==================== descrypt_crypt_ctrl
Fig. 1: descrypt_crypt_ctrl, cell outlines without signal wires
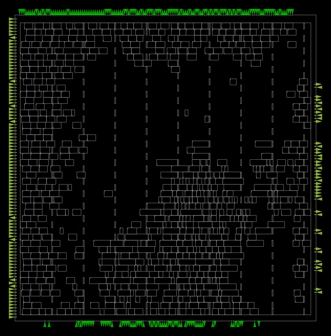

$ cat src/rtl/descrypt_crypt_ctrl.sv
// rtl/descrypt_crypt_ctrl.sv - batch sequencer for the 16-stage descrypt round pipeline
module descrypt_crypt_ctrl #(
  parameter int N_STAGES = 16,
  parameter int N_ITER   = 25,
  parameter int SALT_W   = 12
) (
  input  logic              CLK,
  input  logic              RESET_N,
  input  logic              in_valid,
  output logic              in_ready,
  input  logic [55:0]       in_key,
  input  logic [SALT_W-1:0] in_salt,
  input  logic              in_last,
  output logic              rnd_enable,
  output logic              rnd_start,
  output logic [55:0]       rnd_CiDi,
  output logic              rnd_valid,
  output logic [SALT_W-1:0] rnd_salt,
  input  logic [55:0]       pipe_CiDi,
  input  logic [63:0]       pipe_T,
  input  logic              pipe_valid,
  output logic              out_valid,
  output logic [63:0]       out_T,
  output logic [3:0]        out_slot,
  output logic              busy
);

  localparam int IW = (N_ITER > 2) ? $clog2(N_ITER) : 1;
  localparam logic [3:0]    SLOT_LAST  = 4'(N_STAGES - 1);
  localparam logic [IW-1:0] ITER_LAST  = IW'(N_ITER - 1);
  localparam logic [4:0]    DRAIN_FULL = 5'(N_STAGES);

  typedef enum logic [1:0] {IDLE, LOAD, CRYPT} state_t;

  state_t            state;
  logic [3:0]        slot;
  logic [IW-1:0]     iter;
  logic [4:0]        drain;
  logic [SALT_W-1:0] salt_q;
  logic              closed;   // in_last already taken this batch
  logic              accept;
  logic              accept_idle;
  logic              draining;

  assign draining = (drain != 5'd0);

  // A new batch may start only once the old salt is no longer needed by any round
  always_comb begin
    in_ready = 1'b0;
    case (state)
      IDLE:    in_ready = !draining || (in_salt == salt_q);
      LOAD:    in_ready = !closed;
      default: in_ready = 1'b0;
    endcase
    if (!RESET_N) in_ready = 1'b0;
  end

  assign accept      = in_valid && in_ready;
  assign accept_idle = accept && (state == IDLE);

  assign rnd_start  = accept_idle || (state == LOAD);
  assign rnd_CiDi   = (state == CRYPT) ? pipe_CiDi : in_key;
  assign rnd_valid  = (state == CRYPT) ? pipe_valid : accept;
  assign rnd_enable = (state != IDLE) || draining || accept_idle;
  assign rnd_salt   = accept_idle ? in_salt : salt_q;

  assign out_valid = draining && pipe_valid;
  assign out_T     = pipe_T;
  assign out_slot  = 4'(DRAIN_FULL - drain);
  assign busy      = (state != IDLE) || draining;

  // Sequencer state, slot/iteration counters, drain counter and salt register
  always_ff @(posedge CLK) begin
    if (!RESET_N) begin
      state  <= IDLE;
      slot   <= 4'd0;
      iter   <= '0;
      drain  <= 5'd0;
      salt_q <= '0;
      closed <= 1'b0;
    end else begin
      if (draining) drain <= drain - 5'd1;
      case (state)
        IDLE: begin
          if (accept) begin
            state  <= LOAD;
            slot   <= 4'd1;
            iter   <= '0;
            salt_q <= in_salt;
            closed <= in_last;
          end
        end
        LOAD: begin
          if (accept && in_last) closed <= 1'b1;
          if (slot == SLOT_LAST) begin
            state <= CRYPT;
            slot  <= 4'd0;
            iter  <= IW'(1);
          end else begin
            slot <= slot + 4'd1;
          end
        end
        CRYPT: begin
          if (slot == SLOT_LAST) begin
            slot <= 4'd0;
            if (iter == ITER_LAST) begin
              state <= IDLE;
              drain <= DRAIN_FULL;
            end else begin
              iter <= iter + IW'(1);
            end
          end else begin
            slot <= slot + 4'd1;
          end
        end
        default: state <= IDLE;
      endcase
    end
  end

endmodule

$ cat config.mk
export PLATFORM = sky130hd
export DESIGN_NAME = descrypt_crypt_ctrl
export DESIGN_NICKNAME = d
export VERILOG_FILES = /design/src/rtl/descrypt_crypt_ctrl.sv
export SDC_FILE = /design/constraint.sdc
export NUM_CORES = 1
export LEC_CHECK = 0
export CAP_MARGIN = 20
export CORE_AREA = 2 2 130 132
export CTS_CLUSTER_DIAMETER = 30
export CTS_CLUSTER_SIZE = 20
export DETAILED_ROUTE_END_ITERATION = 8
export DIE_AREA = 0 0 132 134
export GPL_TIMING_DRIVEN = 0
export PLACE_DENSITY = 0.66
export SYNTH_ARGS = -nofsm -noshare
export SYNTH_HDL_FRONTEND = slang
export SYNTH_SLANG_ARGS = --single-unit
$ cat constraint.sdc
create_clock -name CLK -period 4.2 [get_ports CLK]
set_input_delay 1.05 -clock CLK [delete_from_list [all_inputs] [get_ports CLK]]
set_output_delay 1.05 -clock CLK [all_outputs]
set_load 0.03 [all_outputs]
==================== logic_writeback
[src/rtl/logic_writeback.sv]
// Final stage of the game-of-life update pipeline: packs next-state bits into
// words and writes them to the next-generation board memory at sequential addresses.
module logic_writeback #(
    parameter int NUM_PE       = 1,
    parameter int WORD_SIZE    = 32,
    parameter int BOARD_WIDTH  = 512,
    parameter int BOARD_HEIGHT = 512,
    parameter int ADDR_WIDTH   = $clog2(BOARD_WIDTH*BOARD_HEIGHT/WORD_SIZE)
) (
    input  logic                  clk_in,
    input  logic                  rst_in,
    input  logic                  stall_in,
    input  logic                  start_in,
    input  logic [NUM_PE-1:0]     next_state_in,
    output logic                  wr_en_out,
    output logic [ADDR_WIDTH-1:0] addr_w_out,
    output logic [WORD_SIZE-1:0]  data_w_out
);

    localparam int CAPS      = WORD_SIZE / NUM_PE;
    localparam int CNT_W     = (CAPS > 1) ? $clog2(CAPS) : 1;
    localparam int NUM_WORDS = BOARD_WIDTH * BOARD_HEIGHT / WORD_SIZE;
    localparam logic [CNT_W-1:0]      LAST_CNT  = CNT_W'(CAPS - 1);
    localparam logic [ADDR_WIDTH-1:0] LAST_ADDR = ADDR_WIDTH'(NUM_WORDS - 1);

    typedef enum logic {IDLE, RUN} state_t;

    state_t                state;
    logic [WORD_SIZE-1:0]  word_buf_p0;
    logic [CNT_W-1:0]      bit_cnt_p0;
    logic [ADDR_WIDTH-1:0] word_ptr_p0;

    logic                  capture;
    logic                  word_done;
    logic [CNT_W-1:0]      slot;
    logic [WORD_SIZE-1:0]  base_buf;
    logic [WORD_SIZE-1:0]  next_buf;
    logic [ADDR_WIDTH-1:0] base_ptr;

    function automatic logic [WORD_SIZE-1:0] insert_bits(
        input logic [WORD_SIZE-1:0] base,
        input logic [CNT_W-1:0]     pos,
        input logic [NUM_PE-1:0]    bits
    );
        logic [WORD_SIZE-1:0] r;
        r = base;
        for (int i = 0; i < CAPS; i++) begin
            if (pos == CNT_W'(i)) r[i*NUM_PE +: NUM_PE] = bits;
        end
        return r;
    endfunction

    // A start cycle behaves as a capture into an empty word 0, so a restart and
    // its first capture (when unstalled) resolve in the same cycle.
    always_comb begin
        capture   = !stall_in && (start_in || state == RUN);
        slot      = start_in ? '0 : bit_cnt_p0;
        base_buf  = start_in ? '0 : word_buf_p0;
        base_ptr  = start_in ? '0 : word_ptr_p0;
        next_buf  = insert_bits(base_buf, slot, next_state_in);
        word_done = capture && (slot == LAST_CNT);
    end

    // p0 -> output register
    always_ff @(posedge clk_in) begin
        if (rst_in) begin
            state       <= IDLE;
            word_buf_p0 <= '0;
            bit_cnt_p0  <= '0;
            word_ptr_p0 <= '0;
            wr_en_out   <= 1'b0;
            addr_w_out  <= '0;
            data_w_out  <= '0;
        end else begin
            wr_en_out <= 1'b0;
            if (start_in) state <= RUN;

            if (word_done) begin
                data_w_out  <= next_buf;
                addr_w_out  <= base_ptr;
                wr_en_out   <= 1'b1;
                word_buf_p0 <= '0;
                bit_cnt_p0  <= '0;
                if (base_ptr == LAST_ADDR) begin
                    word_ptr_p0 <= '0;
                    state       <= IDLE;
                end else begin
                    word_ptr_p0 <= base_ptr + ADDR_WIDTH'(1);
                end
            end else if (capture) begin
                word_buf_p0 <= next_buf;
                bit_cnt_p0  <= slot + CNT_W'(1);
                word_ptr_p0 <= base_ptr;
            end else if (start_in) begin
                word_buf_p0 <= '0;
                bit_cnt_p0  <= '0;
                word_ptr_p0 <= '0;
            end
        end
    end

endmodule

[config.mk]
export PLATFORM = sky130hd
export DESIGN_NAME = logic_writeback
export DESIGN_NICKNAME = d
export VERILOG_FILES = /design/src/rtl/logic_writeback.sv
export SDC_FILE = /design/constraint.sdc
export NUM_CORES = 1
export LEC_CHECK = 0
export ABC_AREA = 1
export CORE_MARGIN = 3
export CORE_UTILIZATION = 41
export DETAILED_ROUTE_END_ITERATION = 10
export SYNTH_ARGS = -nofsm -noshare
export SYNTH_HDL_FRONTEND = slang
export SYNTH_SLANG_ARGS = --single-unit
export TNS_END_PERCENT = 20
[constraint.sdc]
create_clock -name clk_in -period 2.1 [get_ports clk_in]
set_clock_uncertainty 0.1 [all_clocks]
set_input_delay 0.21 -clock clk_in [delete_from_list [all_inputs] [get_ports clk_in]]
set_output_delay 0.21 -clock clk_in [all_outputs]
set_load 0.02 [all_outputs]
==================== key_pulse_conditioner
[src/rtl/key_cond_pkg.sv]
// Shared types, default timing constants and counter sizing for the key conditioner.
// Imported by key_channel and key_pulse_conditioner.
package key_cond_pkg;

  typedef enum logic [1:0] {
    StIdle,
    StDelay,
    StRepeat
  } ch_state_e;

  localparam int unsigned DefNKeys         = 12;
  localparam int unsigned DefTickCycles    = 50000;
  localparam int unsigned DefDebounceMs    = 20;
  localparam int unsigned DefRepeatDelayMs = 500;
  localparam int unsigned DefRepeatRateMs  = 100;
  localparam logic [11:0] DefRepeatMask    = 12'h2DA;

  // One spare bit above the largest ms value so counters can never wrap.
  function automatic int unsigned cnt_width(input int unsigned a, input int unsigned b,
                                            input int unsigned c);
    int unsigned m;
    m = (a > b) ? a : b;
    m = (m > c) ? m : c;
    return $clog2(m) + 1;
  endfunction

endpackage

[src/rtl/key_channel.sv]
// One key lane: 2-flop synchroniser, tick-based debounce, and press/auto-repeat pulse FSM.
// Pulses are registered and one clk wide.
module key_channel
  import key_cond_pkg::*;
#(
  parameter int unsigned DEBOUNCE_MS     = DefDebounceMs,
  parameter int unsigned REPEAT_DELAY_MS = DefRepeatDelayMs,
  parameter int unsigned REPEAT_RATE_MS  = DefRepeatRateMs,
  parameter bit          KEY_ACTIVE_LOW  = 1'b0
) (
  input  logic clk,
  input  logic rst_n,
  input  logic key_i,
  input  logic tick_i,
  input  logic repeat_en_i,
  output logic pulse_o,
  output logic state_o
);

  localparam int unsigned CntW = cnt_width(DEBOUNCE_MS, REPEAT_DELAY_MS, REPEAT_RATE_MS);
  localparam logic [CntW-1:0] DbLast   = CntW'(DEBOUNCE_MS - 1);
  localparam logic [CntW-1:0] RptDelay = CntW'(REPEAT_DELAY_MS);
  localparam logic [CntW-1:0] RptRate  = CntW'(REPEAT_RATE_MS);

  logic [1:0]      sync_q;
  logic            key_s;
  logic [CntW-1:0] db_cnt_q;
  logic            state_q;
  ch_state_e       fsm_q, fsm_d;
  logic [CntW-1:0] rpt_cnt_q, rpt_cnt_d;
  logic            pulse_q, pulse_d;

  always_ff @(posedge clk or negedge rst_n) begin
    if (!rst_n) begin
      sync_q <= 2'b00;
    end else begin
      sync_q <= {sync_q[0], key_i};
    end
  end

  assign key_s = sync_q[1] ^ KEY_ACTIVE_LOW;

  // Any sample agreeing with the stable level restarts the debounce count.
  always_ff @(posedge clk or negedge rst_n) begin
    if (!rst_n) begin
      db_cnt_q <= '0;
      state_q  <= 1'b0;
    end else if (key_s == state_q) begin
      db_cnt_q <= '0;
    end else if (tick_i) begin
      if (db_cnt_q == DbLast) begin
        state_q  <= ~state_q;
        db_cnt_q <= '0;
      end else begin
        db_cnt_q <= db_cnt_q + CntW'(1);
      end
    end
  end

  always_comb begin
    fsm_d     = fsm_q;
    rpt_cnt_d = rpt_cnt_q;
    pulse_d   = 1'b0;
    case (fsm_q)
      StIdle: begin
        if (state_q) begin
          pulse_d   = 1'b1;
          fsm_d     = StDelay;
          rpt_cnt_d = RptDelay;
        end
      end
      StDelay, StRepeat: begin
        // Release wins over a same-cycle expiry; without repeat enable DELAY just holds.
        if (!state_q) begin
          fsm_d = StIdle;
        end else if (repeat_en_i && tick_i) begin
          if (rpt_cnt_q <= CntW'(1)) begin
            pulse_d   = 1'b1;
            fsm_d     = StRepeat;
            rpt_cnt_d = RptRate;
          end else begin
            rpt_cnt_d = rpt_cnt_q - CntW'(1);
          end
        end
      end
      default: fsm_d = StIdle;
    endcase
  end

  always_ff @(posedge clk or negedge rst_n) begin
    if (!rst_n) begin
      fsm_q     <= StIdle;
      rpt_cnt_q <= '0;
      pulse_q   <= 1'b0;
    end else begin
      fsm_q     <= fsm_d;
      rpt_cnt_q <= rpt_cnt_d;
      pulse_q   <= pulse_d;
    end
  end

  assign pulse_o = pulse_q;
  assign state_o = state_q;

endmodule

[src/rtl/key_pulse_conditioner.sv]
// Push-button front end: shared 1 ms tick prescaler feeding N_KEYS independent key channels.
// Exports single-cycle step pulses and debounced levels.
module key_pulse_conditioner
  import key_cond_pkg::*;
#(
  parameter int unsigned        N_KEYS          = DefNKeys,
  parameter int unsigned        TICK_CYCLES     = DefTickCycles,
  parameter int unsigned        DEBOUNCE_MS     = DefDebounceMs,
  parameter int unsigned        REPEAT_DELAY_MS = DefRepeatDelayMs,
  parameter int unsigned        REPEAT_RATE_MS  = DefRepeatRateMs,
  parameter logic [N_KEYS-1:0]  REPEAT_MASK     = N_KEYS'(DefRepeatMask),
  parameter bit                 KEY_ACTIVE_LOW  = 1'b0
) (
  input  logic              clk,
  input  logic              rst_n,
  input  logic [N_KEYS-1:0] key,
  output logic [N_KEYS-1:0] key_pulse,
  output logic [N_KEYS-1:0] key_state,
  output logic              any_pulse
);

  if (TICK_CYCLES < 2) begin : g_bad_tick
    $error("TICK_CYCLES must be >= 2");
  end
  if (DEBOUNCE_MS < 1) begin : g_bad_db
    $error("DEBOUNCE_MS must be >= 1");
  end
  if (REPEAT_RATE_MS < 1) begin : g_bad_rate
    $error("REPEAT_RATE_MS must be >= 1");
  end

  localparam int unsigned PsW = $clog2(TICK_CYCLES);

  logic [PsW-1:0] ps_q;
  logic           tick;

  assign tick = (ps_q == PsW'(TICK_CYCLES - 1));

  always_ff @(posedge clk or negedge rst_n) begin
    if (!rst_n) begin
      ps_q <= '0;
    end else if (tick) begin
      ps_q <= '0;
    end else begin
      ps_q <= ps_q + PsW'(1);
    end
  end

  for (genvar i = 0; i < N_KEYS; i++) begin : g_ch
    key_channel #(
      .DEBOUNCE_MS    (DEBOUNCE_MS),
      .REPEAT_DELAY_MS(REPEAT_DELAY_MS),
      .REPEAT_RATE_MS (REPEAT_RATE_MS),
      .KEY_ACTIVE_LOW (KEY_ACTIVE_LOW)
    ) u_ch (
      .clk        (clk),
      .rst_n      (rst_n),
      .key_i      (key[i]),
      .tick_i     (tick),
      .repeat_en_i(REPEAT_MASK[i]),
      .pulse_o    (key_pulse[i]),
      .state_o    (key_state[i])
    );
  end

  assign any_pulse = |key_pulse;

endmodule

[config.mk]
export PLATFORM = sky130hd
export DESIGN_NAME = key_pulse_conditioner
export DESIGN_NICKNAME = d
export VERILOG_FILES = /design/src/rtl/key_cond_pkg.sv /design/src/rtl/key_channel.sv /design/src/rtl/key_pulse_conditioner.sv
export SDC_FILE = /design/constraint.sdc
export NUM_CORES = 1
export LEC_CHECK = 0
export ABC_AREA = 1
export CORE_MARGIN = 4
export CORE_UTILIZATION = 50
export DETAILED_ROUTE_END_ITERATION = 10
export PLACE_DENSITY_LB_ADDON = 0.15
export RECOVER_POWER = 50
export SYNTH_ARGS = -nofsm -noshare
export SYNTH_HDL_FRONTEND = slang
export SYNTH_HIERARCHICAL = 1
export SYNTH_SLANG_ARGS = --single-unit
[constraint.sdc]
create_clock -name clk -period 5.5 [get_ports clk]
set_clock_uncertainty 0.05 [all_clocks]
set_input_delay 0.55 -clock clk [delete_from_list [all_inputs] [get_ports clk]]
set_output_delay 0.55 -clock clk [all_outputs]
set_load 0.02 [all_outputs]
Fig. 2: key_pulse_conditioner, routed metal per tile
The die is cut into 20 by 20 equal tiles; black is low, pale yellow is high, scaled to the fullest tile. Values are wire area over tile area, all layers added.
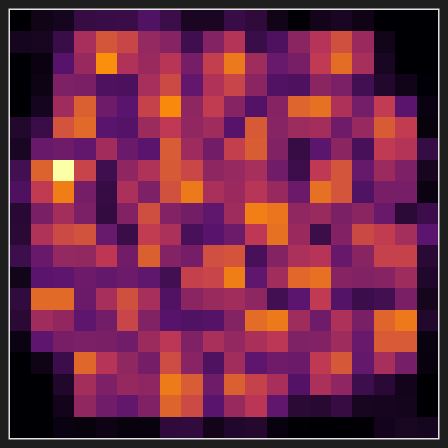
densest ninth of the die = middle
tiles over half the peak = 20%
nearly empty tiles = 7.0%
mean over tiles = 0.15
fullest tile = 0.47

==> results.txt, key_pulse_conditioner <==
Implementation results.

The run finished, with violations left. The final reports fail on capacitance limit, slew limit. The worst min-delay path startpoint is g_ch[3].u_ch/sync_q[0]. The required time of the critical path is 5.87 ns. In the post-synthesis netlist, the cell with the most instances is sky130_fd_sc_hd__nand2_1. The startpoint of the most critical register-to-register path is ps_q[0].

The area of the core region is between 30000 and 40000 um^2. The placement summary gives the final routability congestion estimate as a little under 0.9. The area share of xor/xnor cells in the synthesized design is 0.02326.

For flop-to-flop paths, the worst setup slack is roughly 2.6 ns. The count of non-filler cells in the finished layout is approximately 3200. The data arrival time reported for the critical path is around 3.3 ns. The horizontal die dimension reported for this design is ~200 um. At the end of the flow, the number of nets in the layout was around 2800. The buffer levels on the longest clock path is 3. The max-capacitance violation count is 1. The script logs the mean routed wire length per placed instance as between 10 and 15 um.

The worst hold slack is just under 0.3 ns. The final antenna diode tally reported by the flow is 0. The most area-hungry cell type in the Yosys netlist is sky130_fd_sc_hd__dfrtp_1. The cell type taking the most area is combinational gates. The area recorded from the Yosys report for this design is roughly 19000 um^2. The largest net degree at the start of global routing is roughly 120. The type of the worst min-delay path is reg2reg. The share of async-settable or async-resettable flops after synthesis is 1.000. Per the synthesis report, the simple-gate share of the synthesized area is 0.3529.

Counting the inverters off the clock network in the layout gives ~390. The reported leakage power is about 11 nW. The post-DP HPWL is 27940 um. The number of clock buffer instances in the layout is between 50 and 60. The flop share of the area is 0.3820. The synthesized design contains around 330 register bits. Post-synth the commonest register cell is sky130_fd_sc_hd__dfrtp_1. The fraction of power consumed by the clock network is 0.495. In this run the full chip footprint comes out at approximately 42000 um^2. Across all checked pins, the minimum headroom to the slew limit is -0.7941. Routing resource usage on met3 recorded by global route was 0.03443. The remaining antenna violation count is 0. The post-synthesis share of cell area spent on full adders, half adders and majority gates is 0.03975. The fraction of area in multi-input gates is 0.4439.

The detailed placer reported the number of placed instances as 3181. During placement, the flow inserted port buffers numbering 38. After synthesis, the share of cell area in mux cells is 0. Routing resource usage on met2 recorded by global route was 0.3210.

The final-report max-slew violation count is 102. The cell with the largest stage delay on the worst path is sky130_fd_sc_hd__inv_2. The clock sink count is around 330.

The pin closest to its max-slew limit shows a slew of ~2.7 ns.
## key_pulse_conditioner: power groups by stage
stage | clock network (mW) | registers, mW | logic [mW]
after global routing | 2.65 | 2.43 | 0.0998
after detailed placement | 0 | 2.47 | 0.0921
after floorplan | 0 | 2.47 | 0.0205
after CTS | 2.55 | 2.43 | 0.0920
final | 2.46 | 2.43 | 0.0841
after global placement | 0 | 2.47 | 0.0912
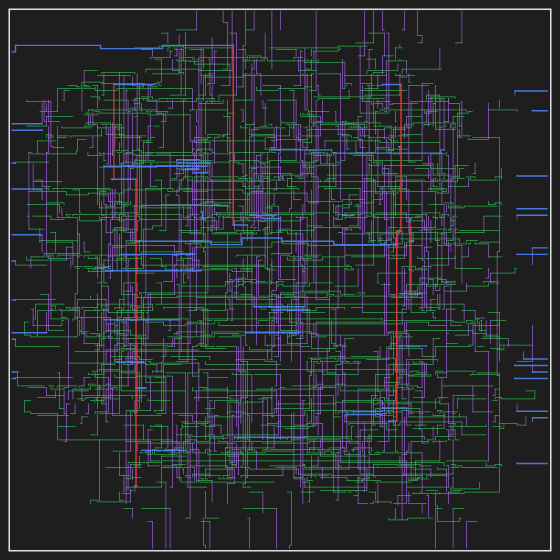
Fig. 3. Wiring by layer (logic_writeback).
metal 1 -> green  # wire length 5790 um
metal 3 -> blue  # wire length 492 um
metal 4 -> red  # wire length 207 um
metal 2 -> purple  # wire length 5430 um

==> results.txt, logic_writeback <==
Implementation results.

Counting only logic cells after layout, the most numerous master is sky130_fd_sc_hd__nand2_1. The flop share of the area is 0.3219. The clock tree from TritonCTS is built. The buffer levels on the longest clock path is 2. The via total after detailed routing is between 4000 and 5000. The effective utilization at floorplan is 0.4246. In the layout the commonest cells are sky130_fd_sc_hd__nand2_1 (244), sky130_fd_sc_hd__dfxtp_1 (96), sky130_fd_sc_hd__inv_1 (77).

According to the report, the first pass of detailed routing completed in 5 iterations. The total die size is approximately 13000 um^2. Of all the cell area in the finished design, the clock network holds 0.04652. The worst setup path is of the reg2reg kind. The logic gate share of total power is 0.079. The top flip-flop cell by instance count after synthesis is sky130_fd_sc_hd__dfxtp_1.

In the synthesized netlist the async set-or-reset flop fraction comes to 0. The final sum of negative setup slack is 0 ns. The final antenna diode tally reported by the flow is 0. Tap insertion was completed with between 100 and 150 tapcells. The flow ran to the end, and the final reports show no timing, DRC or antenna violations. Hold timing on the final database bottoms out at a slack of between 0.3 and 0.4 ns. The data arrival time of the critical path is 2.14 ns.

The final core utilization is 0.5460. The portion of synthesized area spent on multiplexers is 0. The met3 track demand over resource in global routing is 0.03019. Clock latency on the worst-skew pair, taken at its later pin, is 0.35 ns. For this run, the total global-route usage over all layers was measured as 0.1955.

Yosys shows that the main logic family after synthesis is simple AND/OR/NAND/NOR gates. The die outline width is around 110 um. The wire length of the first global-routing pass is around 20000 um. The cell count after synthesis is just under 700. The area share of xor/xnor cells in the synthesized design is 0.001886.
==> logic_writeback: power groups by stage <==
stage | sequential (mW) | combinational [mW] | clock (mW)
final | 1.87 | 0.294 | 1.55
after global routing | 1.87 | 0.333 | 1.66
after CTS | 1.87 | 0.295 | 1.59
after detailed placement | 1.91 | 0.294 | 0
after global placement | 1.91 | 0.287 | 0
after floorplan | 1.91 | 0.197 | 0
==> logic_writeback: what timing repair did <==
| action | CTS | global route |
|---|---|---|
| setup buffers | 1 | 1 |
| hold buffers | 0 | 0 |
| setup endpoints to repair | 58 | 87 |
| resized | 3 | 5 |
| pin swaps | 1 | 2 |
Fig. 4: descrypt_crypt_ctrl, routed metal per tile
The die is cut into 26 by 27 equal tiles; black is low, pale yellow is high, scaled to the fullest tile. Values are wire area over tile area, all layers added.
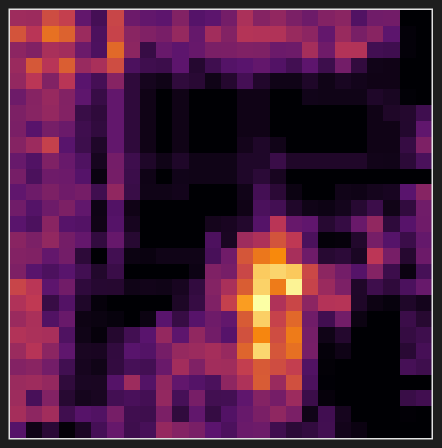
nearly empty tiles = 18%
tiles over half the peak = 7.3%
fullest tile = 0.64
densest ninth of the die = bottom middle

About Fig. 1:
Site Rows: 47
number of sequential cells: 29
count of fill cells added during filler insertion: 1645
final cell utilization of the core: 0.4088
count of non-filler cells in the finished layout: 907

==> results.txt, descrypt_crypt_ctrl <==
Implementation results.

On the critical path the data arrives at approximately 3.1 ns. The net count of the mapped netlist is approximately 560. The die outline width is 132 um. The wire length of the first global-routing pass is 21650 um. The run finished with clean final reports.

Recorded from the global router log, the overflow total was 0. The portion of synthesized area spent on multiplexers is 0.3034. The inverter count is 25. The launching element type of the critical path is an input pin. The final hold violation count is 0. The remaining antenna violation count is 0. The power report attributes to the sequential group a share of 0.151. The share of synthesized area in the top cell type comes to 0.2406. The mapped netlist covers 3089 um^2. The analysis attributes to net switching a power of between 1 and 1.5 mW. The type recorded for the worst min-delay path is reg2reg. The worst hold slack is approximately 0.48 ns. The share of the core area taken by cells at floorplan is 0.1896. The final report gives the standard cell area, fillers excluded, as ~6700 um^2. After synthesis, the share of flip-flops with an asynchronous set or reset is 0. The max-capacitance violation count is 0.
==> descrypt_crypt_ctrl: what timing repair did <==
| item | in CTS | in global routing |
|---|---|---|
| resized | 124 | 23 |
| pin swaps | 13 | 16 |
| buffers inserted | 49 | 1 |
| setup endpoints to repair | 16 | 24 |
| gates cloned | 1 | 0 |
==> descrypt_crypt_ctrl: power groups by stage <==
stage	combinational, mW	clock (mW)	sequential [mW]
after floorplan	1.04	0	0.385
after global placement	1.69	0	0.395
after detailed placement	1.69	0	0.397
after CTS	1.88	0.356	0.395
after global routing	2.00	0.376	0.407
final	1.90	0.348	0.399

==================== alu_seq_n
Fig. 5: alu_seq_n, the metal 1 layer
Supply wires on this layer in gray.
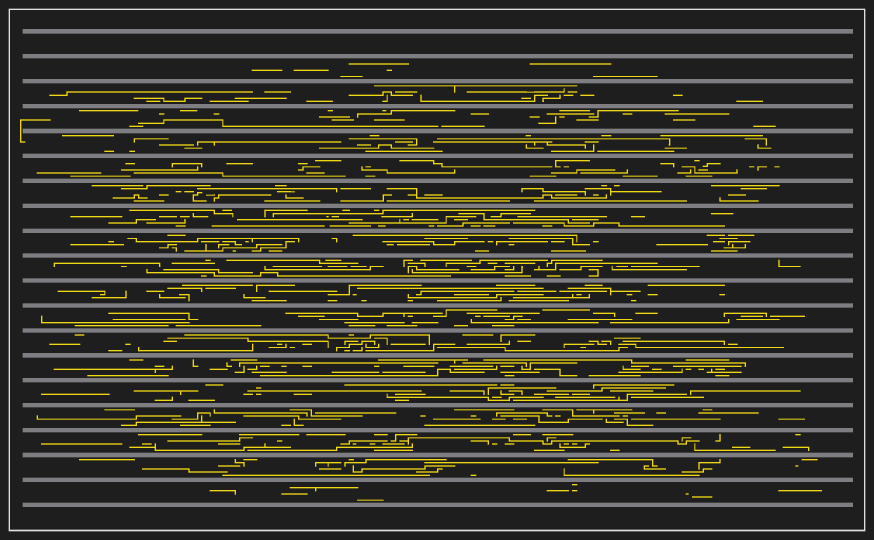

**src/rtl/alu_seq_n_pkg.sv**
```systemverilog
// Package for the sequential ALU.
// Holds the opcode encodings and the controller state type shared by
// alu_seq_n and anything that drives or observes it.
package alu_seq_n_pkg;

  localparam logic [2:0] OP_ADD   = 3'b000;
  localparam logic [2:0] OP_SUB   = 3'b001;
  localparam logic [2:0] OP_ORXOR = 3'b010;
  localparam logic [2:0] OP_ROR   = 3'b011;
  localparam logic [2:0] OP_RAND  = 3'b100;
  localparam logic [2:0] OP_CAT   = 3'b101;
  localparam logic [2:0] OP_MUL   = 3'b110;
  localparam logic [2:0] OP_RSVD  = 3'b111;

  // IDLE accepts requests; MUL runs the shift-add multiplier.
  typedef enum logic {
    ST_IDLE = 1'b0,
    ST_MUL  = 1'b1
  } state_t;

endpackage

```
**src/rtl/alu_seq_n_ripple_carry.sv**
```systemverilog
// ripple_carry_n: parametrised ripple-carry adder.
// Ports:
//   a, b  in  WIDTH  addends
//   cin   in  1      carry in
//   s     out WIDTH  sum
//   cout  out 1      carry out
// The carry chain is a local variable walked bit by bit, which keeps the
// chain out of a self-referencing vector.
module ripple_carry_n #(
  parameter int WIDTH = 4
) (
  input  logic [WIDTH-1:0] a,
  input  logic [WIDTH-1:0] b,
  input  logic             cin,
  output logic [WIDTH-1:0] s,
  output logic             cout
);

  always_comb begin : chain
    logic c;
    c = cin;
    s = '0;
    for (int i = 0; i < WIDTH; i++) begin
      s[i] = a[i] ^ b[i] ^ c;
      c    = (a[i] & b[i]) | (c & (a[i] ^ b[i]));
    end
    cout = c;
  end

endmodule

```
**src/rtl/alu_seq_n.sv**
```systemverilog
// alu_seq_n: registered WIDTH-bit ALU with a start/busy/done handshake.
// Ports:
//   clk      in   1        clock, rising edge
//   reset    in   1        asynchronous active-high reset
//   start    in   1        request, accepted on a clock edge while busy=0
//   op       in   3        opcode, sampled with start
//   a, b     in   WIDTH    operands, sampled with start
//   acc_sel  in   1        1: use result[WIDTH-1:0] as the B operand
//   result   out  2*WIDTH  registered result, held until the next completion
//   carry    out  1        ADD carry-out / SUB borrow, 0 otherwise
//   zero     out  1        result == 0, registered with result
//   busy     out  1        multiply in progress (controller is in ST_MUL)
//   done     out  1        one-cycle pulse after result/flags update
// Handshake: a request is taken on any rising edge where start=1 and
// busy=0; single-cycle ops complete at that edge and done is high for the
// following cycle, MUL completes WIDTH edges later. start while busy is
// dropped, never queued. done and busy are never high together.
module alu_seq_n
  import alu_seq_n_pkg::*;
#(
  parameter int WIDTH = 4
) (
  input  logic               clk,
  input  logic               reset,
  input  logic               start,
  input  logic [2:0]         op,
  input  logic [WIDTH-1:0]   a,
  input  logic [WIDTH-1:0]   b,
  input  logic               acc_sel,
  output logic [2*WIDTH-1:0] result,
  output logic               carry,
  output logic               zero,
  output logic               busy,
  output logic               done
);

  localparam int CNT_W = $clog2(WIDTH + 1);

  state_t             state, state_nxt;
  logic [WIDTH-1:0]   a_q;        // latched multiplicand
  logic [WIDTH-1:0]   mq;         // multiplier, shifted right each step
  logic [2*WIDTH-1:0] prod;       // partial product
  logic [CNT_W-1:0]   cnt;        // multiply steps completed

  logic [WIDTH-1:0]   b_eff;
  logic [WIDTH-1:0]   add_a, add_b, add_s;
  logic               add_cin, add_cout;
  logic [2*WIDTH-1:0] op_result;
  logic               op_carry;
  logic [2*WIDTH-1:0] mul_next;
  logic               last_step;

  assign b_eff = acc_sel ? result[WIDTH-1:0] : b;

  // One adder serves ADD/SUB while idle and the partial-sum step while
  // multiplying; SUB is A + ~B + 1.
  always_comb begin
    add_a   = a;
    add_b   = b_eff;
    add_cin = 1'b0;
    if (state == ST_MUL) begin
      add_a = prod[2*WIDTH-1:WIDTH];
      add_b = mq[0] ? a_q : '0;
    end else if (op == OP_SUB) begin
      add_b   = ~b_eff;
      add_cin = 1'b1;
    end
  end

  ripple_carry_n #(.WIDTH(WIDTH)) u_adder (
    .a   (add_a),
    .b   (add_b),
    .cin (add_cin),
    .s   (add_s),
    .cout(add_cout)
  );

  // Right-shifting shift-add: the adder's carry becomes the new top bit and
  // the low half collects finished product bits.
  assign mul_next  = {add_cout, add_s, prod[WIDTH-1:1]};
  assign last_step = (state == ST_MUL) && (cnt == CNT_W'(WIDTH - 1));

  // Single-cycle op results.
  always_comb begin
    op_result = '0;
    op_carry  = 1'b0;
    case (op)
      OP_ADD: begin
        op_result = {{(WIDTH-1){1'b0}}, add_cout, add_s};
        op_carry  = add_cout;
      end
      OP_SUB: begin
        op_result = {{WIDTH{1'b0}}, add_s};
        op_carry  = ~add_cout;  // no carry out of A + ~B + 1 means A < B
      end
      OP_ORXOR: op_result = {a | b_eff, a ^ b_eff};
      OP_ROR:   op_result = {{(2*WIDTH-1){1'b0}}, |{a, b_eff}};
      OP_RAND:  op_result = {{(2*WIDTH-1){1'b0}}, &{a, b_eff}};
      OP_CAT:   op_result = {a, b_eff};
      default:  op_result = '0;  // MUL goes through the FSM; RSVD yields 0
    endcase
  end

  // Controller.
  always_ff @(posedge clk or posedge reset) begin
    if (reset) state <= ST_IDLE;
    else       state <= state_nxt;
  end

  always_comb begin
    state_nxt = state;
    case (state)
      ST_IDLE: if (start && op == OP_MUL) state_nxt = ST_MUL;
      ST_MUL:  if (last_step)             state_nxt = ST_IDLE;
      default: state_nxt = ST_IDLE;
    endcase
  end

  assign busy = (state == ST_MUL);

  // Datapath and output registers.
  always_ff @(posedge clk or posedge reset) begin
    if (reset) begin
      result <= '0;
      carry  <= 1'b0;
      zero   <= 1'b1;
      done   <= 1'b0;
      a_q    <= '0;
      mq     <= '0;
      prod   <= '0;
      cnt    <= '0;
    end else begin
      done <= 1'b0;
      if (state == ST_IDLE) begin
        if (start) begin
          if (op == OP_MUL) begin
            a_q  <= a;
            mq   <= b_eff;
            prod <= '0;
            cnt  <= '0;
          end else begin
            result <= op_result;
            carry  <= op_carry;
            zero   <= (op_result == '0);
            done   <= 1'b1;
          end
        end
      end else begin
        prod <= mul_next;
        mq   <= mq >> 1;
        cnt  <= cnt + CNT_W'(1);
        if (last_step) begin
          result <= mul_next;
          carry  <= 1'b0;
          zero   <= (mul_next == '0);
          done   <= 1'b1;
          cnt    <= '0;
        end
      end
    end
  end

endmodule

```
**config.mk**
```make
export PLATFORM = sky130hd
export DESIGN_NAME = alu_seq_n
export DESIGN_NICKNAME = d
export VERILOG_FILES = /design/src/rtl/alu_seq_n_pkg.sv /design/src/rtl/alu_seq_n_ripple_carry.sv /design/src/rtl/alu_seq_n.sv
export SDC_FILE = /design/constraint.sdc
export NUM_CORES = 1
export LEC_CHECK = 0
export CORE_ASPECT_RATIO = 0.6
export CORE_MARGIN = 1
export CORE_UTILIZATION = 40
export DETAILED_ROUTE_END_ITERATION = 8
export HOLD_SLACK_MARGIN = 0.03
export PLACE_DENSITY_LB_ADDON = 0.25
export RECOVER_POWER = 50
export SLEW_MARGIN = 0
export SYNTH_ARGS = -nofsm -noshare
export SYNTH_HDL_FRONTEND = slang
export SYNTH_HIERARCHICAL = 1
export SYNTH_SLANG_ARGS = --single-unit
export TNS_END_PERCENT = 50
```
**constraint.sdc**
```tcl
create_clock -name clk -period 3.8 [get_ports clk]
set_clock_uncertainty 0.05 [all_clocks]
set_input_delay 0.38 -clock clk [delete_from_list [all_inputs] [get_ports clk]]
set_output_delay 0.38 -clock clk [all_outputs]
set_load 0.005 [all_outputs]
```
==================== mod_counter
[config.mk]
export PLATFORM = sky130hd
export DESIGN_NAME = mod_counter
export DESIGN_NICKNAME = d
export VERILOG_FILES = /design/src/rtl/counter_pkg.sv /design/src/rtl/counter_step.sv /design/src/rtl/mod_counter.sv
export SDC_FILE = /design/constraint.sdc
export NUM_CORES = 1
export LEC_CHECK = 0
export ABC_AREA = 1
export CORE_MARGIN = 5
export CORE_UTILIZATION = 30
export CTS_CLUSTER_SIZE = 12
export DETAILED_ROUTE_END_ITERATION = 10
export PLACE_DENSITY = 0.6
export SLEW_MARGIN = 20
export SYNTH_ARGS = -nofsm -noshare
export SYNTH_HDL_FRONTEND = slang
export SYNTH_SLANG_ARGS = --single-unit
export TNS_END_PERCENT = 30
[constraint.sdc]
create_clock -name clk -period 1.7 [get_ports clk]
set_input_delay 0.17 -clock clk [delete_from_list [all_inputs] [get_ports clk]]
set_output_delay 0.17 -clock clk [all_outputs]
set_load 0.05 [all_outputs]
[src/rtl/counter_pkg.sv]
// Shared constants and helpers for the modulus counter family.
package counter_pkg;

  localparam int unsigned CNT_WRAP = 0;
  localparam int unsigned CNT_SAT  = 1;

  // Largest value representable in w bits; the natural top count for a width.
  function automatic int unsigned default_max(input int unsigned w);
    if (w >= 32) begin
      return 32'hFFFF_FFFF;
    end
    return (32'd1 << w) - 32'd1;
  endfunction

endpackage

[src/rtl/counter_step.sv]
// Combinational next-count generator: one step up or down with wrap or saturate at the boundary.
module counter_step
  import counter_pkg::*;
#(
  parameter int unsigned W   = 8,
  parameter int unsigned MAX = default_max(W),
  parameter int unsigned SAT = CNT_WRAP
) (
  input  logic [W-1:0] count_i,
  input  logic         up_i,
  output logic [W-1:0] next_c_o,
  output logic         bnd_c_o
);

  localparam logic [W-1:0] MAX_W  = W'(MAX);
  localparam logic [W-1:0] UP_BND = (SAT == CNT_SAT) ? MAX_W : '0;
  localparam logic [W-1:0] DN_BND = (SAT == CNT_SAT) ? '0 : MAX_W;

  // Boundary values are selected explicitly so a non-power-of-two MAX never relies on overflow.
  always_comb begin
    next_c_o = count_i;
    bnd_c_o  = 1'b0;
    if (up_i) begin
      if (count_i == MAX_W) begin
        bnd_c_o  = 1'b1;
        next_c_o = UP_BND;
      end else begin
        next_c_o = count_i + W'(1);
      end
    end else begin
      if (count_i == '0) begin
        bnd_c_o  = 1'b1;
        next_c_o = DN_BND;
      end else begin
        next_c_o = count_i - W'(1);
      end
    end
  end

endmodule

[src/rtl/mod_counter.sv]
// Programmable-modulus up/down counter with load, wrap/saturate mode,
// terminal-count flag, boundary-event pulse and sticky overflow.
module mod_counter
  import counter_pkg::*;
#(
  parameter int unsigned W   = 8,
  parameter int unsigned MAX = default_max(W),
  parameter int unsigned SAT = CNT_WRAP
) (
  input  logic         clk,
  input  logic         reset,
  input  logic         ce,
  input  logic         le,
  input  logic [W-1:0] load,
  input  logic         up,
  input  logic         clr_ovf,
  output logic [W-1:0] count,
  output logic         tc,
  output logic         evt,
  output logic         ovf
);

  localparam logic [W-1:0] MAX_W = W'(MAX);

  logic [W-1:0] count_q, count_d;
  logic         evt_q, evt_d;
  logic         ovf_q, ovf_d;
  logic [W-1:0] load_clamp;
  logic [W-1:0] step_next;
  logic         step_bnd;

  // A full-range MAX needs no clamp; comparing against all-ones would be constant.
  if (MAX >= default_max(W)) begin : g_no_clamp
    assign load_clamp = load;
  end else begin : g_clamp
    assign load_clamp = (load > MAX_W) ? MAX_W : load;
  end

  counter_step #(
    .W   (W),
    .MAX (MAX),
    .SAT (SAT)
  ) u_step (
    .count_i  (count_q),
    .up_i     (up),
    .next_c_o (step_next),
    .bnd_c_o  (step_bnd)
  );

  // Priority: load over count; a set of ovf on a boundary beats a same-edge clear.
  always_comb begin
    count_d = count_q;
    evt_d   = 1'b0;
    ovf_d   = ovf_q & ~clr_ovf;
    if (le) begin
      count_d = load_clamp;
    end else if (ce) begin
      count_d = step_next;
      evt_d   = step_bnd;
      if (step_bnd) begin
        ovf_d = 1'b1;
      end
    end
  end

  always_ff @(posedge clk or posedge reset) begin
    if (reset) begin
      count_q <= '0;
      evt_q   <= 1'b0;
      ovf_q   <= 1'b0;
    end else begin
      count_q <= count_d;
      evt_q   <= evt_d;
      ovf_q   <= ovf_d;
    end
  end

  assign count = count_q;
  assign evt   = evt_q;
  assign ovf   = ovf_q;
  assign tc    = up ? (count_q == MAX_W) : (count_q == '0);

endmodule

==================== add_op_issuer
[config.mk]
export PLATFORM = sky130hd
export DESIGN_NAME = add_op_issuer
export DESIGN_NICKNAME = d
export VERILOG_FILES = /design/src/rtl/add_op_issuer.sv
export SDC_FILE = /design/constraint.sdc
export NUM_CORES = 1
export LEC_CHECK = 0
export CORE_ASPECT_RATIO = 0.75
export CORE_MARGIN = 2
export CORE_UTILIZATION = 52
export CTS_BUF_LIST = sky130_fd_sc_hd__clkbuf_4
export DETAILED_ROUTE_END_ITERATION = 10
export DONT_BUFFER_PORTS = 1
export PLACE_DENSITY = 0.69
export SKIP_CTS_REPAIR_TIMING = 1
export SYNTH_ARGS = -nofsm -noshare
export SYNTH_HDL_FRONTEND = slang
export SYNTH_SLANG_ARGS = --single-unit
[constraint.sdc]
create_clock -name clk -period 3.15 [get_ports clk]
set_input_delay 0.945 -clock clk [delete_from_list [all_inputs] [get_ports clk]]
set_output_delay 0.945 -clock clk [all_outputs]
set_load 0.01 [all_outputs]
[src/rtl/add_op_issuer.sv]
// add_op_issuer: initiator-side driver for the two-cycle pipelined adder.
// Buffers operand pairs, issues each pair with a start pulse and a two-cycle
// hold on a/b, and collects adder results into a downstream result FIFO.
// Issue is credit-limited so the result FIFO can never overflow.
// Optional feature macro: ADD_ISSUER_CHECK_EN (shadow sum check drives err).
module add_op_issuer #(
    parameter int W     = 10,
    parameter int DEPTH = 4
) (
    input  logic         clk,
    input  logic         rst_n,
    input  logic         in_valid,
    output logic         in_ready,
    input  logic [W-1:0] in_a,
    input  logic [W-1:0] in_b,
    output logic         start,
    output logic [W-1:0] a,
    output logic [W-1:0] b,
    input  logic         res_valid,
    input  logic [W-1:0] res_y,
    output logic         out_valid,
    input  logic         out_ready,
    output logic [W-1:0] out_y,
    output logic         busy,
    output logic         err
);
    localparam int AW = $clog2(DEPTH);
    localparam int CW = AW + 1;

    typedef enum logic [1:0] {S_IDLE, S_ISSUE, S_HOLD} state_t;

    state_t         state_q;
    logic           start_q;
    logic [W-1:0]   a_q, b_q;

    logic [W-1:0]   opa_mem_q [DEPTH];
    logic [W-1:0]   opb_mem_q [DEPTH];
    logic [AW-1:0]  op_wr_q, op_rd_q, head_idx;
    logic [CW-1:0]  op_cnt_q, op_cnt_d;

    logic [W-1:0]   res_mem_q [DEPTH];
    logic [AW-1:0]  res_wr_q, res_rd_q;
    logic [CW-1:0]  res_cnt_q, res_cnt_d;

    logic [CW-1:0]  outst_q, outst_d;
    logic [CW:0]    inflight;
    logic           credit, issue_go;
    logic           op_push, op_pop, res_acc, res_pop;

    assign op_push  = in_valid && in_ready;
    assign op_pop   = (state_q == S_HOLD);
    assign res_acc  = res_valid && (outst_q != '0);
    assign res_pop  = out_valid && out_ready;

    // Results already buffered plus results still in the adder must fit the result FIFO.
    assign inflight = {1'b0, res_cnt_q} + {1'b0, outst_q};
    assign credit   = inflight < (CW+1)'(DEPTH);

    // In HOLD the current head is being popped, so the next op is one entry further.
    assign head_idx = (state_q == S_HOLD) ? op_rd_q + AW'(1) : op_rd_q;

    assign op_cnt_d  = op_cnt_q + CW'(op_push) - CW'(op_pop);
    assign res_cnt_d = res_cnt_q + CW'(res_acc) - CW'(res_pop);
    assign outst_d   = outst_q + CW'(issue_go) - CW'(res_acc);

    assign in_ready  = (op_cnt_q != CW'(DEPTH));
    assign out_valid = (res_cnt_q != '0);
    assign out_y     = res_mem_q[res_rd_q];
    assign busy      = (op_cnt_q != '0) || (state_q != S_IDLE) || (outst_q != '0);
    assign start     = start_q;
    assign a         = a_q;
    assign b         = b_q;

    // Decide whether the next cycle is an ISSUE cycle.
    always_comb begin
        issue_go = 1'b0;
        case (state_q)
            S_IDLE:  issue_go = (op_cnt_q != '0) && credit;
            S_HOLD:  issue_go = (op_cnt_q >= CW'(2)) && credit;
            default: issue_go = 1'b0;
        endcase
    end

    // Operand FIFO storage and pointers.
    always_ff @(posedge clk or negedge rst_n) begin
        if (!rst_n) begin
            for (int i = 0; i < DEPTH; i++) begin
                opa_mem_q[i] <= '0;
                opb_mem_q[i] <= '0;
            end
            op_wr_q  <= '0;
            op_rd_q  <= '0;
            op_cnt_q <= '0;
        end else begin
            if (op_push) begin
                opa_mem_q[op_wr_q] <= in_a;
                opb_mem_q[op_wr_q] <= in_b;
                op_wr_q            <= op_wr_q + AW'(1);
            end
            if (op_pop) op_rd_q <= op_rd_q + AW'(1);
            op_cnt_q <= op_cnt_d;
        end
    end

    // Issue sequencer: start pulse for one cycle, a/b held through the following cycle.
    always_ff @(posedge clk or negedge rst_n) begin
        if (!rst_n) begin
            state_q <= S_IDLE;
            start_q <= 1'b0;
            a_q     <= '0;
            b_q     <= '0;
        end else begin
            case (state_q)
                S_IDLE, S_HOLD: begin
                    if (issue_go) begin
                        state_q <= S_ISSUE;
                        start_q <= 1'b1;
                        a_q     <= opa_mem_q[head_idx];
                        b_q     <= opb_mem_q[head_idx];
                    end else begin
                        state_q <= S_IDLE;
                        start_q <= 1'b0;
                    end
                end
                S_ISSUE: begin
                    state_q <= S_HOLD;
                    start_q <= 1'b0;
                end
                default: begin
                    state_q <= S_IDLE;
                    start_q <= 1'b0;
                end
            endcase
        end
    end

    // Ops issued to the adder whose result has not yet come back.
    always_ff @(posedge clk or negedge rst_n) begin
        if (!rst_n) outst_q <= '0;
        else        outst_q <= outst_d;
    end

    // Result FIFO; results arriving with nothing outstanding are dropped.
    always_ff @(posedge clk or negedge rst_n) begin
        if (!rst_n) begin
            for (int i = 0; i < DEPTH; i++) res_mem_q[i] <= '0;
            res_wr_q  <= '0;
            res_rd_q  <= '0;
            res_cnt_q <= '0;
        end else begin
            if (res_acc) begin
                res_mem_q[res_wr_q] <= res_y;
                res_wr_q            <= res_wr_q + AW'(1);
            end
            if (res_pop) res_rd_q <= res_rd_q + AW'(1);
            res_cnt_q <= res_cnt_d;
        end
    end

`ifdef ADD_ISSUER_CHECK_EN
    logic [W-1:0]  exp_mem_q [DEPTH];
    logic [AW-1:0] ex_wr_q, ex_rd_q;
    logic          err_q;

    // Shadow FIFO of expected sums; its occupancy tracks outst_q exactly.
    always_ff @(posedge clk or negedge rst_n) begin
        if (!rst_n) begin
            for (int i = 0; i < DEPTH; i++) exp_mem_q[i] <= '0;
            ex_wr_q <= '0;
            ex_rd_q <= '0;
            err_q   <= 1'b0;
        end else begin
            if (issue_go) begin
                exp_mem_q[ex_wr_q] <= opa_mem_q[head_idx] + opb_mem_q[head_idx];
                ex_wr_q            <= ex_wr_q + AW'(1);
            end
            if (res_acc) begin
                ex_rd_q <= ex_rd_q + AW'(1);
                if (res_y != exp_mem_q[ex_rd_q]) err_q <= 1'b1;
            end
            if (res_valid && (outst_q == '0)) err_q <= 1'b1;
        end
    end

    assign err = err_q;
`else
    assign err = 1'b0;
`endif

endmodule

Fig. 6: mod_counter, routed metal per tile
The die is cut into 13 by 13 equal tiles; black is low, pale yellow is high, scaled to the fullest tile. Values are wire area over tile area, all layers added.
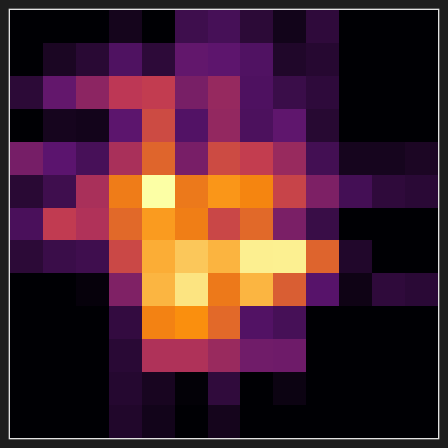
mean over tiles = 0.11
nearly empty tiles = 35%
tiles over half the peak = 19%
fullest tile = 0.47
emptiest ninth of the die = bottom right

==> results.txt, mod_counter <==
Implementation results.

The peak clock frequency supported by timing is just over 600 MHz. The number of nets handed over by synthesis was between 150 and 200. The flow ran to the end, and the final reports show no timing, DRC or antenna violations. The area taken by flip-flops and latches is 255.2 um^2. The via count of the first global-routing pass came to 960. Listed in order, past its start point the critical path passes ha_4, nand2_4, nor2_4, nand3_2, nand2_2, buf_12. The area of the core region is around 2800 um^2. The critical path's largest stage delay is between 0.4 and 0.5 ns. The worst setup path is captured at an output port. The count of warnings emitted by yosys is 0.

The share of async-settable or async-resettable flops after synthesis is 1.000. The layout has between 200 and 300 filler cells. The share of total power dissipated in sequential elements is 0.330. The synthesized-area fraction occupied by and/or/nand/nor cells is 0.4300. In the final layout, the multi-input gates occupy around 600 um^2. The first-iteration detailed-routing DRC count is 46.

The final design instance area without fill is approximately 1300 um^2. Counting along the longest clock path gives a buffer depth of 2. The tally of OpenROAD warnings is 28.

Measured on the final layout, buffering overhead outside the clock network stands at 0.2242. The fraction of area in multi-input gates is 0.4618. The area added between synthesis and finish is 44.96%. The post-cts sizing count is 4.

The wire length of the first global-routing pass is ~4500 um. The share of synthesized area in the top cell type comes to 0.2801. The layout cell share with drive strength beyond 1 is 0.2500. Hold is met by roughly 0.16 ns. The clock tree from TritonCTS is built.
## mod_counter: power groups by stage
stage	clock [mW]	combinational, mW	sequential [mW]
floorplan	0	0.201	0.389
global placement	0	0.401	0.324
detailed placement	0	0.395	0.323
CTS	0.226	0.410	0.317
global route	0.241	0.480	0.333
finish	0.224	0.438	0.326
## mod_counter: through the flow
step / util / setup TNS, ns
5_1_grt: 0.4616 / -0.01059
2_1_floorplan: - / 0
3_5_place_dp: 0.4112 / 0
4_1_cts: 0.4335 / 0
6_report: 0.4616 / 0
3_3_place_gp: 0.4112 / 0
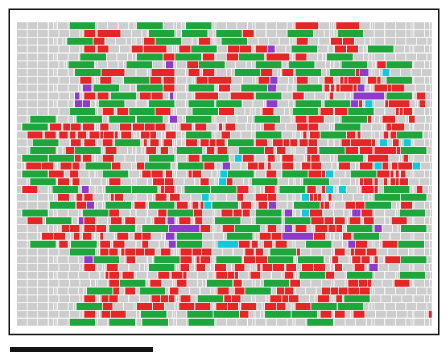
Fig. 7. Placement by cell class (add_op_issuer).
Bar = 50 um. Fill, decap, tap and diode cells in gray.
other buffers and delay cells -> cyan  # cells 17
clock drivers and dummy loads -> purple  # cells 32
combinational and other logic -> red  # cells 413
flops -> green  # cells 159

==> results.txt, add_op_issuer <==
Implementation results.

The peak clock frequency supported by timing is approximately 370 MHz. The buffer levels on the longest clock path is 2. The endpoint of the worst-slack reg-to-reg timing path is outst_q[2].

The flow ran to the end, and the final reports show no timing, DRC or antenna violations. The registers of the reported paths see a clock transition of between 0.1 and 0.15 ns. In the layout the commonest cells are sky130_fd_sc_hd__dfrtp_1 (158), sky130_fd_sc_hd__mux2_2 (118), sky130_fd_sc_hd__inv_1 (37). The count of flip-flops and latches is between 150 and 200. In this run the VDD rail shows a maximum IR drop of ~0.00043 V. The via total after detailed routing is a little over 5000. Per the detail_route log, met2 wirelength is ~8500 um. The clock H-tree reported by CTS has 4 levels. The pre-CTS setup slack is about 0.5 ns.

The number of nets handed over by synthesis was 680. The power report attributes to the sequential group a share of 0.415. Counting the fill cells in the layout gives between 1000 and 1500. The final antenna diode tally reported by the flow is 0.
==> add_op_issuer: critical path: stages (launching register included) <==
cell,delay [ns]
sky130_fd_sc_hd__dfrtp_1,0.41
sky130_fd_sc_hd__buf_4,0.51
sky130_fd_sc_hd__nor3_1,0.13
sky130_fd_sc_hd__nand3_1,0.16
==> add_op_issuer: logic make-up after synthesis <==
logic type / share of synthesized area
compound gates: 0.08293
other cells: 0.0004560
xor+xnor: 0.01172
flops: 0.4839
fa+ha+maj: 0.03317
buf+inv: 0.05082
mux: 0.2517
simple gates: 0.08536
Fig. 8: alu_seq_n, routed metal per tile
The die is cut into 19 by 11 equal tiles; black is low, pale yellow is high, scaled to the fullest tile. Values are wire area over tile area, all layers added.
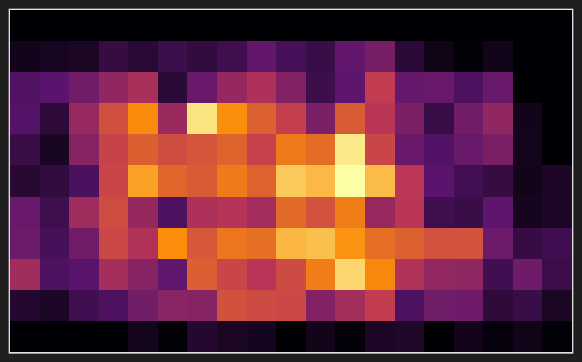
nearly empty tiles = 17%
tiles over half the peak = 26%
mean over tiles = 0.16

## Picture notes: Fig. 5
longest straight run = 25.3 um
wire length on this layer = 2680 um
main direction = horizontal
nets with wire on the layer = 249

==> results.txt, alu_seq_n <==
Implementation results.

Checking max transition, the worst relative margin is -0.06199. The most critical hold endpoint after final layout shows a slack of ~0.43 ns. The run finished, with violations left. The family with the most delay on the worst path is adder cells. The inverter count is 17. Yosys reports that the most numerous cell types are sky130_fd_sc_hd__nand2_1 (35), sky130_fd_sc_hd__o21ai_0 (31), sky130_fd_sc_hd__dfrtp_1 (29). The peak clock frequency supported by timing is about 280 MHz. Wire segments on met3 add up to ~480 um in the final route. Per the Yosys statistics, synthesis produced 224 cells. Timing analysis after detailed placement gives a worst setup slack of -0.2548 ns. Internal power comes to about 1.2 mW. The clock tree from TritonCTS is built. Across every metal layer, demand over resource in global routing totals 0.2207. According to the floorplan report, the die height is around 57 um. Synthesis inferred 30 register bits. The tally of OpenROAD warnings is 26. The tally of filler cells in the layout is 443. The final hold violation count is 0.

The share of synthesized area in the top cell type comes to 0.3634. The report counts max-capacitance violations totalling 1. For this run, the leading register cell type out of synthesis is sky130_fd_sc_hd__dfrtp_1.

The fraction of area in multi-input gates is 0.4316. The number of flops mapped to enable cells by yosys is 0. The number of distinct standard cells referenced by the synthesized netlist is approximately 48. The slowest stage of the critical path is the sky130_fd_sc_hd__or4_1 cell. The met1 track demand over resource is 0.3527. Power comes to approximately 1.9 mW. Entering global routing, the biggest net connects 31 pins. The post-DP HPWL is roughly 4000 um. The clock-cell share of area is 0.05510. The worst min-delay path startpoint is result[4]. The checks that failed: capacitance limit, slew limit.

The cell count after synthesis is approximately 220. In this run the most used layer during global routing was met1. In this run the cell area measured after placement is 2425 um^2.

In this run the cell area of the synthesized design comes to about 2000 um^2. The first detailed-routing pass ran for 4 iterations. Per the final report, max-transition violations number 31. For this design the top-level I/O count stands at 27. The buffer and inverter count on the worst path is 6. The register with the most flip-flops is result. The count of input and output buffers is 26. In this run, the synthesized area fraction spent on AND-OR/OR-AND gates is recorded as 0.1667. The root cell of the clock tree is sky130_fd_sc_hd__clkbuf_8.

The remaining antenna violation count is 0. The area added between synthesis and finish is 29.64%. The share of total power dissipated in combinational logic is 0.488.

The worst hold path stage count is 2.
alu_seq_n: cell families after synthesis:
group           count (synthesis)
compound gates                 55
xor+xnor                        5
fa+ha+maj                       9
buf+inv                        29
flops                          30
mux                            15
simple gates                   81
alu_seq_n: power by group through the flow:
stage               sequential (mW)  combinational, mW  clock [mW]
finish                        0.566              0.929       0.407
global route                  0.586               1.04       0.433
CTS                           0.568              0.922       0.412
detailed placement            0.570              0.920           0
global placement              0.567              0.906           0
floorplan                     0.529              0.553           0
alu_seq_n: repair_timing:
action,CTS,global route
gates resized,0,6
hold buffers,0,0
buffers inserted,0,2
setup endpoints to repair,0,1

==================== lw_hmac_arbiter
Fig. 9: lw_hmac_arbiter, routed metal per tile
The die is cut into 14 by 16 equal tiles; black is low, pale yellow is high, scaled to the fullest tile. Values are wire area over tile area, all layers added.
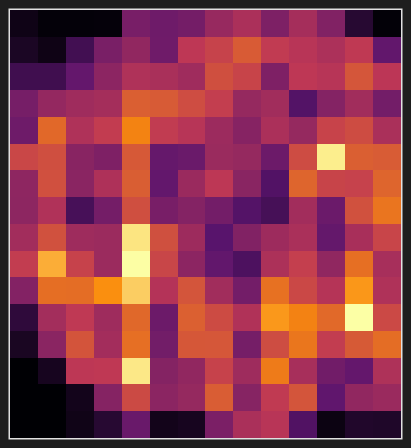

`config.mk`:
```
export PLATFORM = sky130hd
export DESIGN_NAME = lw_hmac_arbiter
export DESIGN_NICKNAME = d
export VERILOG_FILES = /design/src/rtl/lw_hmac_arbiter.sv
export SDC_FILE = /design/constraint.sdc
export NUM_CORES = 1
export LEC_CHECK = 0
export CAP_MARGIN = 20
export CORE_ASPECT_RATIO = 1.1
export CORE_MARGIN = 2
export CORE_UTILIZATION = 26
export DETAILED_ROUTE_END_ITERATION = 8
export PLACE_DENSITY = 0.77
export SETUP_SLACK_MARGIN = 0.15
export SLEW_MARGIN = 20
export SYNTH_ARGS = -nofsm -noshare
export SYNTH_HDL_FRONTEND = slang
export SYNTH_SLANG_ARGS = --single-unit
```
`constraint.sdc`:
```
create_clock -name clk_i -period 1.2 [get_ports clk_i]
set_input_delay 0.24 -clock clk_i [delete_from_list [all_inputs] [get_ports clk_i]]
set_output_delay 0.24 -clock clk_i [all_outputs]
set_load 0.02 [all_outputs]
```
`src/rtl/lw_hmac_arbiter.sv`:
```
// Purpose: grants one shared lw_hmac core to one of two requesters per message (round-robin), with abort/fault recovery.
// Latency: grant and core_start_o one cycle after request; data/valid/last/ready combinational; done_o/err_o registered (+1).
// Backpressure: core_ready_i passes straight through to the owner's ready_o in STREAM; the idle requester always sees ready_o = 0.
// Optional stall watchdog compiled in with `define LW_HMAC_ARB_WATCHDOG_EN (limit TIMEOUT_CYCLES).
module lw_hmac_arbiter #(
    parameter int WORD_SIZE      = 32,
    parameter int TIMEOUT_CYCLES = 1024
) (
    input  logic                      clk_i,
    input  logic                      reset_i,
    input  logic [1:0]                req_i,
    input  logic [1:0][3:0]           opcode_i,
    input  logic [1:0]                valid_i,
    input  logic [1:0]                last_i,
    input  logic [1:0]                abort_i,
    input  logic [1:0][WORD_SIZE-1:0] data_i,
    output logic [1:0]                gnt_o,
    output logic [1:0]                ready_o,
    output logic [1:0]                done_o,
    output logic [1:0]                err_o,
    output logic                      core_start_o,
    output logic                      core_valid_o,
    output logic                      core_last_o,
    output logic                      core_abort_o,
    output logic [3:0]                core_opcode_o,
    output logic [WORD_SIZE-1:0]      core_data_o,
    input  logic                      core_ready_i,
    input  logic                      core_idle_i,
    input  logic                      core_done_i,
    input  logic                      core_fault_i,
    output logic                      busy_o
);

    typedef enum logic [2:0] {
        ST_IDLE,
        ST_START,
        ST_STREAM,
        ST_WAIT_DONE,
        ST_ABORT
    } state_t;

    state_t state_q, state_d;
    logic   owner_q;      // index of the current owner, valid while gnt_o != 0
    logic   rr_last_q;    // last requester served; the other one wins a tie
    logic   pick;
    logic   grant;
    logic   release_en;
    logic   set_done;
    logic   set_err;
    logic   in_stream;
    logic   accept;
    logic   wd_expire;

    assign in_stream = (state_q == ST_STREAM);
    assign accept    = core_valid_o;

    // Owner-to-core data path: purely combinational, nothing leaks outside STREAM
    always_comb begin
        ready_o      = (in_stream && core_ready_i) ? gnt_o : 2'b00;
        core_valid_o = in_stream & core_ready_i & valid_i[owner_q];
        core_last_o  = in_stream & last_i[owner_q];
        core_data_o  = in_stream ? data_i[owner_q] : '0;
        core_start_o = (state_q == ST_START);
        core_abort_o = (state_q == ST_ABORT);
        busy_o       = (state_q != ST_IDLE);
    end

    // Round-robin choice: on a tie take the requester not served last
    always_comb begin
        pick = req_i[1];
        if (req_i == 2'b11) begin
            pick = ~rr_last_q;
        end
    end

`ifdef LW_HMAC_ARB_WATCHDOG_EN
    localparam int CNT_W = $clog2(TIMEOUT_CYCLES) + 1;
    logic [CNT_W-1:0] wd_cnt_q;
    logic             wd_active;

    assign wd_active = (state_q == ST_STREAM) || (state_q == ST_WAIT_DONE);
    assign wd_expire = wd_active && !accept && (wd_cnt_q == CNT_W'(TIMEOUT_CYCLES - 1));

    // Stall counter: restarts on state entry and on every accepted word
    always_ff @(posedge clk_i) begin
        if (reset_i) begin
            wd_cnt_q <= '0;
        end else if (!wd_active || accept || (state_d != state_q)) begin
            wd_cnt_q <= '0;
        end else begin
            wd_cnt_q <= wd_cnt_q + CNT_W'(1);
        end
    end
`else
    // No watchdog: only abort_i or a core fault can cancel a message; the limit has no effect
    assign wd_expire = 1'b0 & (TIMEOUT_CYCLES < 0);
`endif

    // Next-state logic; fault outranks everything, done outranks a same-cycle abort
    always_comb begin
        state_d    = state_q;
        grant      = 1'b0;
        release_en = 1'b0;
        set_done   = 1'b0;
        set_err    = 1'b0;
        case (state_q)
            ST_IDLE: begin
                if ((req_i != 2'b00) && core_idle_i) begin
                    grant   = 1'b1;
                    state_d = ST_START;
                end
            end
            ST_START: begin
                if (core_fault_i) begin
                    state_d = ST_ABORT;
                    set_err = 1'b1;
                end else if (abort_i[owner_q]) begin
                    state_d = ST_ABORT;
                end else begin
                    state_d = ST_STREAM;
                end
            end
            ST_STREAM: begin
                if (core_fault_i) begin
                    state_d = ST_ABORT;
                    set_err = 1'b1;
                end else if (abort_i[owner_q]) begin
                    state_d = ST_ABORT;
                end else if (accept && last_i[owner_q]) begin
                    state_d = ST_WAIT_DONE;
                end else if (wd_expire) begin
                    state_d = ST_ABORT;
                    set_err = 1'b1;
                end
            end
            ST_WAIT_DONE: begin
                if (core_fault_i) begin
                    state_d = ST_ABORT;
                    set_err = 1'b1;
                end else if (core_done_i) begin
                    state_d    = ST_IDLE;
                    set_done   = 1'b1;
                    release_en = 1'b1;
                end else if (abort_i[owner_q]) begin
                    state_d = ST_ABORT;
                end else if (wd_expire) begin
                    state_d = ST_ABORT;
                    set_err = 1'b1;
                end
            end
            ST_ABORT: begin
                if (core_idle_i) begin
                    state_d    = ST_IDLE;
                    release_en = 1'b1;
                end
            end
            default: state_d = ST_IDLE;
        endcase
    end

    // State, grant bookkeeping and the registered done/err pulses
    always_ff @(posedge clk_i) begin
        if (reset_i) begin
            state_q       <= ST_IDLE;
            owner_q       <= 1'b0;
            rr_last_q     <= 1'b1;
            gnt_o         <= 2'b00;
            core_opcode_o <= 4'h0;
            done_o        <= 2'b00;
            err_o         <= 2'b00;
        end else begin
            state_q <= state_d;
            done_o  <= 2'b00;
            err_o   <= 2'b00;
            if (grant) begin
                owner_q       <= pick;
                gnt_o         <= pick ? 2'b10 : 2'b01;
                core_opcode_o <= opcode_i[pick];
            end
            if (release_en) begin
                rr_last_q <= owner_q;
                gnt_o     <= 2'b00;
            end
            if (set_done) begin
                done_o <= owner_q ? 2'b10 : 2'b01;
            end
            if (set_err) begin
                err_o <= owner_q ? 2'b10 : 2'b01;
            end
        end
    end

endmodule

```
==================== pipe_stage_reg
===== src/rtl/pipe_stage_reg.sv =====
// pipe_stage_reg: generic inter-stage pipeline register with valid/ready
// handshake, stall, flush-with-bubble and a saturating stall-cycle counter.
// Optional build macro PIPE_SKID_EN: adds a second (skid) entry so that
// In_Ready depends on registered state only. Without it, a single register
// is built and In_Ready is combinational from Out_Ready.
// On flush the upper PRESERVE_W bits load from Data_In and the lower field
// takes BUBBLE; reset writes zeros above BUBBLE.
module pipe_stage_reg #(
  parameter int unsigned                    DATA_W     = 64,
  parameter int unsigned                    PRESERVE_W = 32,
  parameter logic [DATA_W-PRESERVE_W-1:0]   BUBBLE     = '0,
  parameter int unsigned                    CNT_W      = 16
) (
  input  logic              CLOCK,
  input  logic              RESET,
  input  logic              STALL,
  input  logic              FLUSH,
  input  logic              In_Valid,
  output logic              In_Ready,
  input  logic [DATA_W-1:0] Data_In,
  output logic              Out_Valid,
  input  logic              Out_Ready,
  output logic [DATA_W-1:0] Data_Out,
  output logic [CNT_W-1:0]  Stall_Count
);

  // Lower (bubble) field mask; a mask rather than a slice keeps
  // PRESERVE_W = 0 legal.
  localparam logic [DATA_W-1:0] LOW_MASK   = {DATA_W{1'b1}} >> PRESERVE_W;
  localparam logic [DATA_W-1:0] BUBBLE_EXT = DATA_W'(BUBBLE);

  logic              main_valid_q, main_valid_d;
  logic [DATA_W-1:0] main_q, main_d;
  logic [CNT_W-1:0]  cnt_q, cnt_d;
  logic              accept;
  logic              drain;

`ifdef PIPE_SKID_EN
  logic              skid_valid_q, skid_valid_d;
  logic [DATA_W-1:0] skid_q, skid_d;

  // Ready depends only on skid occupancy (plus control inputs).
  assign In_Ready = RESET & ~FLUSH & ~STALL & ~skid_valid_q;
`else
  // Ready passes Out_Ready straight through when the register is full.
  assign In_Ready = RESET & ~FLUSH & ~STALL & (~main_valid_q | Out_Ready);
`endif

  assign accept      = In_Valid & In_Ready;
  assign drain       = main_valid_q & Out_Ready;
  assign Out_Valid   = main_valid_q;
  assign Data_Out    = main_q;
  assign Stall_Count = cnt_q;

  // Next-state: flush beats stall beats normal handshake.
  always_comb begin
    main_valid_d = main_valid_q;
    main_d       = main_q;
    cnt_d        = cnt_q;
`ifdef PIPE_SKID_EN
    skid_valid_d = skid_valid_q;
    skid_d       = skid_q;
`endif
    if (FLUSH) begin
      main_valid_d = 1'b0;
      main_d       = (Data_In & ~LOW_MASK) | BUBBLE_EXT;
`ifdef PIPE_SKID_EN
      skid_valid_d = 1'b0;
`endif
    end else if (STALL) begin
      if (main_valid_q && (cnt_q != '1)) begin
        cnt_d = cnt_q + 1'b1;
      end
    end else begin
`ifdef PIPE_SKID_EN
      // Skid is only ever full while main is full, and blocks accept,
      // so a drain with skid full is a pure skid->main move.
      if (drain && skid_valid_q) begin
        main_d       = skid_q;
        skid_valid_d = 1'b0;
      end else if (drain || !main_valid_q) begin
        main_valid_d = accept;
        if (accept) begin
          main_d = Data_In;
        end
      end else if (accept) begin
        skid_d       = Data_In;
        skid_valid_d = 1'b1;
      end
`else
      if (accept) begin
        main_d       = Data_In;
        main_valid_d = 1'b1;
      end else if (drain) begin
        main_valid_d = 1'b0;
      end
`endif
    end
  end

  // State registers with synchronous active-low reset.
  always_ff @(posedge CLOCK) begin
    if (!RESET) begin
      main_valid_q <= 1'b0;
      main_q       <= BUBBLE_EXT;
      cnt_q        <= '0;
`ifdef PIPE_SKID_EN
      skid_valid_q <= 1'b0;
      skid_q       <= '0;
`endif
    end else begin
      main_valid_q <= main_valid_d;
      main_q       <= main_d;
      cnt_q        <= cnt_d;
`ifdef PIPE_SKID_EN
      skid_valid_q <= skid_valid_d;
      skid_q       <= skid_d;
`endif
    end
  end

endmodule


===== config.mk =====
export PLATFORM = sky130hd
export DESIGN_NAME = pipe_stage_reg
export DESIGN_NICKNAME = d
export VERILOG_FILES = /design/src/rtl/pipe_stage_reg.sv
export SDC_FILE = /design/constraint.sdc
export NUM_CORES = 1
export LEC_CHECK = 0
export CAP_MARGIN = 20
export CORE_MARGIN = 5
export CORE_UTILIZATION = 42
export CTS_BUF_LIST = sky130_fd_sc_hd__clkbuf_8
export CTS_CLUSTER_SIZE = 40
export DETAILED_ROUTE_END_ITERATION = 16
export PLACE_DENSITY = 0.82
export SKIP_LAST_GASP = 1
export SLEW_MARGIN = 20
export SYNTH_ARGS = -nofsm -noshare
export SYNTH_HDL_FRONTEND = slang
export SYNTH_SLANG_ARGS = --single-unit

===== constraint.sdc =====
create_clock -name CLOCK -period 2.1 [get_ports CLOCK]
set_input_delay 0.315 -clock CLOCK [delete_from_list [all_inputs] [get_ports CLOCK]]
set_output_delay 0.315 -clock CLOCK [all_outputs]
set_load 0.005 [all_outputs]

Fig. 10: lw_hmac_arbiter, placement by cell class
Bar = 20 um. Fill, decap, tap and diode cells in gray.
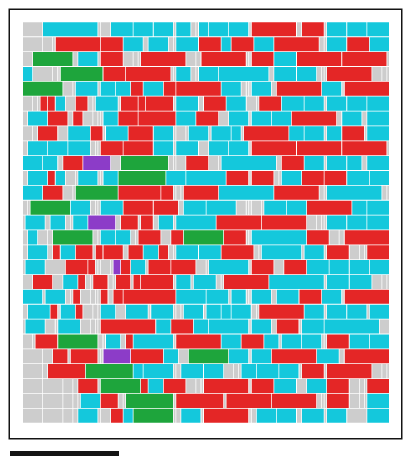
clock drivers and dummy loads -> purple  # cells 4
combinational and other logic -> red  # cells 133
other buffers and delay cells -> cyan  # cells 187
flops -> green  # cells 15

Fig. 11: lw_hmac_arbiter, the metal 1 layer
Supply wires on this layer in gray.
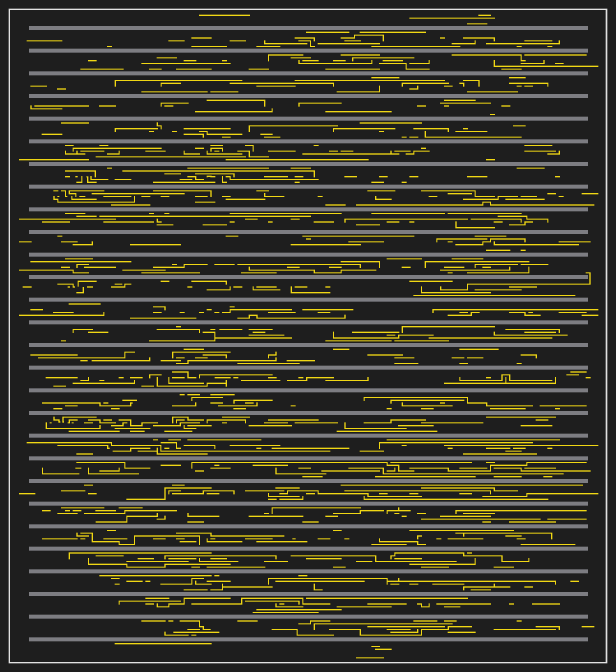
wire length on this layer = 3140 um
share of all routed wire = 36%
main direction = horizontal
nets with wire on the layer = 371
longest straight run = 29.0 um

About Fig. 9:
mean over tiles = 0.24
nearly empty tiles = 4.0%
fullest tile = 0.57
tiles over half the peak = 35%

==> results.txt, lw_hmac_arbiter <==
Implementation results.

The checks that failed: setup timing. The class occupying the most area after layout is reported as non-clock buffers. The total design power is about 2.7 mW. The multi-input combinational gate total is about 130.

The number of DRC violations after detailed routing is 0. The total met3 wirelength after detailed routing is approximately 470 um. Compared with the post-synthesis result, the final layout area differs by 222.0%.

The cell count after synthesis came out at 162. In this run the core area contains 27 standard-cell rows. After synthesis, the mean cell area works out to around 8.1 um^2. Input and output buffers added on the ports amount to 134. The synthesized-area fraction occupied by and/or/nand/nor cells is 0.2778. The count of hold-fix buffers inserted at cts is 0.

The diode insertion count for antenna repair is 0. The main logic family after synthesis is multiplexers. The number of clock buffers added by TritonCTS is 3. The met1 track demand over resource is 0.3173. Setup slack on the critical path of the routed design comes to -0.5262 ns. The chip area line of the yosys report is 1306 um^2. The final-report max-slew violation count is 0.

After layout, the inverter instance count without clock inverters stands at 5. The time the final worst path needs with I/O delays and setup is between 1.5 and 2 ns. The slack of the worst reg-to-reg path is -0.44 ns. The first-pass iteration count of the detailed router is 5.

The cell count after placement is 363. Looking at the hold checks, the worst path lands on core_opcode_o[1]. The final hold violation count is 0. The via total after detailed routing is slightly above 2000. The via count of the first global-routing pass was 2252. Measured on the final layout, buffering overhead outside the clock network stands at 0.4774.

The number of setup violations in the final report is roughly 54. Leaving out fill and tap cells, the most frequent cell in the layout is sky130_fd_sc_hd__clkdlybuf4s50_1. STA classifies the critical path startpoint as a register. The final layout reports a setup TNS of -19.84 ns. The count of plain and timing-repair buffers in the layout is about 190.

After detailed routing, the number of vias per cell comes to roughly 5.2. The total die size is between 5000 and 6000 um^2. Warnings raised by the tools during the run amount to 29. In the layout the commonest cells are sky130_fd_sc_hd__clkdlybuf4s50_1 (85), sky130_fd_sc_hd__buf_6 (43), sky130_fd_sc_hd__nor2_4 (35). Setup repair after global routing could not meet its margin everywhere.

The number of distinct standard cells referenced by the synthesized netlist is 36. The run finished, with violations left. The worst hold path stage count is 2. Overall routing resource usage recorded by global route was 0.2916. The final core utilization is 0.8529.
[lw_hmac_arbiter: power breakdown]
group | internal [mW] | switching, mW
Combinational | 0.961 | 0.724
Sequential | 0.536 | 0.0439
Clock | 0.236 | 0.191
[lw_hmac_arbiter: critical path, cell delays in order (launching register included)]
cell,delay (ns)
sky130_fd_sc_hd__dfxtp_4,0.39
sky130_fd_sc_hd__buf_12,0.12
sky130_fd_sc_hd__buf_6,0.10
sky130_fd_sc_hd__buf_16,0.15
sky130_fd_sc_hd__mux2i_4,0.29
sky130_fd_sc_hd__nor2_4,0.06
sky130_fd_sc_hd__buf_6,0.13
Fig. 12: pipe_stage_reg, placement by cell class
Bar = 20 um. Fill, decap, tap and diode cells in gray.
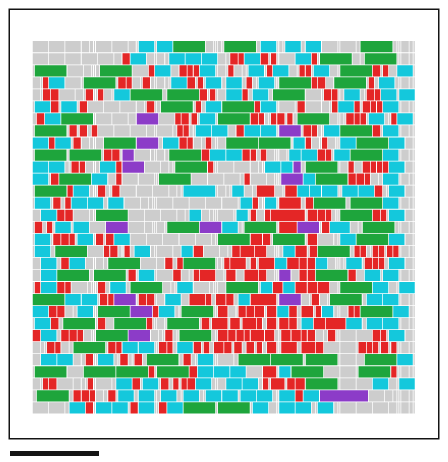
other buffers and delay cells -> cyan  # cells 174
combinational and other logic -> red  # cells 283
flops -> green  # cells 81
clock drivers and dummy loads -> purple  # cells 16

==> results.txt, pipe_stage_reg <==
Implementation results.

The report lists the number of standard-cell rows as 31. Leaving out buffers and inverters, the combinational logic in the layout accounts for around 1400 um^2. The portion of the post-synthesis area used by sequential elements is 0.5137.

The skew report gives the latency at the later pin of the worst-skew pair as roughly 0.34 ns. The synthesis report lists the most area-consuming cells as sky130_fd_sc_hd__dfxtp_1 (51%), sky130_fd_sc_hd__nand2_1 (12%), sky130_fd_sc_hd__a21oi_1 (12%). The number of buffers added for setup after CTS is 0. Across the placement rows, the number of tap cells is between 90 and 100. The global routing report lists met2 layer usage as 0.3588.

The critical path starts at Stall_Count[0]. Measured on the final layout, buffering overhead outside the clock network stands at 0.3333. The required time of the critical path is around 2.3 ns. The count of plain and timing-repair buffers in the layout is about 170. Buffers inserted during clock tree synthesis total 9. After technology mapping, the gate count stands at 391. The count of flip-flops and latches is between 80 and 90.

The total wirelength of the detailed-routed design is 9806 um. The number of gates on the worst path with buffers counted is 5. The flop share of the area is 0.3181.

The slack of the worst reg-to-reg path is approximately 0.21 ns. In this run, power in the clock network comes to around 1.2 mW. The peak clock frequency supported by timing is about 530 MHz. The report lists the cells along the critical path as ha_1, nand3_1, or2_1, o311ai_0, o41ai_1. The most area-hungry cell type in the Yosys netlist is sky130_fd_sc_hd__dfxtp_1. The critical path's largest stage delay is between 0.4 and 0.5 ns. The number of antenna violations at the first check in global routing is 0. The die outline width is ~97 um. The net count of the mapped netlist is 462. The via density per instance is approximately 5.2. The final sum of negative setup slack is 0 ns.

The flow ran to the end, and the final reports show no timing, DRC or antenna violations.
## pipe_stage_reg: cells by family after synthesis
logic type,count (synthesis),synth area share
simple gates,145,0.2105
fa+ha+maj,1,0.003963
mux,3,0.009513
compound gates,128,0.2196
buf+inv,33,0.04280
flops,81,0.5137
## pipe_stage_reg: per-stage QoR
step                worst slack (ns)  hold WS [ns]  instances
finish                        0.2068        0.4530        653
global route                 0.03309        0.4732        653
global placement            -0.07182        0.4373        637
detailed placement          -0.08730        0.4427        637
CTS                         0.006927        0.4541        653
floorplan                     0.4990        0.4483        391

==================== muldiv_seq
Fig. 13: muldiv_seq, placement by cell class
Bar = 50 um. Fill, decap, tap and diode cells in gray.
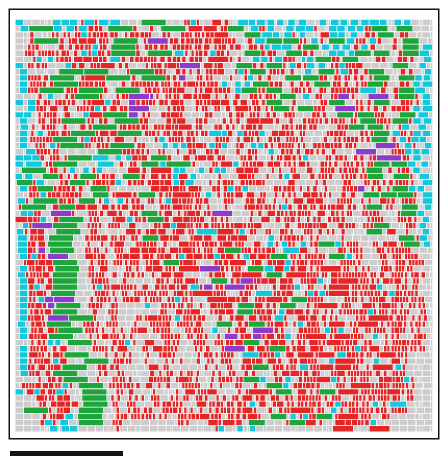

[src/rtl/muldiv_seq.sv]
// Iterative MIPS multiply/divide unit: shift-add multiply and restoring divide,
// signed and unsigned, with architectural HI/LO and MTHI/MTLO writes.
module muldiv_seq #(
    parameter int WIDTH = 32,
    parameter int CW    = $clog2(WIDTH + 1)
) (
    input  logic             clk,
    input  logic             rst_n,
    input  logic             start,
    input  logic [1:0]       op,
    input  logic [WIDTH-1:0] a,
    input  logic [WIDTH-1:0] b,
    input  logic             hi_we,
    input  logic             lo_we,
    input  logic [WIDTH-1:0] wdata,
    output logic             busy,
    output logic             done,
    output logic             div_zero,
    output logic [WIDTH-1:0] hi,
    output logic [WIDTH-1:0] lo
);

    typedef enum logic [1:0] {IDLE, CALC, FIN} state_t;

    state_t             state;
    state_t             state_nxt;
    logic [1:0]         op_hold;
    logic [WIDTH-1:0]   mag_b;
    logic [2*WIDTH-1:0] acc;
    logic [2*WIDTH-1:0] acc_nxt;
    logic [CW-1:0]      cnt;
    logic               neg_q;
    logic               neg_r;
    logic               b_zero;

    logic               accept;
    logic               signed_op;
    logic               sgn_a;
    logic               sgn_b;
    logic [WIDTH:0]     add_sum;
    logic [WIDTH:0]     trial;
    logic [2*WIDTH-1:0] prod;
    logic [WIDTH-1:0]   quo;
    logic [WIDTH-1:0]   rem;

    function automatic logic [WIDTH-1:0] neg_w(input logic [WIDTH-1:0] v, input logic neg);
        return neg ? -v : v;
    endfunction

    function automatic logic [2*WIDTH-1:0] neg_2w(input logic [2*WIDTH-1:0] v, input logic neg);
        return neg ? -v : v;
    endfunction

    assign accept    = !busy && start;
    assign signed_op = !op[0];
    assign sgn_a     = signed_op && a[WIDTH-1];
    assign sgn_b     = signed_op && b[WIDTH-1];

    // Multiply adds into the upper half with a carry bit; divide trial-subtracts
    // from the shifted remainder, which needs one extra bit above WIDTH.
    assign add_sum = {1'b0, acc[2*WIDTH-1:WIDTH]} + {1'b0, mag_b};
    assign trial   = acc[2*WIDTH-1:WIDTH-1] - {1'b0, mag_b};

    always_comb begin
        acc_nxt = acc;
        if (op_hold[1]) begin
            if (!trial[WIDTH]) begin
                acc_nxt = {trial[WIDTH-1:0], acc[WIDTH-2:0], 1'b1};
            end else begin
                acc_nxt = {acc[2*WIDTH-2:0], 1'b0};
            end
        end else if (acc[0]) begin
            acc_nxt = {add_sum, acc[WIDTH-1:1]};
        end else begin
            acc_nxt = {1'b0, acc[2*WIDTH-1:1]};
        end
    end

    // A zero divisor leaves the remainder equal to |a|, so sign correction restores a.
    assign prod = neg_2w(acc, neg_q);
    assign quo  = b_zero ? '1 : neg_w(acc[WIDTH-1:0], neg_q);
    assign rem  = neg_w(acc[2*WIDTH-1:WIDTH], neg_r);

    always_comb begin
        state_nxt = state;
        case (state)
            IDLE:    if (start) state_nxt = CALC;
            CALC:    if (cnt == CW'(WIDTH - 1)) state_nxt = FIN;
            FIN:     state_nxt = IDLE;
            default: state_nxt = IDLE;
        endcase
    end

    always_ff @(posedge clk) begin
        if (!rst_n) begin
            state <= IDLE;
        end else begin
            state <= state_nxt;
        end
    end

    always_ff @(posedge clk) begin
        if (accept) begin
            op_hold <= op;
            mag_b   <= sgn_b ? -b : b;
            acc     <= {{WIDTH{1'b0}}, (sgn_a ? -a : a)};
            neg_q   <= sgn_a ^ sgn_b;
            neg_r   <= sgn_a;
            b_zero  <= (b == '0);
            cnt     <= '0;
        end else if (state == CALC) begin
            acc <= acc_nxt;
            cnt <= cnt + CW'(1);
        end
    end

    always_ff @(posedge clk) begin
        if (!rst_n) begin
            busy     <= 1'b0;
            done     <= 1'b0;
            div_zero <= 1'b0;
            hi       <= '0;
            lo       <= '0;
        end else begin
            busy <= (state_nxt != IDLE);
            done <= 1'b0;
            if (!busy) begin
                if (hi_we) hi <= wdata;
                if (lo_we) lo <= wdata;
            end
            if (accept) div_zero <= 1'b0;
            if (state == FIN) begin
                done <= 1'b1;
                if (op_hold[1]) begin
                    hi       <= rem;
                    lo       <= quo;
                    div_zero <= b_zero;
                end else begin
                    {hi, lo} <= prod;
                end
            end
        end
    end

endmodule

[config.mk]
export PLATFORM = sky130hd
export DESIGN_NAME = muldiv_seq
export DESIGN_NICKNAME = d
export VERILOG_FILES = /design/src/rtl/muldiv_seq.sv
export SDC_FILE = /design/constraint.sdc
export NUM_CORES = 1
export LEC_CHECK = 0
export ABC_AREA = 1
export CAP_MARGIN = 20
export CORE_MARGIN = 2
export CORE_UTILIZATION = 50
export CTS_CLUSTER_SIZE = 25
export DETAILED_ROUTE_END_ITERATION = 6
export PLACE_DENSITY = 0.74
export SETUP_SLACK_MARGIN = 0.5
export SLEW_MARGIN = 5
export SYNTH_ARGS = -nofsm -noshare
export SYNTH_HDL_FRONTEND = slang
export SYNTH_SLANG_ARGS = --single-unit
[constraint.sdc]
create_clock -name clk -period 2.9 [get_ports clk]
set_clock_uncertainty 0.2 [all_clocks]
set_input_delay 0.58 -clock clk [delete_from_list [all_inputs] [get_ports clk]]
set_output_delay 0.58 -clock clk [all_outputs]
set_load 0.05 [all_outputs]
==================== aq_rtu_wb_arb
==> src/rtl/aq_rtu_wb_arb_pkg.sv <==
// Shared RTU writeback-arbiter package.
// Holds the writeback field widths, the starvation FSM encoding and a
// saturating counter helper.
package aq_rtu_wb_arb_pkg;

  localparam int PREG_W = 6;
  localparam int DATA_W = 64;

  // Slot indices. Index 0 is the VPU, index 1 is the divider.
  localparam int SLOT_NUM = 2;
  localparam int SLOT_VPU = 0;
  localparam int SLOT_DIV = 1;

  // Encoding of the starvation FSM.
  typedef enum logic [1:0] {
    ARB_NORMAL = 2'b00,
    ARB_STALL  = 2'b01,
    ARB_DRAIN  = 2'b10
  } arb_state_e;

  // Increment that stops at limit. Used by the starvation counter.
  function automatic logic [3:0] sat_inc(input logic [3:0] cnt, input logic [3:0] limit);
    return (cnt >= limit) ? limit : cnt + 4'd1;
  endfunction

endpackage

==> src/rtl/aq_rtu_wb_slot.sv <==
// Single-entry writeback holding register.
// The valid bit is set on capture and cleared on drain. If capture and drain
// happen in the same cycle, capture wins, so a slot can be drained and
// refilled in one cycle. The preg/data registers load only on capture and
// are not reset.
module aq_rtu_wb_slot
  import aq_rtu_wb_arb_pkg::*;
(
  input  logic              forever_cpuclk,
  input  logic              cpurst,
  input  logic              capture,
  input  logic              drain,
  input  logic [PREG_W-1:0] cap_preg,
  input  logic [DATA_W-1:0] cap_data,
  output logic              vld,
  output logic [PREG_W-1:0] preg,
  output logic [DATA_W-1:0] data
);

  logic              vld_reg;
  logic [PREG_W-1:0] preg_reg;
  logic [DATA_W-1:0] data_reg;

  // Track occupancy. Reset discards any held entry.
  always_ff @(posedge forever_cpuclk or posedge cpurst) begin
    if (cpurst) begin
      vld_reg <= 1'b0;
    end else if (capture) begin
      vld_reg <= 1'b1;
    end else if (drain) begin
      vld_reg <= 1'b0;
    end
  end

  // Payload registers. These carry no reset and load only on capture.
  always_ff @(posedge forever_cpuclk) begin
    if (capture) begin
      preg_reg <= cap_preg;
      data_reg <= cap_data;
    end
  end

  assign vld  = vld_reg;
  assign preg = preg_reg;
  assign data = data_reg;

endmodule

==> src/rtl/aq_rtu_wb_arb.sv <==
// RTU writeback port-0 arbiter.
// The rbus writeback always owns wb0. VPU and divider results wait in
// one-entry slots and are drained when rbus is idle. A 1-bit round-robin
// pointer decides between them when both are pending.
// Optional feature: define AQ_RTU_WB_ARB_STARVE_EN to build the starvation
// counter and FSM. The FSM asks the IDU to stop issuing rbus producers when
// slots wait too long. Without the macro, rtu_idu_issue_stall is tied low.
module aq_rtu_wb_arb
  import aq_rtu_wb_arb_pkg::*;
#(
  parameter int STARVE_LIMIT = 8
)
(
  input  logic              forever_cpuclk,
  input  logic              cpurst,
  input  logic              rbus_wb_vld,
  input  logic [PREG_W-1:0] rbus_wb_preg,
  input  logic [DATA_W-1:0] rbus_wb_data,
  input  logic              vpu_wb_req,
  input  logic [PREG_W-1:0] vpu_wb_preg,
  input  logic [DATA_W-1:0] vpu_wb_data,
  output logic              vpu_wb_grnt,
  input  logic              div_wb_req,
  input  logic [PREG_W-1:0] div_wb_preg,
  input  logic [DATA_W-1:0] div_wb_data,
  output logic              div_wb_grnt,
  output logic              wb0_vld,
  output logic [PREG_W-1:0] wb0_preg,
  output logic [DATA_W-1:0] wb0_data,
  output logic              rtu_idu_issue_stall,
  output logic              wb_arb_idle
);

  localparam logic [3:0] LIMIT_C = 4'(STARVE_LIMIT);

  logic [SLOT_NUM-1:0] slot_req;
  logic [PREG_W-1:0]   slot_req_preg [SLOT_NUM];
  logic [DATA_W-1:0]   slot_req_data [SLOT_NUM];
  logic [SLOT_NUM-1:0] slot_vld;
  logic [PREG_W-1:0]   slot_preg [SLOT_NUM];
  logic [DATA_W-1:0]   slot_data [SLOT_NUM];
  logic [SLOT_NUM-1:0] slot_drain;
  logic [SLOT_NUM-1:0] slot_block;
  logic [SLOT_NUM-1:0] slot_grnt;
  logic [SLOT_NUM-1:0] slot_capture;

  logic rr_ptr_reg;
  logic rr_ptr_next;
  logic contested;

  assign slot_req[SLOT_VPU]      = vpu_wb_req;
  assign slot_req_preg[SLOT_VPU] = vpu_wb_preg;
  assign slot_req_data[SLOT_VPU] = vpu_wb_data;
  assign slot_req[SLOT_DIV]      = div_wb_req;
  assign slot_req_preg[SLOT_DIV] = div_wb_preg;
  assign slot_req_data[SLOT_DIV] = div_wb_data;

  // Instantiate one holding slot per requester.
  // A requester gets a grant when its slot is free, or when the slot is
  // draining this cycle, unless the drain phase is blocking it.
  genvar gi;
  generate
    for (gi = 0; gi < SLOT_NUM; gi++) begin : g_slot
      assign slot_grnt[gi]    = (!slot_vld[gi] || slot_drain[gi]) && !slot_block[gi];
      assign slot_capture[gi] = slot_req[gi] && slot_grnt[gi];

      aq_rtu_wb_slot u_slot (
        .forever_cpuclk (forever_cpuclk),
        .cpurst         (cpurst),
        .capture        (slot_capture[gi]),
        .drain          (slot_drain[gi]),
        .cap_preg       (slot_req_preg[gi]),
        .cap_data       (slot_req_data[gi]),
        .vld            (slot_vld[gi]),
        .preg           (slot_preg[gi]),
        .data           (slot_data[gi])
      );
    end
  endgenerate

  assign vpu_wb_grnt = slot_grnt[SLOT_VPU];
  assign div_wb_grnt = slot_grnt[SLOT_DIV];

  // Choose which pending slot drains to wb0 this cycle. Nothing drains while
  // rbus owns the port. When both slots are pending, the pointer chooses.
  always_comb begin
    slot_drain = '0;
    contested  = !rbus_wb_vld && slot_vld[SLOT_VPU] && slot_vld[SLOT_DIV];
    if (!rbus_wb_vld) begin
      if (contested) begin
        slot_drain[rr_ptr_reg] = 1'b1;
      end else begin
        slot_drain = slot_vld;
      end
    end
  end

  // Drive wb0 with rbus priority, then the draining slot. Otherwise wb0 is idle.
  always_comb begin
    wb0_vld  = 1'b0;
    wb0_preg = '0;
    wb0_data = '0;
    if (rbus_wb_vld) begin
      wb0_vld  = 1'b1;
      wb0_preg = rbus_wb_preg;
      wb0_data = rbus_wb_data;
    end else if (slot_drain[SLOT_VPU]) begin
      wb0_vld  = 1'b1;
      wb0_preg = slot_preg[SLOT_VPU];
      wb0_data = slot_data[SLOT_VPU];
    end else if (slot_drain[SLOT_DIV]) begin
      wb0_vld  = 1'b1;
      wb0_preg = slot_preg[SLOT_DIV];
      wb0_data = slot_data[SLOT_DIV];
    end
  end

  // Move the round-robin pointer to the other requester only after a contested pick.
  always_comb begin
    rr_ptr_next = contested ? !rr_ptr_reg : rr_ptr_reg;
  end

  // Round-robin pointer register.
  always_ff @(posedge forever_cpuclk or posedge cpurst) begin
    if (cpurst) begin
      rr_ptr_reg <= 1'b0;
    end else begin
      rr_ptr_reg <= rr_ptr_next;
    end
  end

  assign wb_arb_idle = !slot_vld[SLOT_VPU] && !slot_vld[SLOT_DIV] && !wb0_vld;

`ifdef AQ_RTU_WB_ARB_STARVE_EN
  arb_state_e          state_reg;
  arb_state_e          state_next;
  logic [3:0]          starve_cnt_reg;
  logic [3:0]          starve_cnt_next;
  logic [SLOT_NUM-1:0] drained_reg;
  logic [SLOT_NUM-1:0] drained_next;
  logic                any_pend;

  assign any_pend = |slot_vld;

  // Count the cycles in which pending work is held off by rbus.
  // Any drain is forward progress, so it restarts the count.
  always_comb begin
    starve_cnt_next = starve_cnt_reg;
    if (|slot_drain) begin
      starve_cnt_next = 4'd0;
    end else if (any_pend && rbus_wb_vld) begin
      starve_cnt_next = sat_inc(starve_cnt_reg, LIMIT_C);
    end
  end

  // Advance the starvation FSM and record which slots drained while stalled.
  // A slot that has drained during STALL or DRAIN must not refill in DRAIN.
  // This includes its drain cycle. Blocking these slots stops DRAIN from
  // being extended forever by requesters that keep coming back.
  always_comb begin
    state_next   = state_reg;
    drained_next = '0;
    slot_block   = '0;
    case (state_reg)
      ARB_NORMAL: begin
        if (starve_cnt_reg == LIMIT_C) begin
          state_next = ARB_STALL;
        end
      end
      ARB_STALL: begin
        drained_next = drained_reg | slot_drain;
        if (!rbus_wb_vld) begin
          state_next = ARB_DRAIN;
        end
      end
      ARB_DRAIN: begin
        drained_next = drained_reg | slot_drain;
        slot_block   = drained_reg | slot_drain;
        if (!any_pend) begin
          state_next   = ARB_NORMAL;
          drained_next = '0;
        end
      end
      default: begin
        state_next = ARB_NORMAL;
      end
    endcase
  end

  // Starvation counter, FSM state and drained-slot flags.
  always_ff @(posedge forever_cpuclk or posedge cpurst) begin
    if (cpurst) begin
      state_reg      <= ARB_NORMAL;
      starve_cnt_reg <= 4'd0;
      drained_reg    <= '0;
    end else begin
      state_reg      <= state_next;
      starve_cnt_reg <= starve_cnt_next;
      drained_reg    <= drained_next;
    end
  end

  assign rtu_idu_issue_stall = (state_reg != ARB_NORMAL);
`else
  // Without starvation control the limit has no effect.
  logic unused_starve_limit;
  assign unused_starve_limit = ^LIMIT_C;
  assign slot_block          = '0;
  assign rtu_idu_issue_stall = 1'b0;
`endif

endmodule

==> config.mk <==
export PLATFORM = sky130hd
export DESIGN_NAME = aq_rtu_wb_arb
export DESIGN_NICKNAME = d
export VERILOG_FILES = /design/src/rtl/aq_rtu_wb_arb_pkg.sv /design/src/rtl/aq_rtu_wb_slot.sv /design/src/rtl/aq_rtu_wb_arb.sv
export SDC_FILE = /design/constraint.sdc
export NUM_CORES = 1
export LEC_CHECK = 0
export ABC_AREA = 0
export CORE_MARGIN = 5
export CORE_UTILIZATION = 30
export CTS_BUF_LIST = sky130_fd_sc_hd__clkbuf_8 sky130_fd_sc_hd__clkbuf_16
export CTS_CLUSTER_SIZE = 30
export DETAILED_ROUTE_END_ITERATION = 12
export GPL_TIMING_DRIVEN = 0
export HOLD_SLACK_MARGIN = 0.15
export SYNTH_ARGS = -nofsm -noshare
export SYNTH_HDL_FRONTEND = slang
export SYNTH_SLANG_ARGS = --single-unit
==> constraint.sdc <==
create_clock -name forever_cpuclk -period 9.9 [get_ports forever_cpuclk]
set_clock_uncertainty 0.05 [all_clocks]
set_input_delay 0.99 -clock forever_cpuclk [delete_from_list [all_inputs] [get_ports forever_cpuclk]]
set_output_delay 0.99 -clock forever_cpuclk [all_outputs]
set_load 0.01 [all_outputs]
Fig. 14: aq_rtu_wb_arb, placement by cell class
Bar = 50 um. Fill, decap, tap and diode cells in gray.
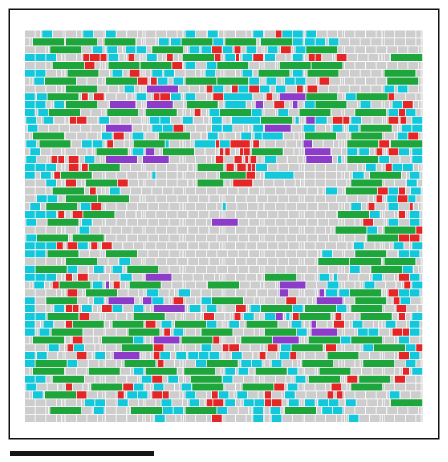
other buffers and delay cells -> cyan  # cells 319
combinational and other logic -> red  # cells 159
clock drivers and dummy loads -> purple  # cells 31
flops -> green  # cells 143

Fig. 15: aq_rtu_wb_arb, routed metal per tile
The die is cut into 30 by 30 equal tiles; black is low, pale yellow is high, scaled to the fullest tile. Values are wire area over tile area, all layers added.
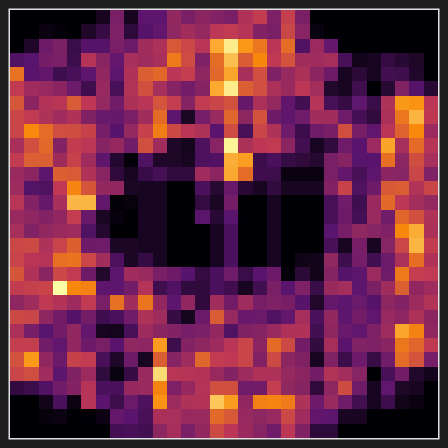
fullest tile = 0.42
tiles over half the peak = 19%
nearly empty tiles = 13%
densest ninth of the die = top middle
mean over tiles = 0.13
emptiest ninth of the die = middle

==> results.txt, aq_rtu_wb_arb <==
Implementation results.

The flow ran to the end, and the final reports show no timing, DRC or antenna violations. The buffer and inverter count on the worst path is 5. The clock H-tree reported by CTS has 4 levels. The net count after synthesis is around 540.

For this sky-water flow run, the detailed-routed wirelength per cell is reported as approximately 20 um. The total design power is around 2.1 mW. The final-report max-slew violation count is 0. In this run the tools logged warnings totalling 26. In the layout the commonest cells are sky130_fd_sc_hd__clkdlybuf4s50_1 (288), sky130_fd_sc_hd__edfxtp_1 (140), sky130_fd_sc_hd__and2_1 (71).

Clock latency on the worst-skew pair, taken at its later pin, is 0.41 ns. The logic gate share of total power is 0.301. The most area-hungry cell type in the Yosys netlist is sky130_fd_sc_hd__edfxtp_1. The total congestion overflow after global routing is 0. The final core utilization is 0.5159. The count of hold-fix buffers inserted at cts is 0. The share of total power dissipated in sequential elements is 0.388.

According to the floorplan report, the total die area is 22030 um^2. The switching share of power is 0.2638. The area share of xor/xnor cells in the synthesized design is 0.001524. The transition time at the pin with the least slew margin is 0.6741 ns. The count of input and output buffers is between 200 and 300. The inverter count is 2. The required time of the critical path is about 8.9 ns.

The floorplan has ~50 rows. The tally of filler cells in the layout is approximately 1600. The post-synthesis share of cell area spent on full adders, half adders and majority gates is 0.

The clock sink count is approximately 140. The endpoint of the worst-slack reg-to-reg timing path is g_slot[1].u_slot.data[62]. The count of warnings emitted by yosys is 0. The count of flip-flops and latches is roughly 140.

The final timing summary puts the cycle share of the worst path at 0.4132. The internal power summed over all cells is about 1.5 mW. The area taken by flip-flops and latches is between 4000 and 5000 um^2.

The post-DP HPWL is around 14000 um. The final timing report counts setup violations totalling 0. The worst hold slack is approximately 0.45 ns. Per the final timing report, the hold violations number 0. Per the layout area report, the sequential fraction of cell area is 0.4420.

The final sum of negative setup slack is 0 ns. The startpoint-to-endpoint class of the critical path is in2out. The worst hold path stage count is 1. Setup slack on the critical path of the routed design comes to 5.809 ns. The portion of the post-synthesis area used by sequential elements is 0.7444. Per the timing report, the biggest fanout along the worst path comes to 10. The timing startpoint of the critical path is rbus_wb_vld.
## aq_rtu_wb_arb: worst reg2reg max path: stages, from the launching register on
cell and delay (ns):
sky130_fd_sc_hd__dfrtp_1 0.45, sky130_fd_sc_hd__nand2b_1 0.13, sky130_fd_sc_hd__nand3b_1 0.17, sky130_fd_sc_hd__a21boi_4 0.60, sky130_fd_sc_hd__buf_16 0.25, sky130_fd_sc_hd__buf_12 0.21
## aq_rtu_wb_arb: layer usage
layer	GRT usage	wire length, um
met1	0.1836	6986
met5	0	0
met4	0.05450	346
met2	0.2796	9159
met3	0.06399	1559
Fig. 16: muldiv_seq, wiring by layer
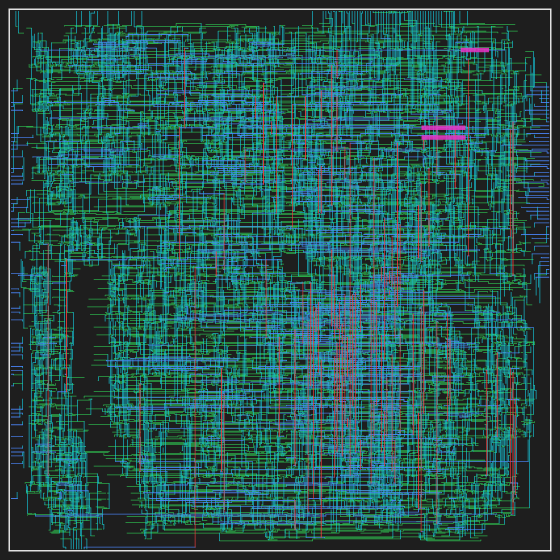
metal 5 -> magenta  # wire length 35.9 um
metal 3 -> blue  # wire length 8690 um
metal 2 -> cyan  # wire length 27.8 mm
metal 1 -> green  # wire length 29.9 mm
metal 4 -> red  # wire length 2980 um

## Picture notes: Fig. 13
clock drivers and dummy loads -> purple  # cells 32
combinational and other logic -> red  # cells 2722
other buffers and delay cells -> cyan  # cells 314
flops -> green  # cells 175

==> results.txt, muldiv_seq <==
Implementation results.

The destination of the worst hold path is mag_b[4]. After detailed routing, no signal wire sits above met5. The launch point of the worst min-delay path is recorded as b[4]. The chip area line of the yosys report is between 15000 and 20000 um^2. The analysis attributes to cell leakage a power of about 11 nW. The tree is rooted in a sky130_fd_sc_hd__clkbuf_16. In the per-layer breakdown of the detailed-route log, met1 shows around 30000 um.

Per the synthesis report, the number of distinct cell types is about 50. The commonest cells after synthesis are sky130_fd_sc_hd__nand2_1 (954), sky130_fd_sc_hd__inv_1 (472), sky130_fd_sc_hd__nor2_1 (251). The multiplexer fraction of the synthesized cell area is 0.

The share of total power dissipated in sequential elements is 0.272. Warnings raised by the tools during the run amount to 29. The STA report counts the stages on the worst setup path as 16.

The post-synth count of flops with an enable pin is 68. The flow ran to the end, but the final reports show violations. For reference, the critical path is launched at mag_b[7]. The final hold violation count recorded for this run is 0. The post-cts sizing count is about 160. The final sum of negative setup slack is 0 ns. Per the synth log, the flip-flop and latch total comes to approximately 180. The total met3 wirelength after detailed routing is about 8700 um.

The area share of xor/xnor cells in the synthesized design is 0.02964. In the post-synthesis netlist, the biggest area contributors are sky130_fd_sc_hd__nand2_1 (21%), sky130_fd_sc_hd__dfxtp_1 (13%), sky130_fd_sc_hd__edfxtp_1 (12%). The met3 track demand over resource in global routing is 0.08601. After detailed routing, the number of remaining DRC violations is 1. The family with the most delay on the worst path is simple AND/OR/NAND/NOR gates. The cell type taking the most area is combinational gates. The checks that failed: DRC. The data required time reported for the critical path is a little over 3 ns.

The power report attributes to the combinational group a share of 0.514. The area fraction of the largest cell type after synthesis is 0.2090. about 170 I/O pins were placed. The H-tree was split into 4 levels. The cell with the largest stage delay on the worst path is sky130_fd_sc_hd__edfxtp_1. The placement-stage cell area is about 20000 um^2. The layout report lists the clock-cell share of area as 0.02776. In the final layout, the multi-input gates occupy approximately 12000 um^2. The register with the most flip-flops in the layout has 64 of them. In this run the layout overhead on the synthesized area is reported as 30.48%. At the worst endpoint, the arrival time is 2.99 ns. STA classifies the critical path startpoint as a register.

In the final report, the number of endpoints failing setup comes to 0. Max-slew check failures listed in the final report amount to 0. The via density per instance is ~5.7.
-- muldiv_seq: cell usage in the layout, fill, tap and decap left out, types with 50 or more instances in the layout --
cell type                         count
sky130_fd_sc_hd__a21oi_1            197
sky130_fd_sc_hd__buf_4              128
sky130_fd_sc_hd__clkdlybuf4s50_1     93
sky130_fd_sc_hd__dfxtp_1            103
sky130_fd_sc_hd__dlygate4sd2_1       50
sky130_fd_sc_hd__edfxtp_1            68
sky130_fd_sc_hd__inv_1              449
sky130_fd_sc_hd__nand2_1            890
sky130_fd_sc_hd__nand3_1            175
sky130_fd_sc_hd__nor2_1             213
sky130_fd_sc_hd__o21ai_0            227

==================== color_sensor_emu
===== src/rtl/color_sensor_emu.sv =====
// color_sensor_emu
//   Emulates a colour-to-frequency light sensor. For the selected filter,
//   the sensor emits a square wave whose half-period (in clkus cycles)
//   comes from a small writable table, or from DARK_HALF when the LED is
//   off. Any change of filter or LED restarts a settle window, during which
//   the wave is held low. A channel whose half-period is 0 stays silent.
//
// Ports
//   clkus     in   1 MHz system clock, the only clock
//   rst       in   synchronous active-high reset
//   select    in   filter select {S2,S3}: 00=R, 11=G, 01=B, 10=clear
//   led_en    in   illumination LED on; low selects the dark half-period
//   cfg_we    in   one-cycle write strobe for a half-period register
//   cfg_sel   in   register index to write (same encoding as select)
//   cfg_half  in   half-period in cycles; 0 silences the channel
//   wave      out  emulated sensor square wave
//   settled   out  high while the wave generator is running
//   edge_cnt  out  rising edges of wave since the last select/led_en change
module color_sensor_emu #(
   parameter int SETTLE    = 100,
   parameter int DARK_HALF = 250
) (
   input  logic        clkus,
   input  logic        rst,
   input  logic [1:0]  select,
   input  logic        led_en,
   input  logic        cfg_we,
   input  logic [1:0]  cfg_sel,
   input  logic [7:0]  cfg_half,
   output logic        wave,
   output logic        settled,
   output logic [15:0] edge_cnt
);

   localparam int CNT_W = 16;

   typedef enum logic [1:0] {
      ST_SETTLE = 2'd0,
      ST_RUN    = 2'd1,
      ST_SILENT = 2'd2
   } state_t;

   state_t           state, state_nxt;
   logic [7:0]       half_r [4];
   logic [1:0]       sel_q;
   logic             led_q;
   logic [CNT_W-1:0] cnt, cnt_nxt;
   logic [CNT_W-1:0] half_lat, half_nxt;
   logic [CNT_W-1:0] eff_half;
   logic             wave_nxt;
   logic [15:0]      edge_nxt;
   logic             change;
   logic             settle_done;
   logic             phase_done;

   // A change is seen one cycle after the input moves; sel_q/led_q then
   // track the new value, so eff_half already reflects the new channel.
   assign change      = (select != sel_q) || (led_en != led_q);
   assign eff_half    = led_q ? CNT_W'(half_r[sel_q]) : CNT_W'(DARK_HALF);
   assign settle_done = (cnt == CNT_W'(SETTLE - 1));
   // half_lat is never 0 while running, so the subtraction cannot wrap.
   assign phase_done  = (cnt == half_lat - CNT_W'(1));

   // Half-period table, indexed by select code. Reset wins over a write.
   always_ff @(posedge clkus) begin
      if (rst) begin
         half_r[0] <= 8'd50;   // R
         half_r[1] <= 8'd75;   // B
         half_r[2] <= 8'd25;   // clear
         half_r[3] <= 8'd100;  // G
      end else if (cfg_we) begin
         half_r[cfg_sel] <= cfg_half;
      end
   end

   // State and datapath registers
   always_ff @(posedge clkus) begin
      if (rst) begin
         state    <= ST_SETTLE;
         cnt      <= '0;
         half_lat <= '0;
         wave     <= 1'b0;
         settled  <= 1'b0;
         edge_cnt <= 16'd0;
         sel_q    <= select;
         led_q    <= led_en;
      end else begin
         state    <= state_nxt;
         cnt      <= cnt_nxt;
         half_lat <= half_nxt;
         wave     <= wave_nxt;
         settled  <= (state_nxt == ST_RUN);
         edge_cnt <= edge_nxt;
         sel_q    <= select;
         led_q    <= led_en;
      end
   end

   // Next-state logic
   always_comb begin
      state_nxt = state;
      if (change) begin
         state_nxt = ST_SETTLE;
      end else begin
         case (state)
            ST_SETTLE: if (settle_done) state_nxt = (eff_half != '0) ? ST_RUN : ST_SILENT;
            ST_RUN:    if (phase_done)  state_nxt = (eff_half != '0) ? ST_RUN : ST_SILENT;
            ST_SILENT: if (eff_half != '0) state_nxt = ST_RUN;
            default:   state_nxt = ST_SETTLE;
         endcase
      end
   end

   // Datapath next values
   always_comb begin
      cnt_nxt  = cnt;
      half_nxt = half_lat;
      wave_nxt = wave;
      edge_nxt = edge_cnt;
      if (change) begin
         cnt_nxt  = '0;
         wave_nxt = 1'b0;
         edge_nxt = 16'd0;
      end else begin
         case (state)
            ST_SETTLE: begin
               wave_nxt = 1'b0;
               if (settle_done) begin
                  cnt_nxt  = '0;
                  half_nxt = eff_half;
               end else begin
                  cnt_nxt = cnt + CNT_W'(1);
               end
            end
            ST_RUN: begin
               if (phase_done) begin
                  // Toggle point is the only place a new half-period is
                  // picked up, so a register write never cuts a half short.
                  cnt_nxt  = '0;
                  half_nxt = eff_half;
                  if (eff_half == '0) begin
                     wave_nxt = 1'b0;
                  end else begin
                     wave_nxt = ~wave;
                     if (!wave) edge_nxt = edge_cnt + 16'd1;
                  end
               end else begin
                  cnt_nxt = cnt + CNT_W'(1);
               end
            end
            ST_SILENT: begin
               cnt_nxt  = '0;
               wave_nxt = 1'b0;
               half_nxt = eff_half;
            end
            default: begin
               cnt_nxt  = '0;
               wave_nxt = 1'b0;
            end
         endcase
      end
   end

endmodule


===== config.mk =====
export PLATFORM = sky130hd
export DESIGN_NAME = color_sensor_emu
export DESIGN_NICKNAME = d
export VERILOG_FILES = /design/src/rtl/color_sensor_emu.sv
export SDC_FILE = /design/constraint.sdc
export NUM_CORES = 1
export LEC_CHECK = 0
export CORE_UTILIZATION = 30
export CTS_BUF_LIST = sky130_fd_sc_hd__clkbuf_16
export DETAILED_ROUTE_END_ITERATION = 10
export SYNTH_ARGS = -nofsm -noshare
export SYNTH_HDL_FRONTEND = slang
export SYNTH_SLANG_ARGS = --single-unit

===== constraint.sdc =====
create_clock -name clkus -period 4.3 [get_ports clkus]
set_clock_uncertainty 0.2 [all_clocks]
set_input_delay 0.43 -clock clkus [delete_from_list [all_inputs] [get_ports clkus]]
set_output_delay 0.43 -clock clkus [all_outputs]
set_load 0.005 [all_outputs]

==================== bus_wait_ctrl
**src/rtl/bus_pkg.sv**
```systemverilog
// Shared JB-8 bus definitions: FSM states, decoder regions and the address map.
// Latency: n/a (types, constants and a pure decode helper only).
// Backpressure: n/a.
package bus_pkg;

    localparam int CNT_W_DEFAULT = 4;

    // JB-8 address map as seen by the region decoder.
    localparam logic [15:0] RAM_HI       = 16'hDFFF;
    localparam logic [15:0] IO_BASE      = 16'hE000;
    localparam logic [15:0] IO_SLOT_SIZE = 16'h0010;
    localparam logic [15:0] RSVD_LO      = 16'hE040;
    localparam logic [15:0] RSVD_HI      = 16'hE0FF;
    localparam logic [15:0] ROM_LO       = 16'hE100;

    typedef enum logic [1:0] {
        IDLE = 2'd0,
        WAIT = 2'd1,
        EXT  = 2'd2
    } state_e;

    typedef enum logic [2:0] {
        REG_NONE = 3'd0,
        REG_RAM  = 3'd1,
        REG_ROM  = 3'd2,
        REG_IO0  = 3'd3,
        REG_IO1  = 3'd4,
        REG_IO2  = 3'd5,
        REG_IO3  = 3'd6
    } region_e;

    // Reference decode of a CPU address into a region; mirrors the decoder chip.
    function automatic region_e decode_addr(input logic [15:0] addr);
        region_e r;
        r = REG_NONE;
        if (addr <= RAM_HI) begin
            r = REG_RAM;
        end else if (addr >= ROM_LO) begin
            r = REG_ROM;
        end else if (addr >= RSVD_LO && addr <= RSVD_HI) begin
            r = REG_NONE;
        end else if (addr >= IO_BASE && addr < (IO_BASE + (IO_SLOT_SIZE << 2))) begin
            case (addr[5:4])
                2'd0:    r = REG_IO0;
                2'd1:    r = REG_IO1;
                2'd2:    r = REG_IO2;
                default: r = REG_IO3;
            endcase
        end
        return r;
    endfunction

endpackage

```
**src/rtl/wait_cfg_regs.sv**
```systemverilog
// Per-I/O-slot wait configuration: 4 x (wait count + external-ready enable).
// Latency: write takes effect on the cfg_we clock; reads are combinational.
// Backpressure: none, a write is always accepted.
//
// Ports: clk/rst (async active-high), cfg_we/cfg_slot/cfg_wait/cfg_ext write
// port, slot_wait/slot_ext expose every slot for the cycle-start latch mux.
module wait_cfg_regs
    import bus_pkg::*;
#(
    parameter int CNT_W   = CNT_W_DEFAULT,
    parameter int IO_WAIT = 2
) (
    input  logic                  clk,
    input  logic                  rst,
    input  logic                  cfg_we,
    input  logic [1:0]            cfg_slot,
    input  logic [CNT_W-1:0]      cfg_wait,
    input  logic                  cfg_ext,
    output logic [3:0][CNT_W-1:0] slot_wait,
    output logic [3:0]            slot_ext
);

    always_ff @(posedge clk or posedge rst) begin
        if (rst) begin
            slot_wait <= {4{CNT_W'(IO_WAIT)}};
            slot_ext  <= '0;
        end else if (cfg_we) begin
            slot_wait[cfg_slot] <= cfg_wait;
            slot_ext[cfg_slot]  <= cfg_ext;
        end
    end

endmodule

```
**src/rtl/bus_wait_ctrl.sv**
```systemverilog
// JB-8 wait-state controller: stretches CPU MRDY per decoded region, optional external ready.
// Latency: mrdy falls one clock after cycle_start; low W clocks, plus EXT clocks if enabled.
// Backpressure: cycle_start outside IDLE is ignored; EXT wait bounded by TIMEOUT.
//
// Ports: clk/rst (async active-high); cycle_start + active-low region selects
// from the decoder; io_rdy_N per-slot device ready; cfg_* slot config write;
// timeout_clr; outputs mrdy (0 = stretch), busy, sticky timeout.
module bus_wait_ctrl
    import bus_pkg::*;
#(
    parameter int CNT_W    = CNT_W_DEFAULT,
    parameter int RAM_WAIT = 0,
    parameter int ROM_WAIT = 1,
    parameter int IO_WAIT  = 2,
    parameter int TIMEOUT  = 64
) (
    input  logic             clk,
    input  logic             rst,
    input  logic             cycle_start,
    input  logic             ram_sel_N,
    input  logic             rom_sel_N,
    input  logic [3:0]       io_sel_N,
    input  logic [3:0]       io_rdy_N,
    input  logic             cfg_we,
    input  logic [1:0]       cfg_slot,
    input  logic [CNT_W-1:0] cfg_wait,
    input  logic             cfg_ext,
    input  logic             timeout_clr,
    output logic             mrdy,
    output logic             busy,
    output logic             timeout
);

    localparam int TO_W = (TIMEOUT > 2) ? $clog2(TIMEOUT) : 1;

    logic [3:0][CNT_W-1:0] slot_wait;
    logic [3:0]            slot_ext;

    wait_cfg_regs #(
        .CNT_W  (CNT_W),
        .IO_WAIT(IO_WAIT)
    ) u_cfg (
        .clk      (clk),
        .rst      (rst),
        .cfg_we   (cfg_we),
        .cfg_slot (cfg_slot),
        .cfg_wait (cfg_wait),
        .cfg_ext  (cfg_ext),
        .slot_wait(slot_wait),
        .slot_ext (slot_ext)
    );

    region_e          region;
    logic [CNT_W-1:0] sel_wait;
    logic             sel_ext;
    logic [1:0]       sel_slot;

    state_e           state_q, state_d;
    logic [CNT_W-1:0] cnt_q, cnt_d;
    logic [TO_W-1:0]  tcnt_q, tcnt_d;
    logic             ext_q, ext_d;
    logic [1:0]       slot_q, slot_d;
    logic             timeout_q, timeout_d;
    logic             mrdy_q, busy_q;

    // Priority encoder: io0 > io1 > io2 > io3 > ROM > RAM > NONE.
    always_comb begin
        region = REG_NONE;
        if      (!io_sel_N[0]) region = REG_IO0;
        else if (!io_sel_N[1]) region = REG_IO1;
        else if (!io_sel_N[2]) region = REG_IO2;
        else if (!io_sel_N[3]) region = REG_IO3;
        else if (!rom_sel_N)   region = REG_ROM;
        else if (!ram_sel_N)   region = REG_RAM;
    end

    always_comb begin
        sel_wait = '0;
        sel_ext  = 1'b0;
        sel_slot = 2'd0;
        case (region)
            REG_RAM: sel_wait = CNT_W'(RAM_WAIT);
            REG_ROM: sel_wait = CNT_W'(ROM_WAIT);
            REG_IO0: sel_slot = 2'd0;
            REG_IO1: sel_slot = 2'd1;
            REG_IO2: sel_slot = 2'd2;
            REG_IO3: sel_slot = 2'd3;
            default: sel_slot = 2'd0;
        endcase
        if (region inside {REG_IO0, REG_IO1, REG_IO2, REG_IO3}) begin
            sel_wait = slot_wait[sel_slot];
            sel_ext  = slot_ext[sel_slot];
        end
    end

    always_comb begin
        state_d   = state_q;
        cnt_d     = cnt_q;
        tcnt_d    = tcnt_q;
        ext_d     = ext_q;
        slot_d    = slot_q;
        timeout_d = timeout_q;

        // Clear first so a timeout expiring on the same clock overrides it.
        if (timeout_clr) timeout_d = 1'b0;

        case (state_q)
            IDLE: begin
                if (cycle_start) begin
                    ext_d  = sel_ext;
                    slot_d = sel_slot;
                    if (sel_wait != '0) begin
                        state_d = WAIT;
                        cnt_d   = sel_wait;
                    end else if (sel_ext) begin
                        state_d = EXT;
                        tcnt_d  = '0;
                    end
                end
            end
            WAIT: begin
                if (cnt_q == CNT_W'(1)) begin
                    cnt_d = '0;
                    if (ext_q) begin
                        state_d = EXT;
                        tcnt_d  = '0;
                    end else begin
                        state_d = IDLE;
                    end
                end else begin
                    cnt_d = cnt_q - CNT_W'(1);
                end
            end
            EXT: begin
                if (!io_rdy_N[slot_q]) begin
                    state_d = IDLE;
                end else if (tcnt_q == TO_W'(TIMEOUT - 1)) begin
                    state_d   = IDLE;
                    timeout_d = 1'b1;
                end else begin
                    tcnt_d = tcnt_q + TO_W'(1);
                end
            end
            default: state_d = IDLE;
        endcase
    end

    // mrdy/busy are registered from the next state so they move on the same
    // edge as the state register.
    always_ff @(posedge clk or posedge rst) begin
        if (rst) begin
            state_q   <= IDLE;
            cnt_q     <= '0;
            tcnt_q    <= '0;
            ext_q     <= 1'b0;
            slot_q    <= 2'd0;
            timeout_q <= 1'b0;
            mrdy_q    <= 1'b1;
            busy_q    <= 1'b0;
        end else begin
            state_q   <= state_d;
            cnt_q     <= cnt_d;
            tcnt_q    <= tcnt_d;
            ext_q     <= ext_d;
            slot_q    <= slot_d;
            timeout_q <= timeout_d;
            mrdy_q    <= (state_d == IDLE);
            busy_q    <= (state_d != IDLE);
        end
    end

    assign mrdy    = mrdy_q;
    assign busy    = busy_q;
    assign timeout = timeout_q;

endmodule
```
**config.mk**
```make
export PLATFORM = sky130hd
export DESIGN_NAME = bus_wait_ctrl
export DESIGN_NICKNAME = d
export VERILOG_FILES = /design/src/rtl/bus_pkg.sv /design/src/rtl/wait_cfg_regs.sv /design/src/rtl/bus_wait_ctrl.sv
export SDC_FILE = /design/constraint.sdc
export NUM_CORES = 1
export LEC_CHECK = 0
export CAP_MARGIN = 20
export CORE_ASPECT_RATIO = 1.2
export CORE_MARGIN = 4
export CORE_UTILIZATION = 40
export CTS_BUF_LIST = sky130_fd_sc_hd__clkbuf_2
export DETAILED_ROUTE_END_ITERATION = 10
export PLACE_DENSITY = 0.69
export SETUP_SLACK_MARGIN = 0.02
export SYNTH_ARGS = -nofsm -noshare
export SYNTH_HDL_FRONTEND = slang
export SYNTH_SLANG_ARGS = --single-unit
```
**constraint.sdc**
```tcl
create_clock -name clk -period 2.4 [get_ports clk]
set_input_delay 0.48 -clock clk [delete_from_list [all_inputs] [get_ports clk]]
set_output_delay 0.48 -clock clk [all_outputs]
set_load 0.02 [all_outputs]
```

==> screenshots <==
Routed metal per tile.
picture 1
The die is cut into 23 by 23 equal tiles; black is low, pale yellow is high, scaled to the fullest tile. Values are wire area over tile area, all layers added.
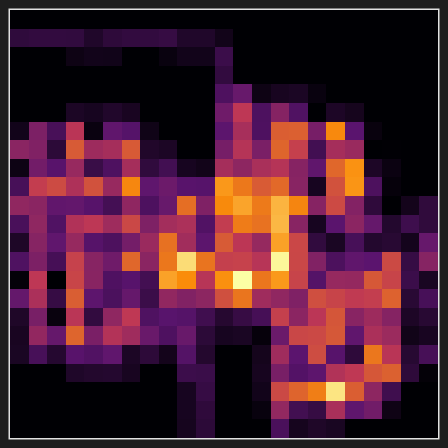
picture 2
The die is cut into 15 by 17 equal tiles; black is low, pale yellow is high, scaled to the fullest tile. Values are wire area over tile area, all layers added.
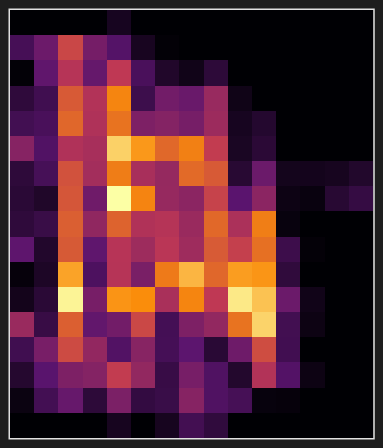
color_sensor_emu -> picture 1
bus_wait_ctrl -> picture 2

Fig. 17: color_sensor_emu, cell outlines without signal wires
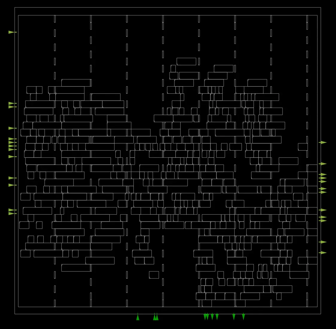
well-tap cell count: 172
Floorplan Core Area: 12770 um^2
sequential cell area share: 0.3958
count of non-filler cells in the finished layout: 587

Fig. 18: color_sensor_emu, wiring by layer
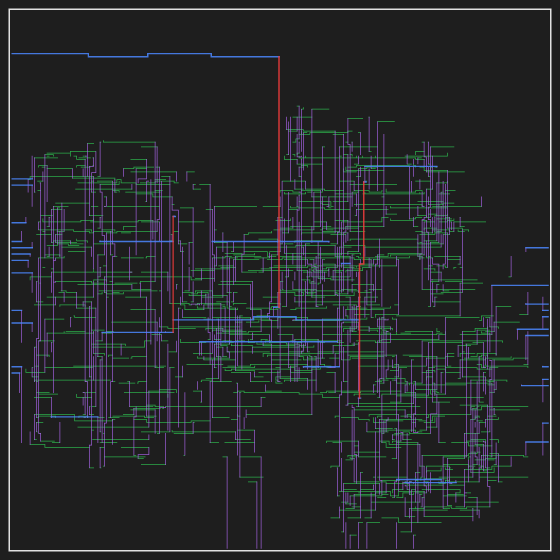
metal 4 -> red  # wire length 127 um
metal 1 -> green  # wire length 3750 um
metal 2 -> purple  # wire length 3870 um
metal 3 -> blue  # wire length 336 um

==> results.txt, color_sensor_emu <==
Implementation results.

As reported, the later end of the worst-skew pair has a clock insertion delay of 0.33 ns. The count of warnings emitted by yosys is 0. The end point of the critical path is cnt[15]. The area taken by multi-input logic gates is roughly 2000 um^2. The cell with the largest stage delay on the worst path is sky130_fd_sc_hd__a2bb2oi_2. The max-capacitance violation count is 0. The count of plain and timing-repair buffers in the layout is 37. The and-or/or-and share of the synthesized area is 0.09733.

Of the post-synthesis cell area, the dominant cell type holds 0.2411. The run finished with clean final reports. The launch point of the worst register-to-register path is recorded as half_lat[2]. The highest ir drop seen on vdd is about 0.00022 V. Of the total synthesized cell area, the portion taken by AND, OR, NAND and NOR gates is 0.2688.

The largest registers in the layout are half_r x32, cnt x16, edge_cnt x16. The script computed the net switching share of total power as 0.1942. Counting the clock-network buffers in the layout gives 10.

Setup repair after global routing left no endpoint under its margin. The total die size is 13750 um^2. The portion of the layout cell area used by non-clock buffers is 0.07500.

The fraction of power consumed by the clock network is 0.480. The arrival time of data at the worst endpoint is listed as approximately 3.5 ns. STA shows the worst reg2reg path with a cell count of 9. For this run, the slowest stage of the critical path takes slightly below 0.6 ns. The peak clock frequency supported by timing is 286.2 MHz. The period utilization is 0.8126.

In this run the register-to-register setup slack is just over 0.8 ns. Overall routing resource usage recorded by global route was 0.1339. In the post-synthesis netlist, the biggest area contributors are sky130_fd_sc_hd__edfxtp_1 (24%), sky130_fd_sc_hd__dfxtp_1 (24%), sky130_fd_sc_hd__mux4_2 (4.5%).
[color_sensor_emu: layer usage]
metal  up-vias  wire length, um  GRT usage
li1       1479                -          -
met1      1396             3749     0.1663
met2        53             3870     0.2208
met3         9              336    0.03708
met4         0              127    0.05148
met5         -                0          0
[color_sensor_emu: through the flow]
step                  util  total power [mW]  cell area [um^2]  worst slack [ns]
floorplan                -            0.8762              3985             1.201
global placement    0.3506            0.9076              4478            0.8807
detailed placement  0.3506            0.9096              4478            0.7892
CTS                 0.3761             1.736              4805            0.7738
global route        0.3761             1.776              4805            0.5356
finish              0.3761             1.716              4805            0.8060
Fig. 19: bus_wait_ctrl, placement by cell class
Bar = 20 um. Fill, decap, tap and diode cells in gray.
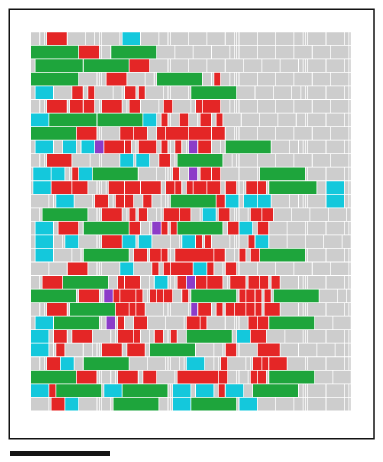
other buffers and delay cells -> cyan  # cells 46
clock drivers and dummy loads -> purple  # cells 8
combinational and other logic -> red  # cells 155
flops -> green  # cells 38

==> results.txt, bus_wait_ctrl <==
Implementation results.

The flow ran to the end, and the final reports show no timing, DRC or antenna violations. In the synthesized netlist the async set-or-reset flop fraction comes to 1.000. The maximum net fanout on the critical path is 7. The area added between synthesis and finish is 24.88%. The slack of the worst reg-to-reg path is 0.43 ns. Of the total synthesized cell area, the portion taken by XOR and XNOR cells is 0. After filler insertion, the fill cell instance count of the layout stands at 465. The detailed router put a total of roughly 1800 um of wire on met1. For the pin with the worst max-slew slack, the measured transition is around 0.48 ns. The area taken by multi-input logic gates is 1020 um^2. 25 I/O pins were placed. The die outline width is ~73 um. Static timing analysis puts the maximum clock frequency at approximately 430 MHz. The count of non-filler cells in the finished layout is 307.

Per the STA report, the cell with the highest stage delay on the worst path is sky130_fd_sc_hd__or4_4. The logic gate share of total power is 0.376. Sorting the synthesized cells by area gives the leading types as sky130_fd_sc_hd__dfrtp_1 (41%), sky130_fd_sc_hd__mux2_2 (11%), sky130_fd_sc_hd__dfstp_2 (6.5%). STA classifies the critical path startpoint as an input pin. Per the placement report, the placed cell count is approximately 300.

Yosys stat counts 198 cells in the synthesized netlist. The switching component of the power was reported as around 700 uW. Per the finish-stage timing summary, setup violations number 0. The remaining antenna violation count is 0.

The worst hold slack is about 0.48 ns. The internal power summed over all cells is about 1.3 mW. The last weighted congestion value of the routability-driven placer is ~0.81. The most area-hungry cell type in the Yosys netlist is sky130_fd_sc_hd__dfrtp_1. The cell count after synthesis is between 150 and 200. The number of flops mapped to enable cells by yosys is 0. The family with the most delay on the worst path is AND-OR/OR-AND gates. The required time of the critical path is 2.69 ns.
-- bus_wait_ctrl: final cells by class --
cell class / instances / share of cell area
tap: 60 / 0.02966
clock buffer: 6 / 0.01186
inverter: 10 / 0.01483
clock inverter: 2 / 0.003460
multi-input combinational: 145 / 0.4029
sequential: 38 / 0.3782
timing repair buffer: 46 / 0.1592
-- bus_wait_ctrl: kinds of logic after synthesis --
family,Yosys count
fa+ha+maj,3
mux,22
simple gates,77
flops,38
compound gates,43
buf+inv,15


==> gallery <==
Wiring by layer.
panel A
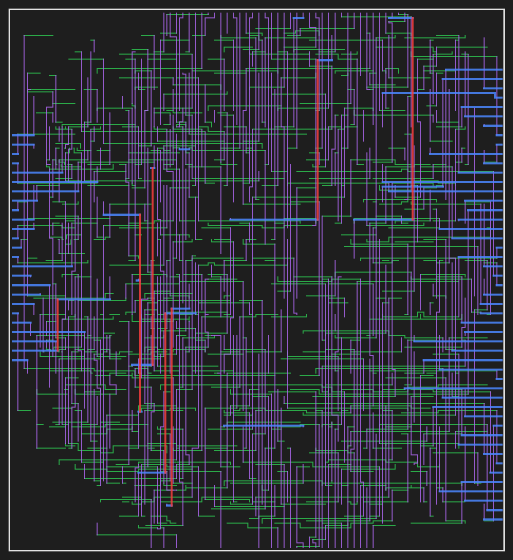
panel B
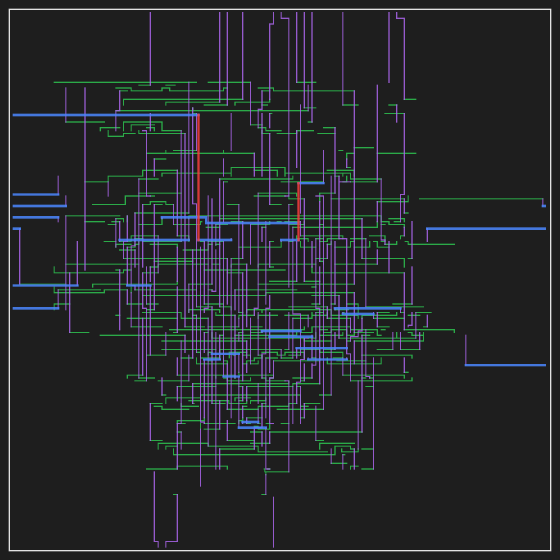
panel C
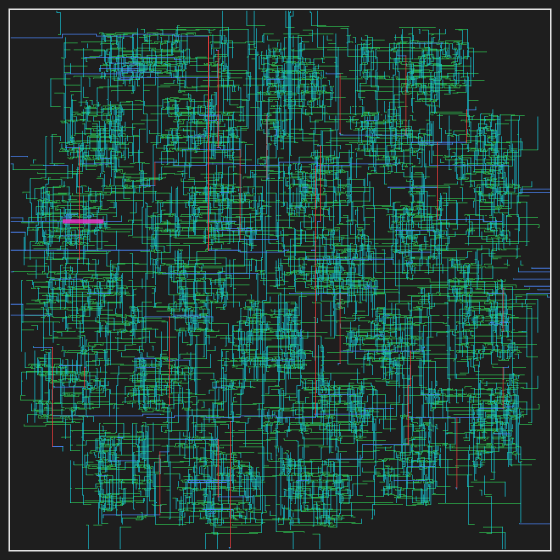
panel D
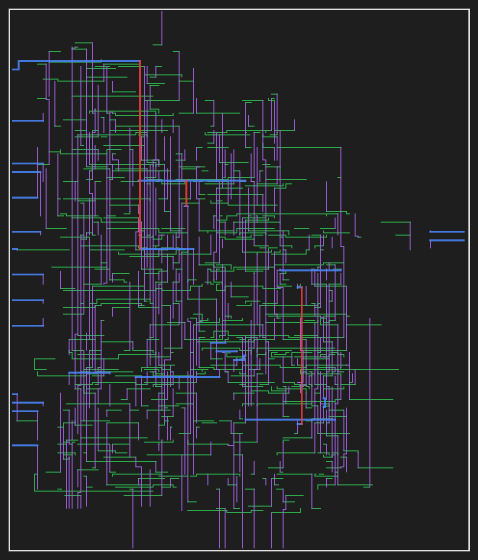
panel E
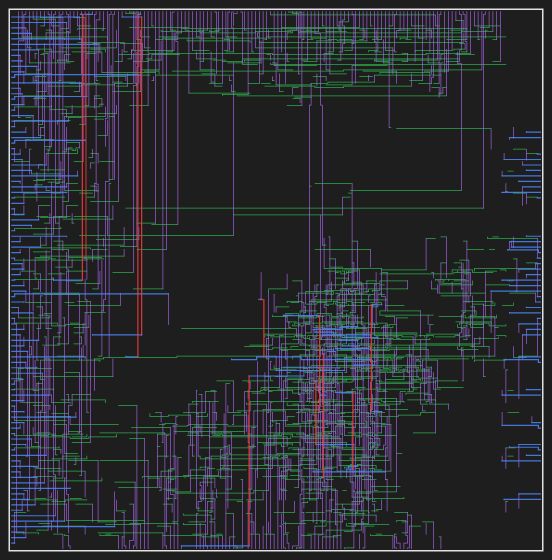
panel F
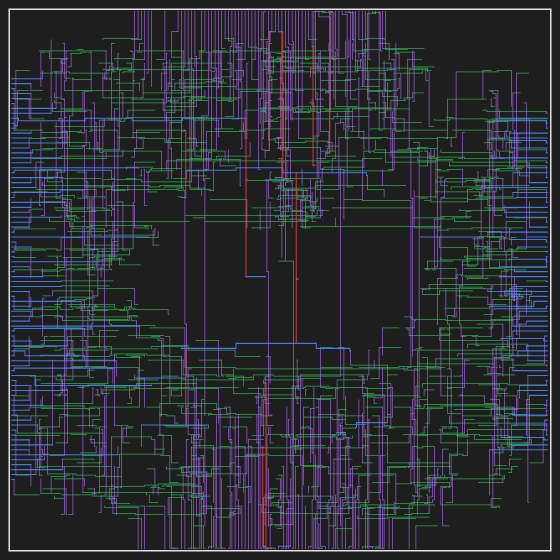
Of these, least wire: panel B
Of these, most wire: panel C
descrypt_crypt_ctrl: panel E
mod_counter: panel B
lw_hmac_arbiter: panel A
key_pulse_conditioner: panel C
bus_wait_ctrl: panel D
aq_rtu_wb_arb: panel F


==> gallery <==
Wiring by layer.
image #1
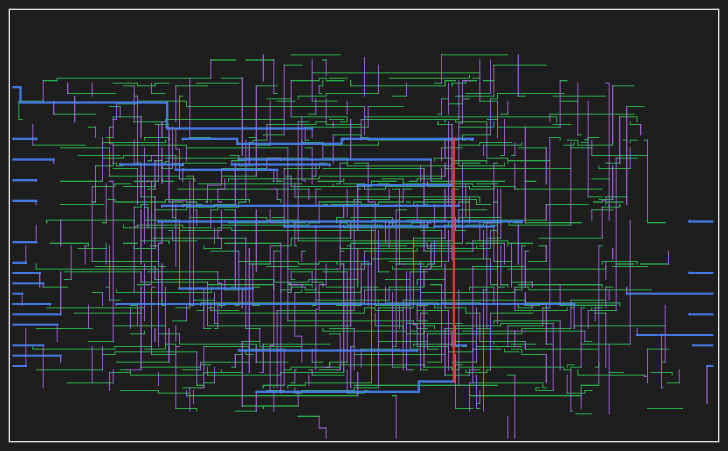
image #2
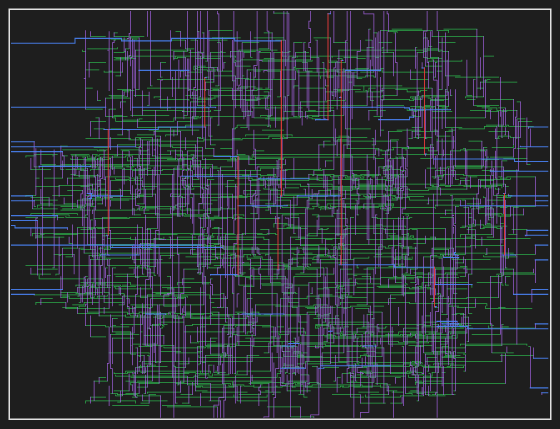
image #3
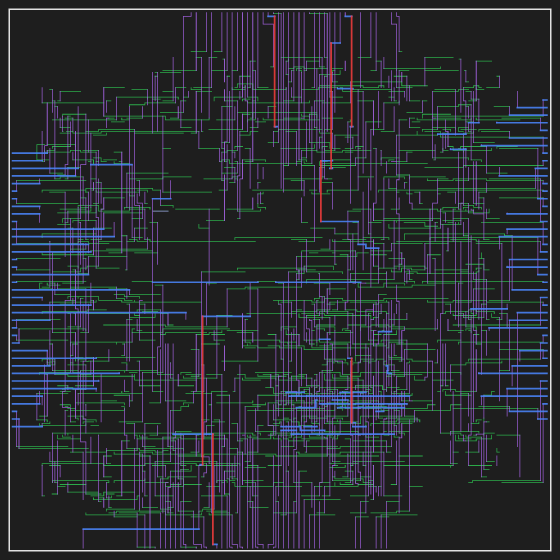
add_op_issuer: image #2
pipe_stage_reg: image #3
alu_seq_n: image #1
- most wire: image #2
- least wire: image #1

Power and IR drop assume default switching activity.
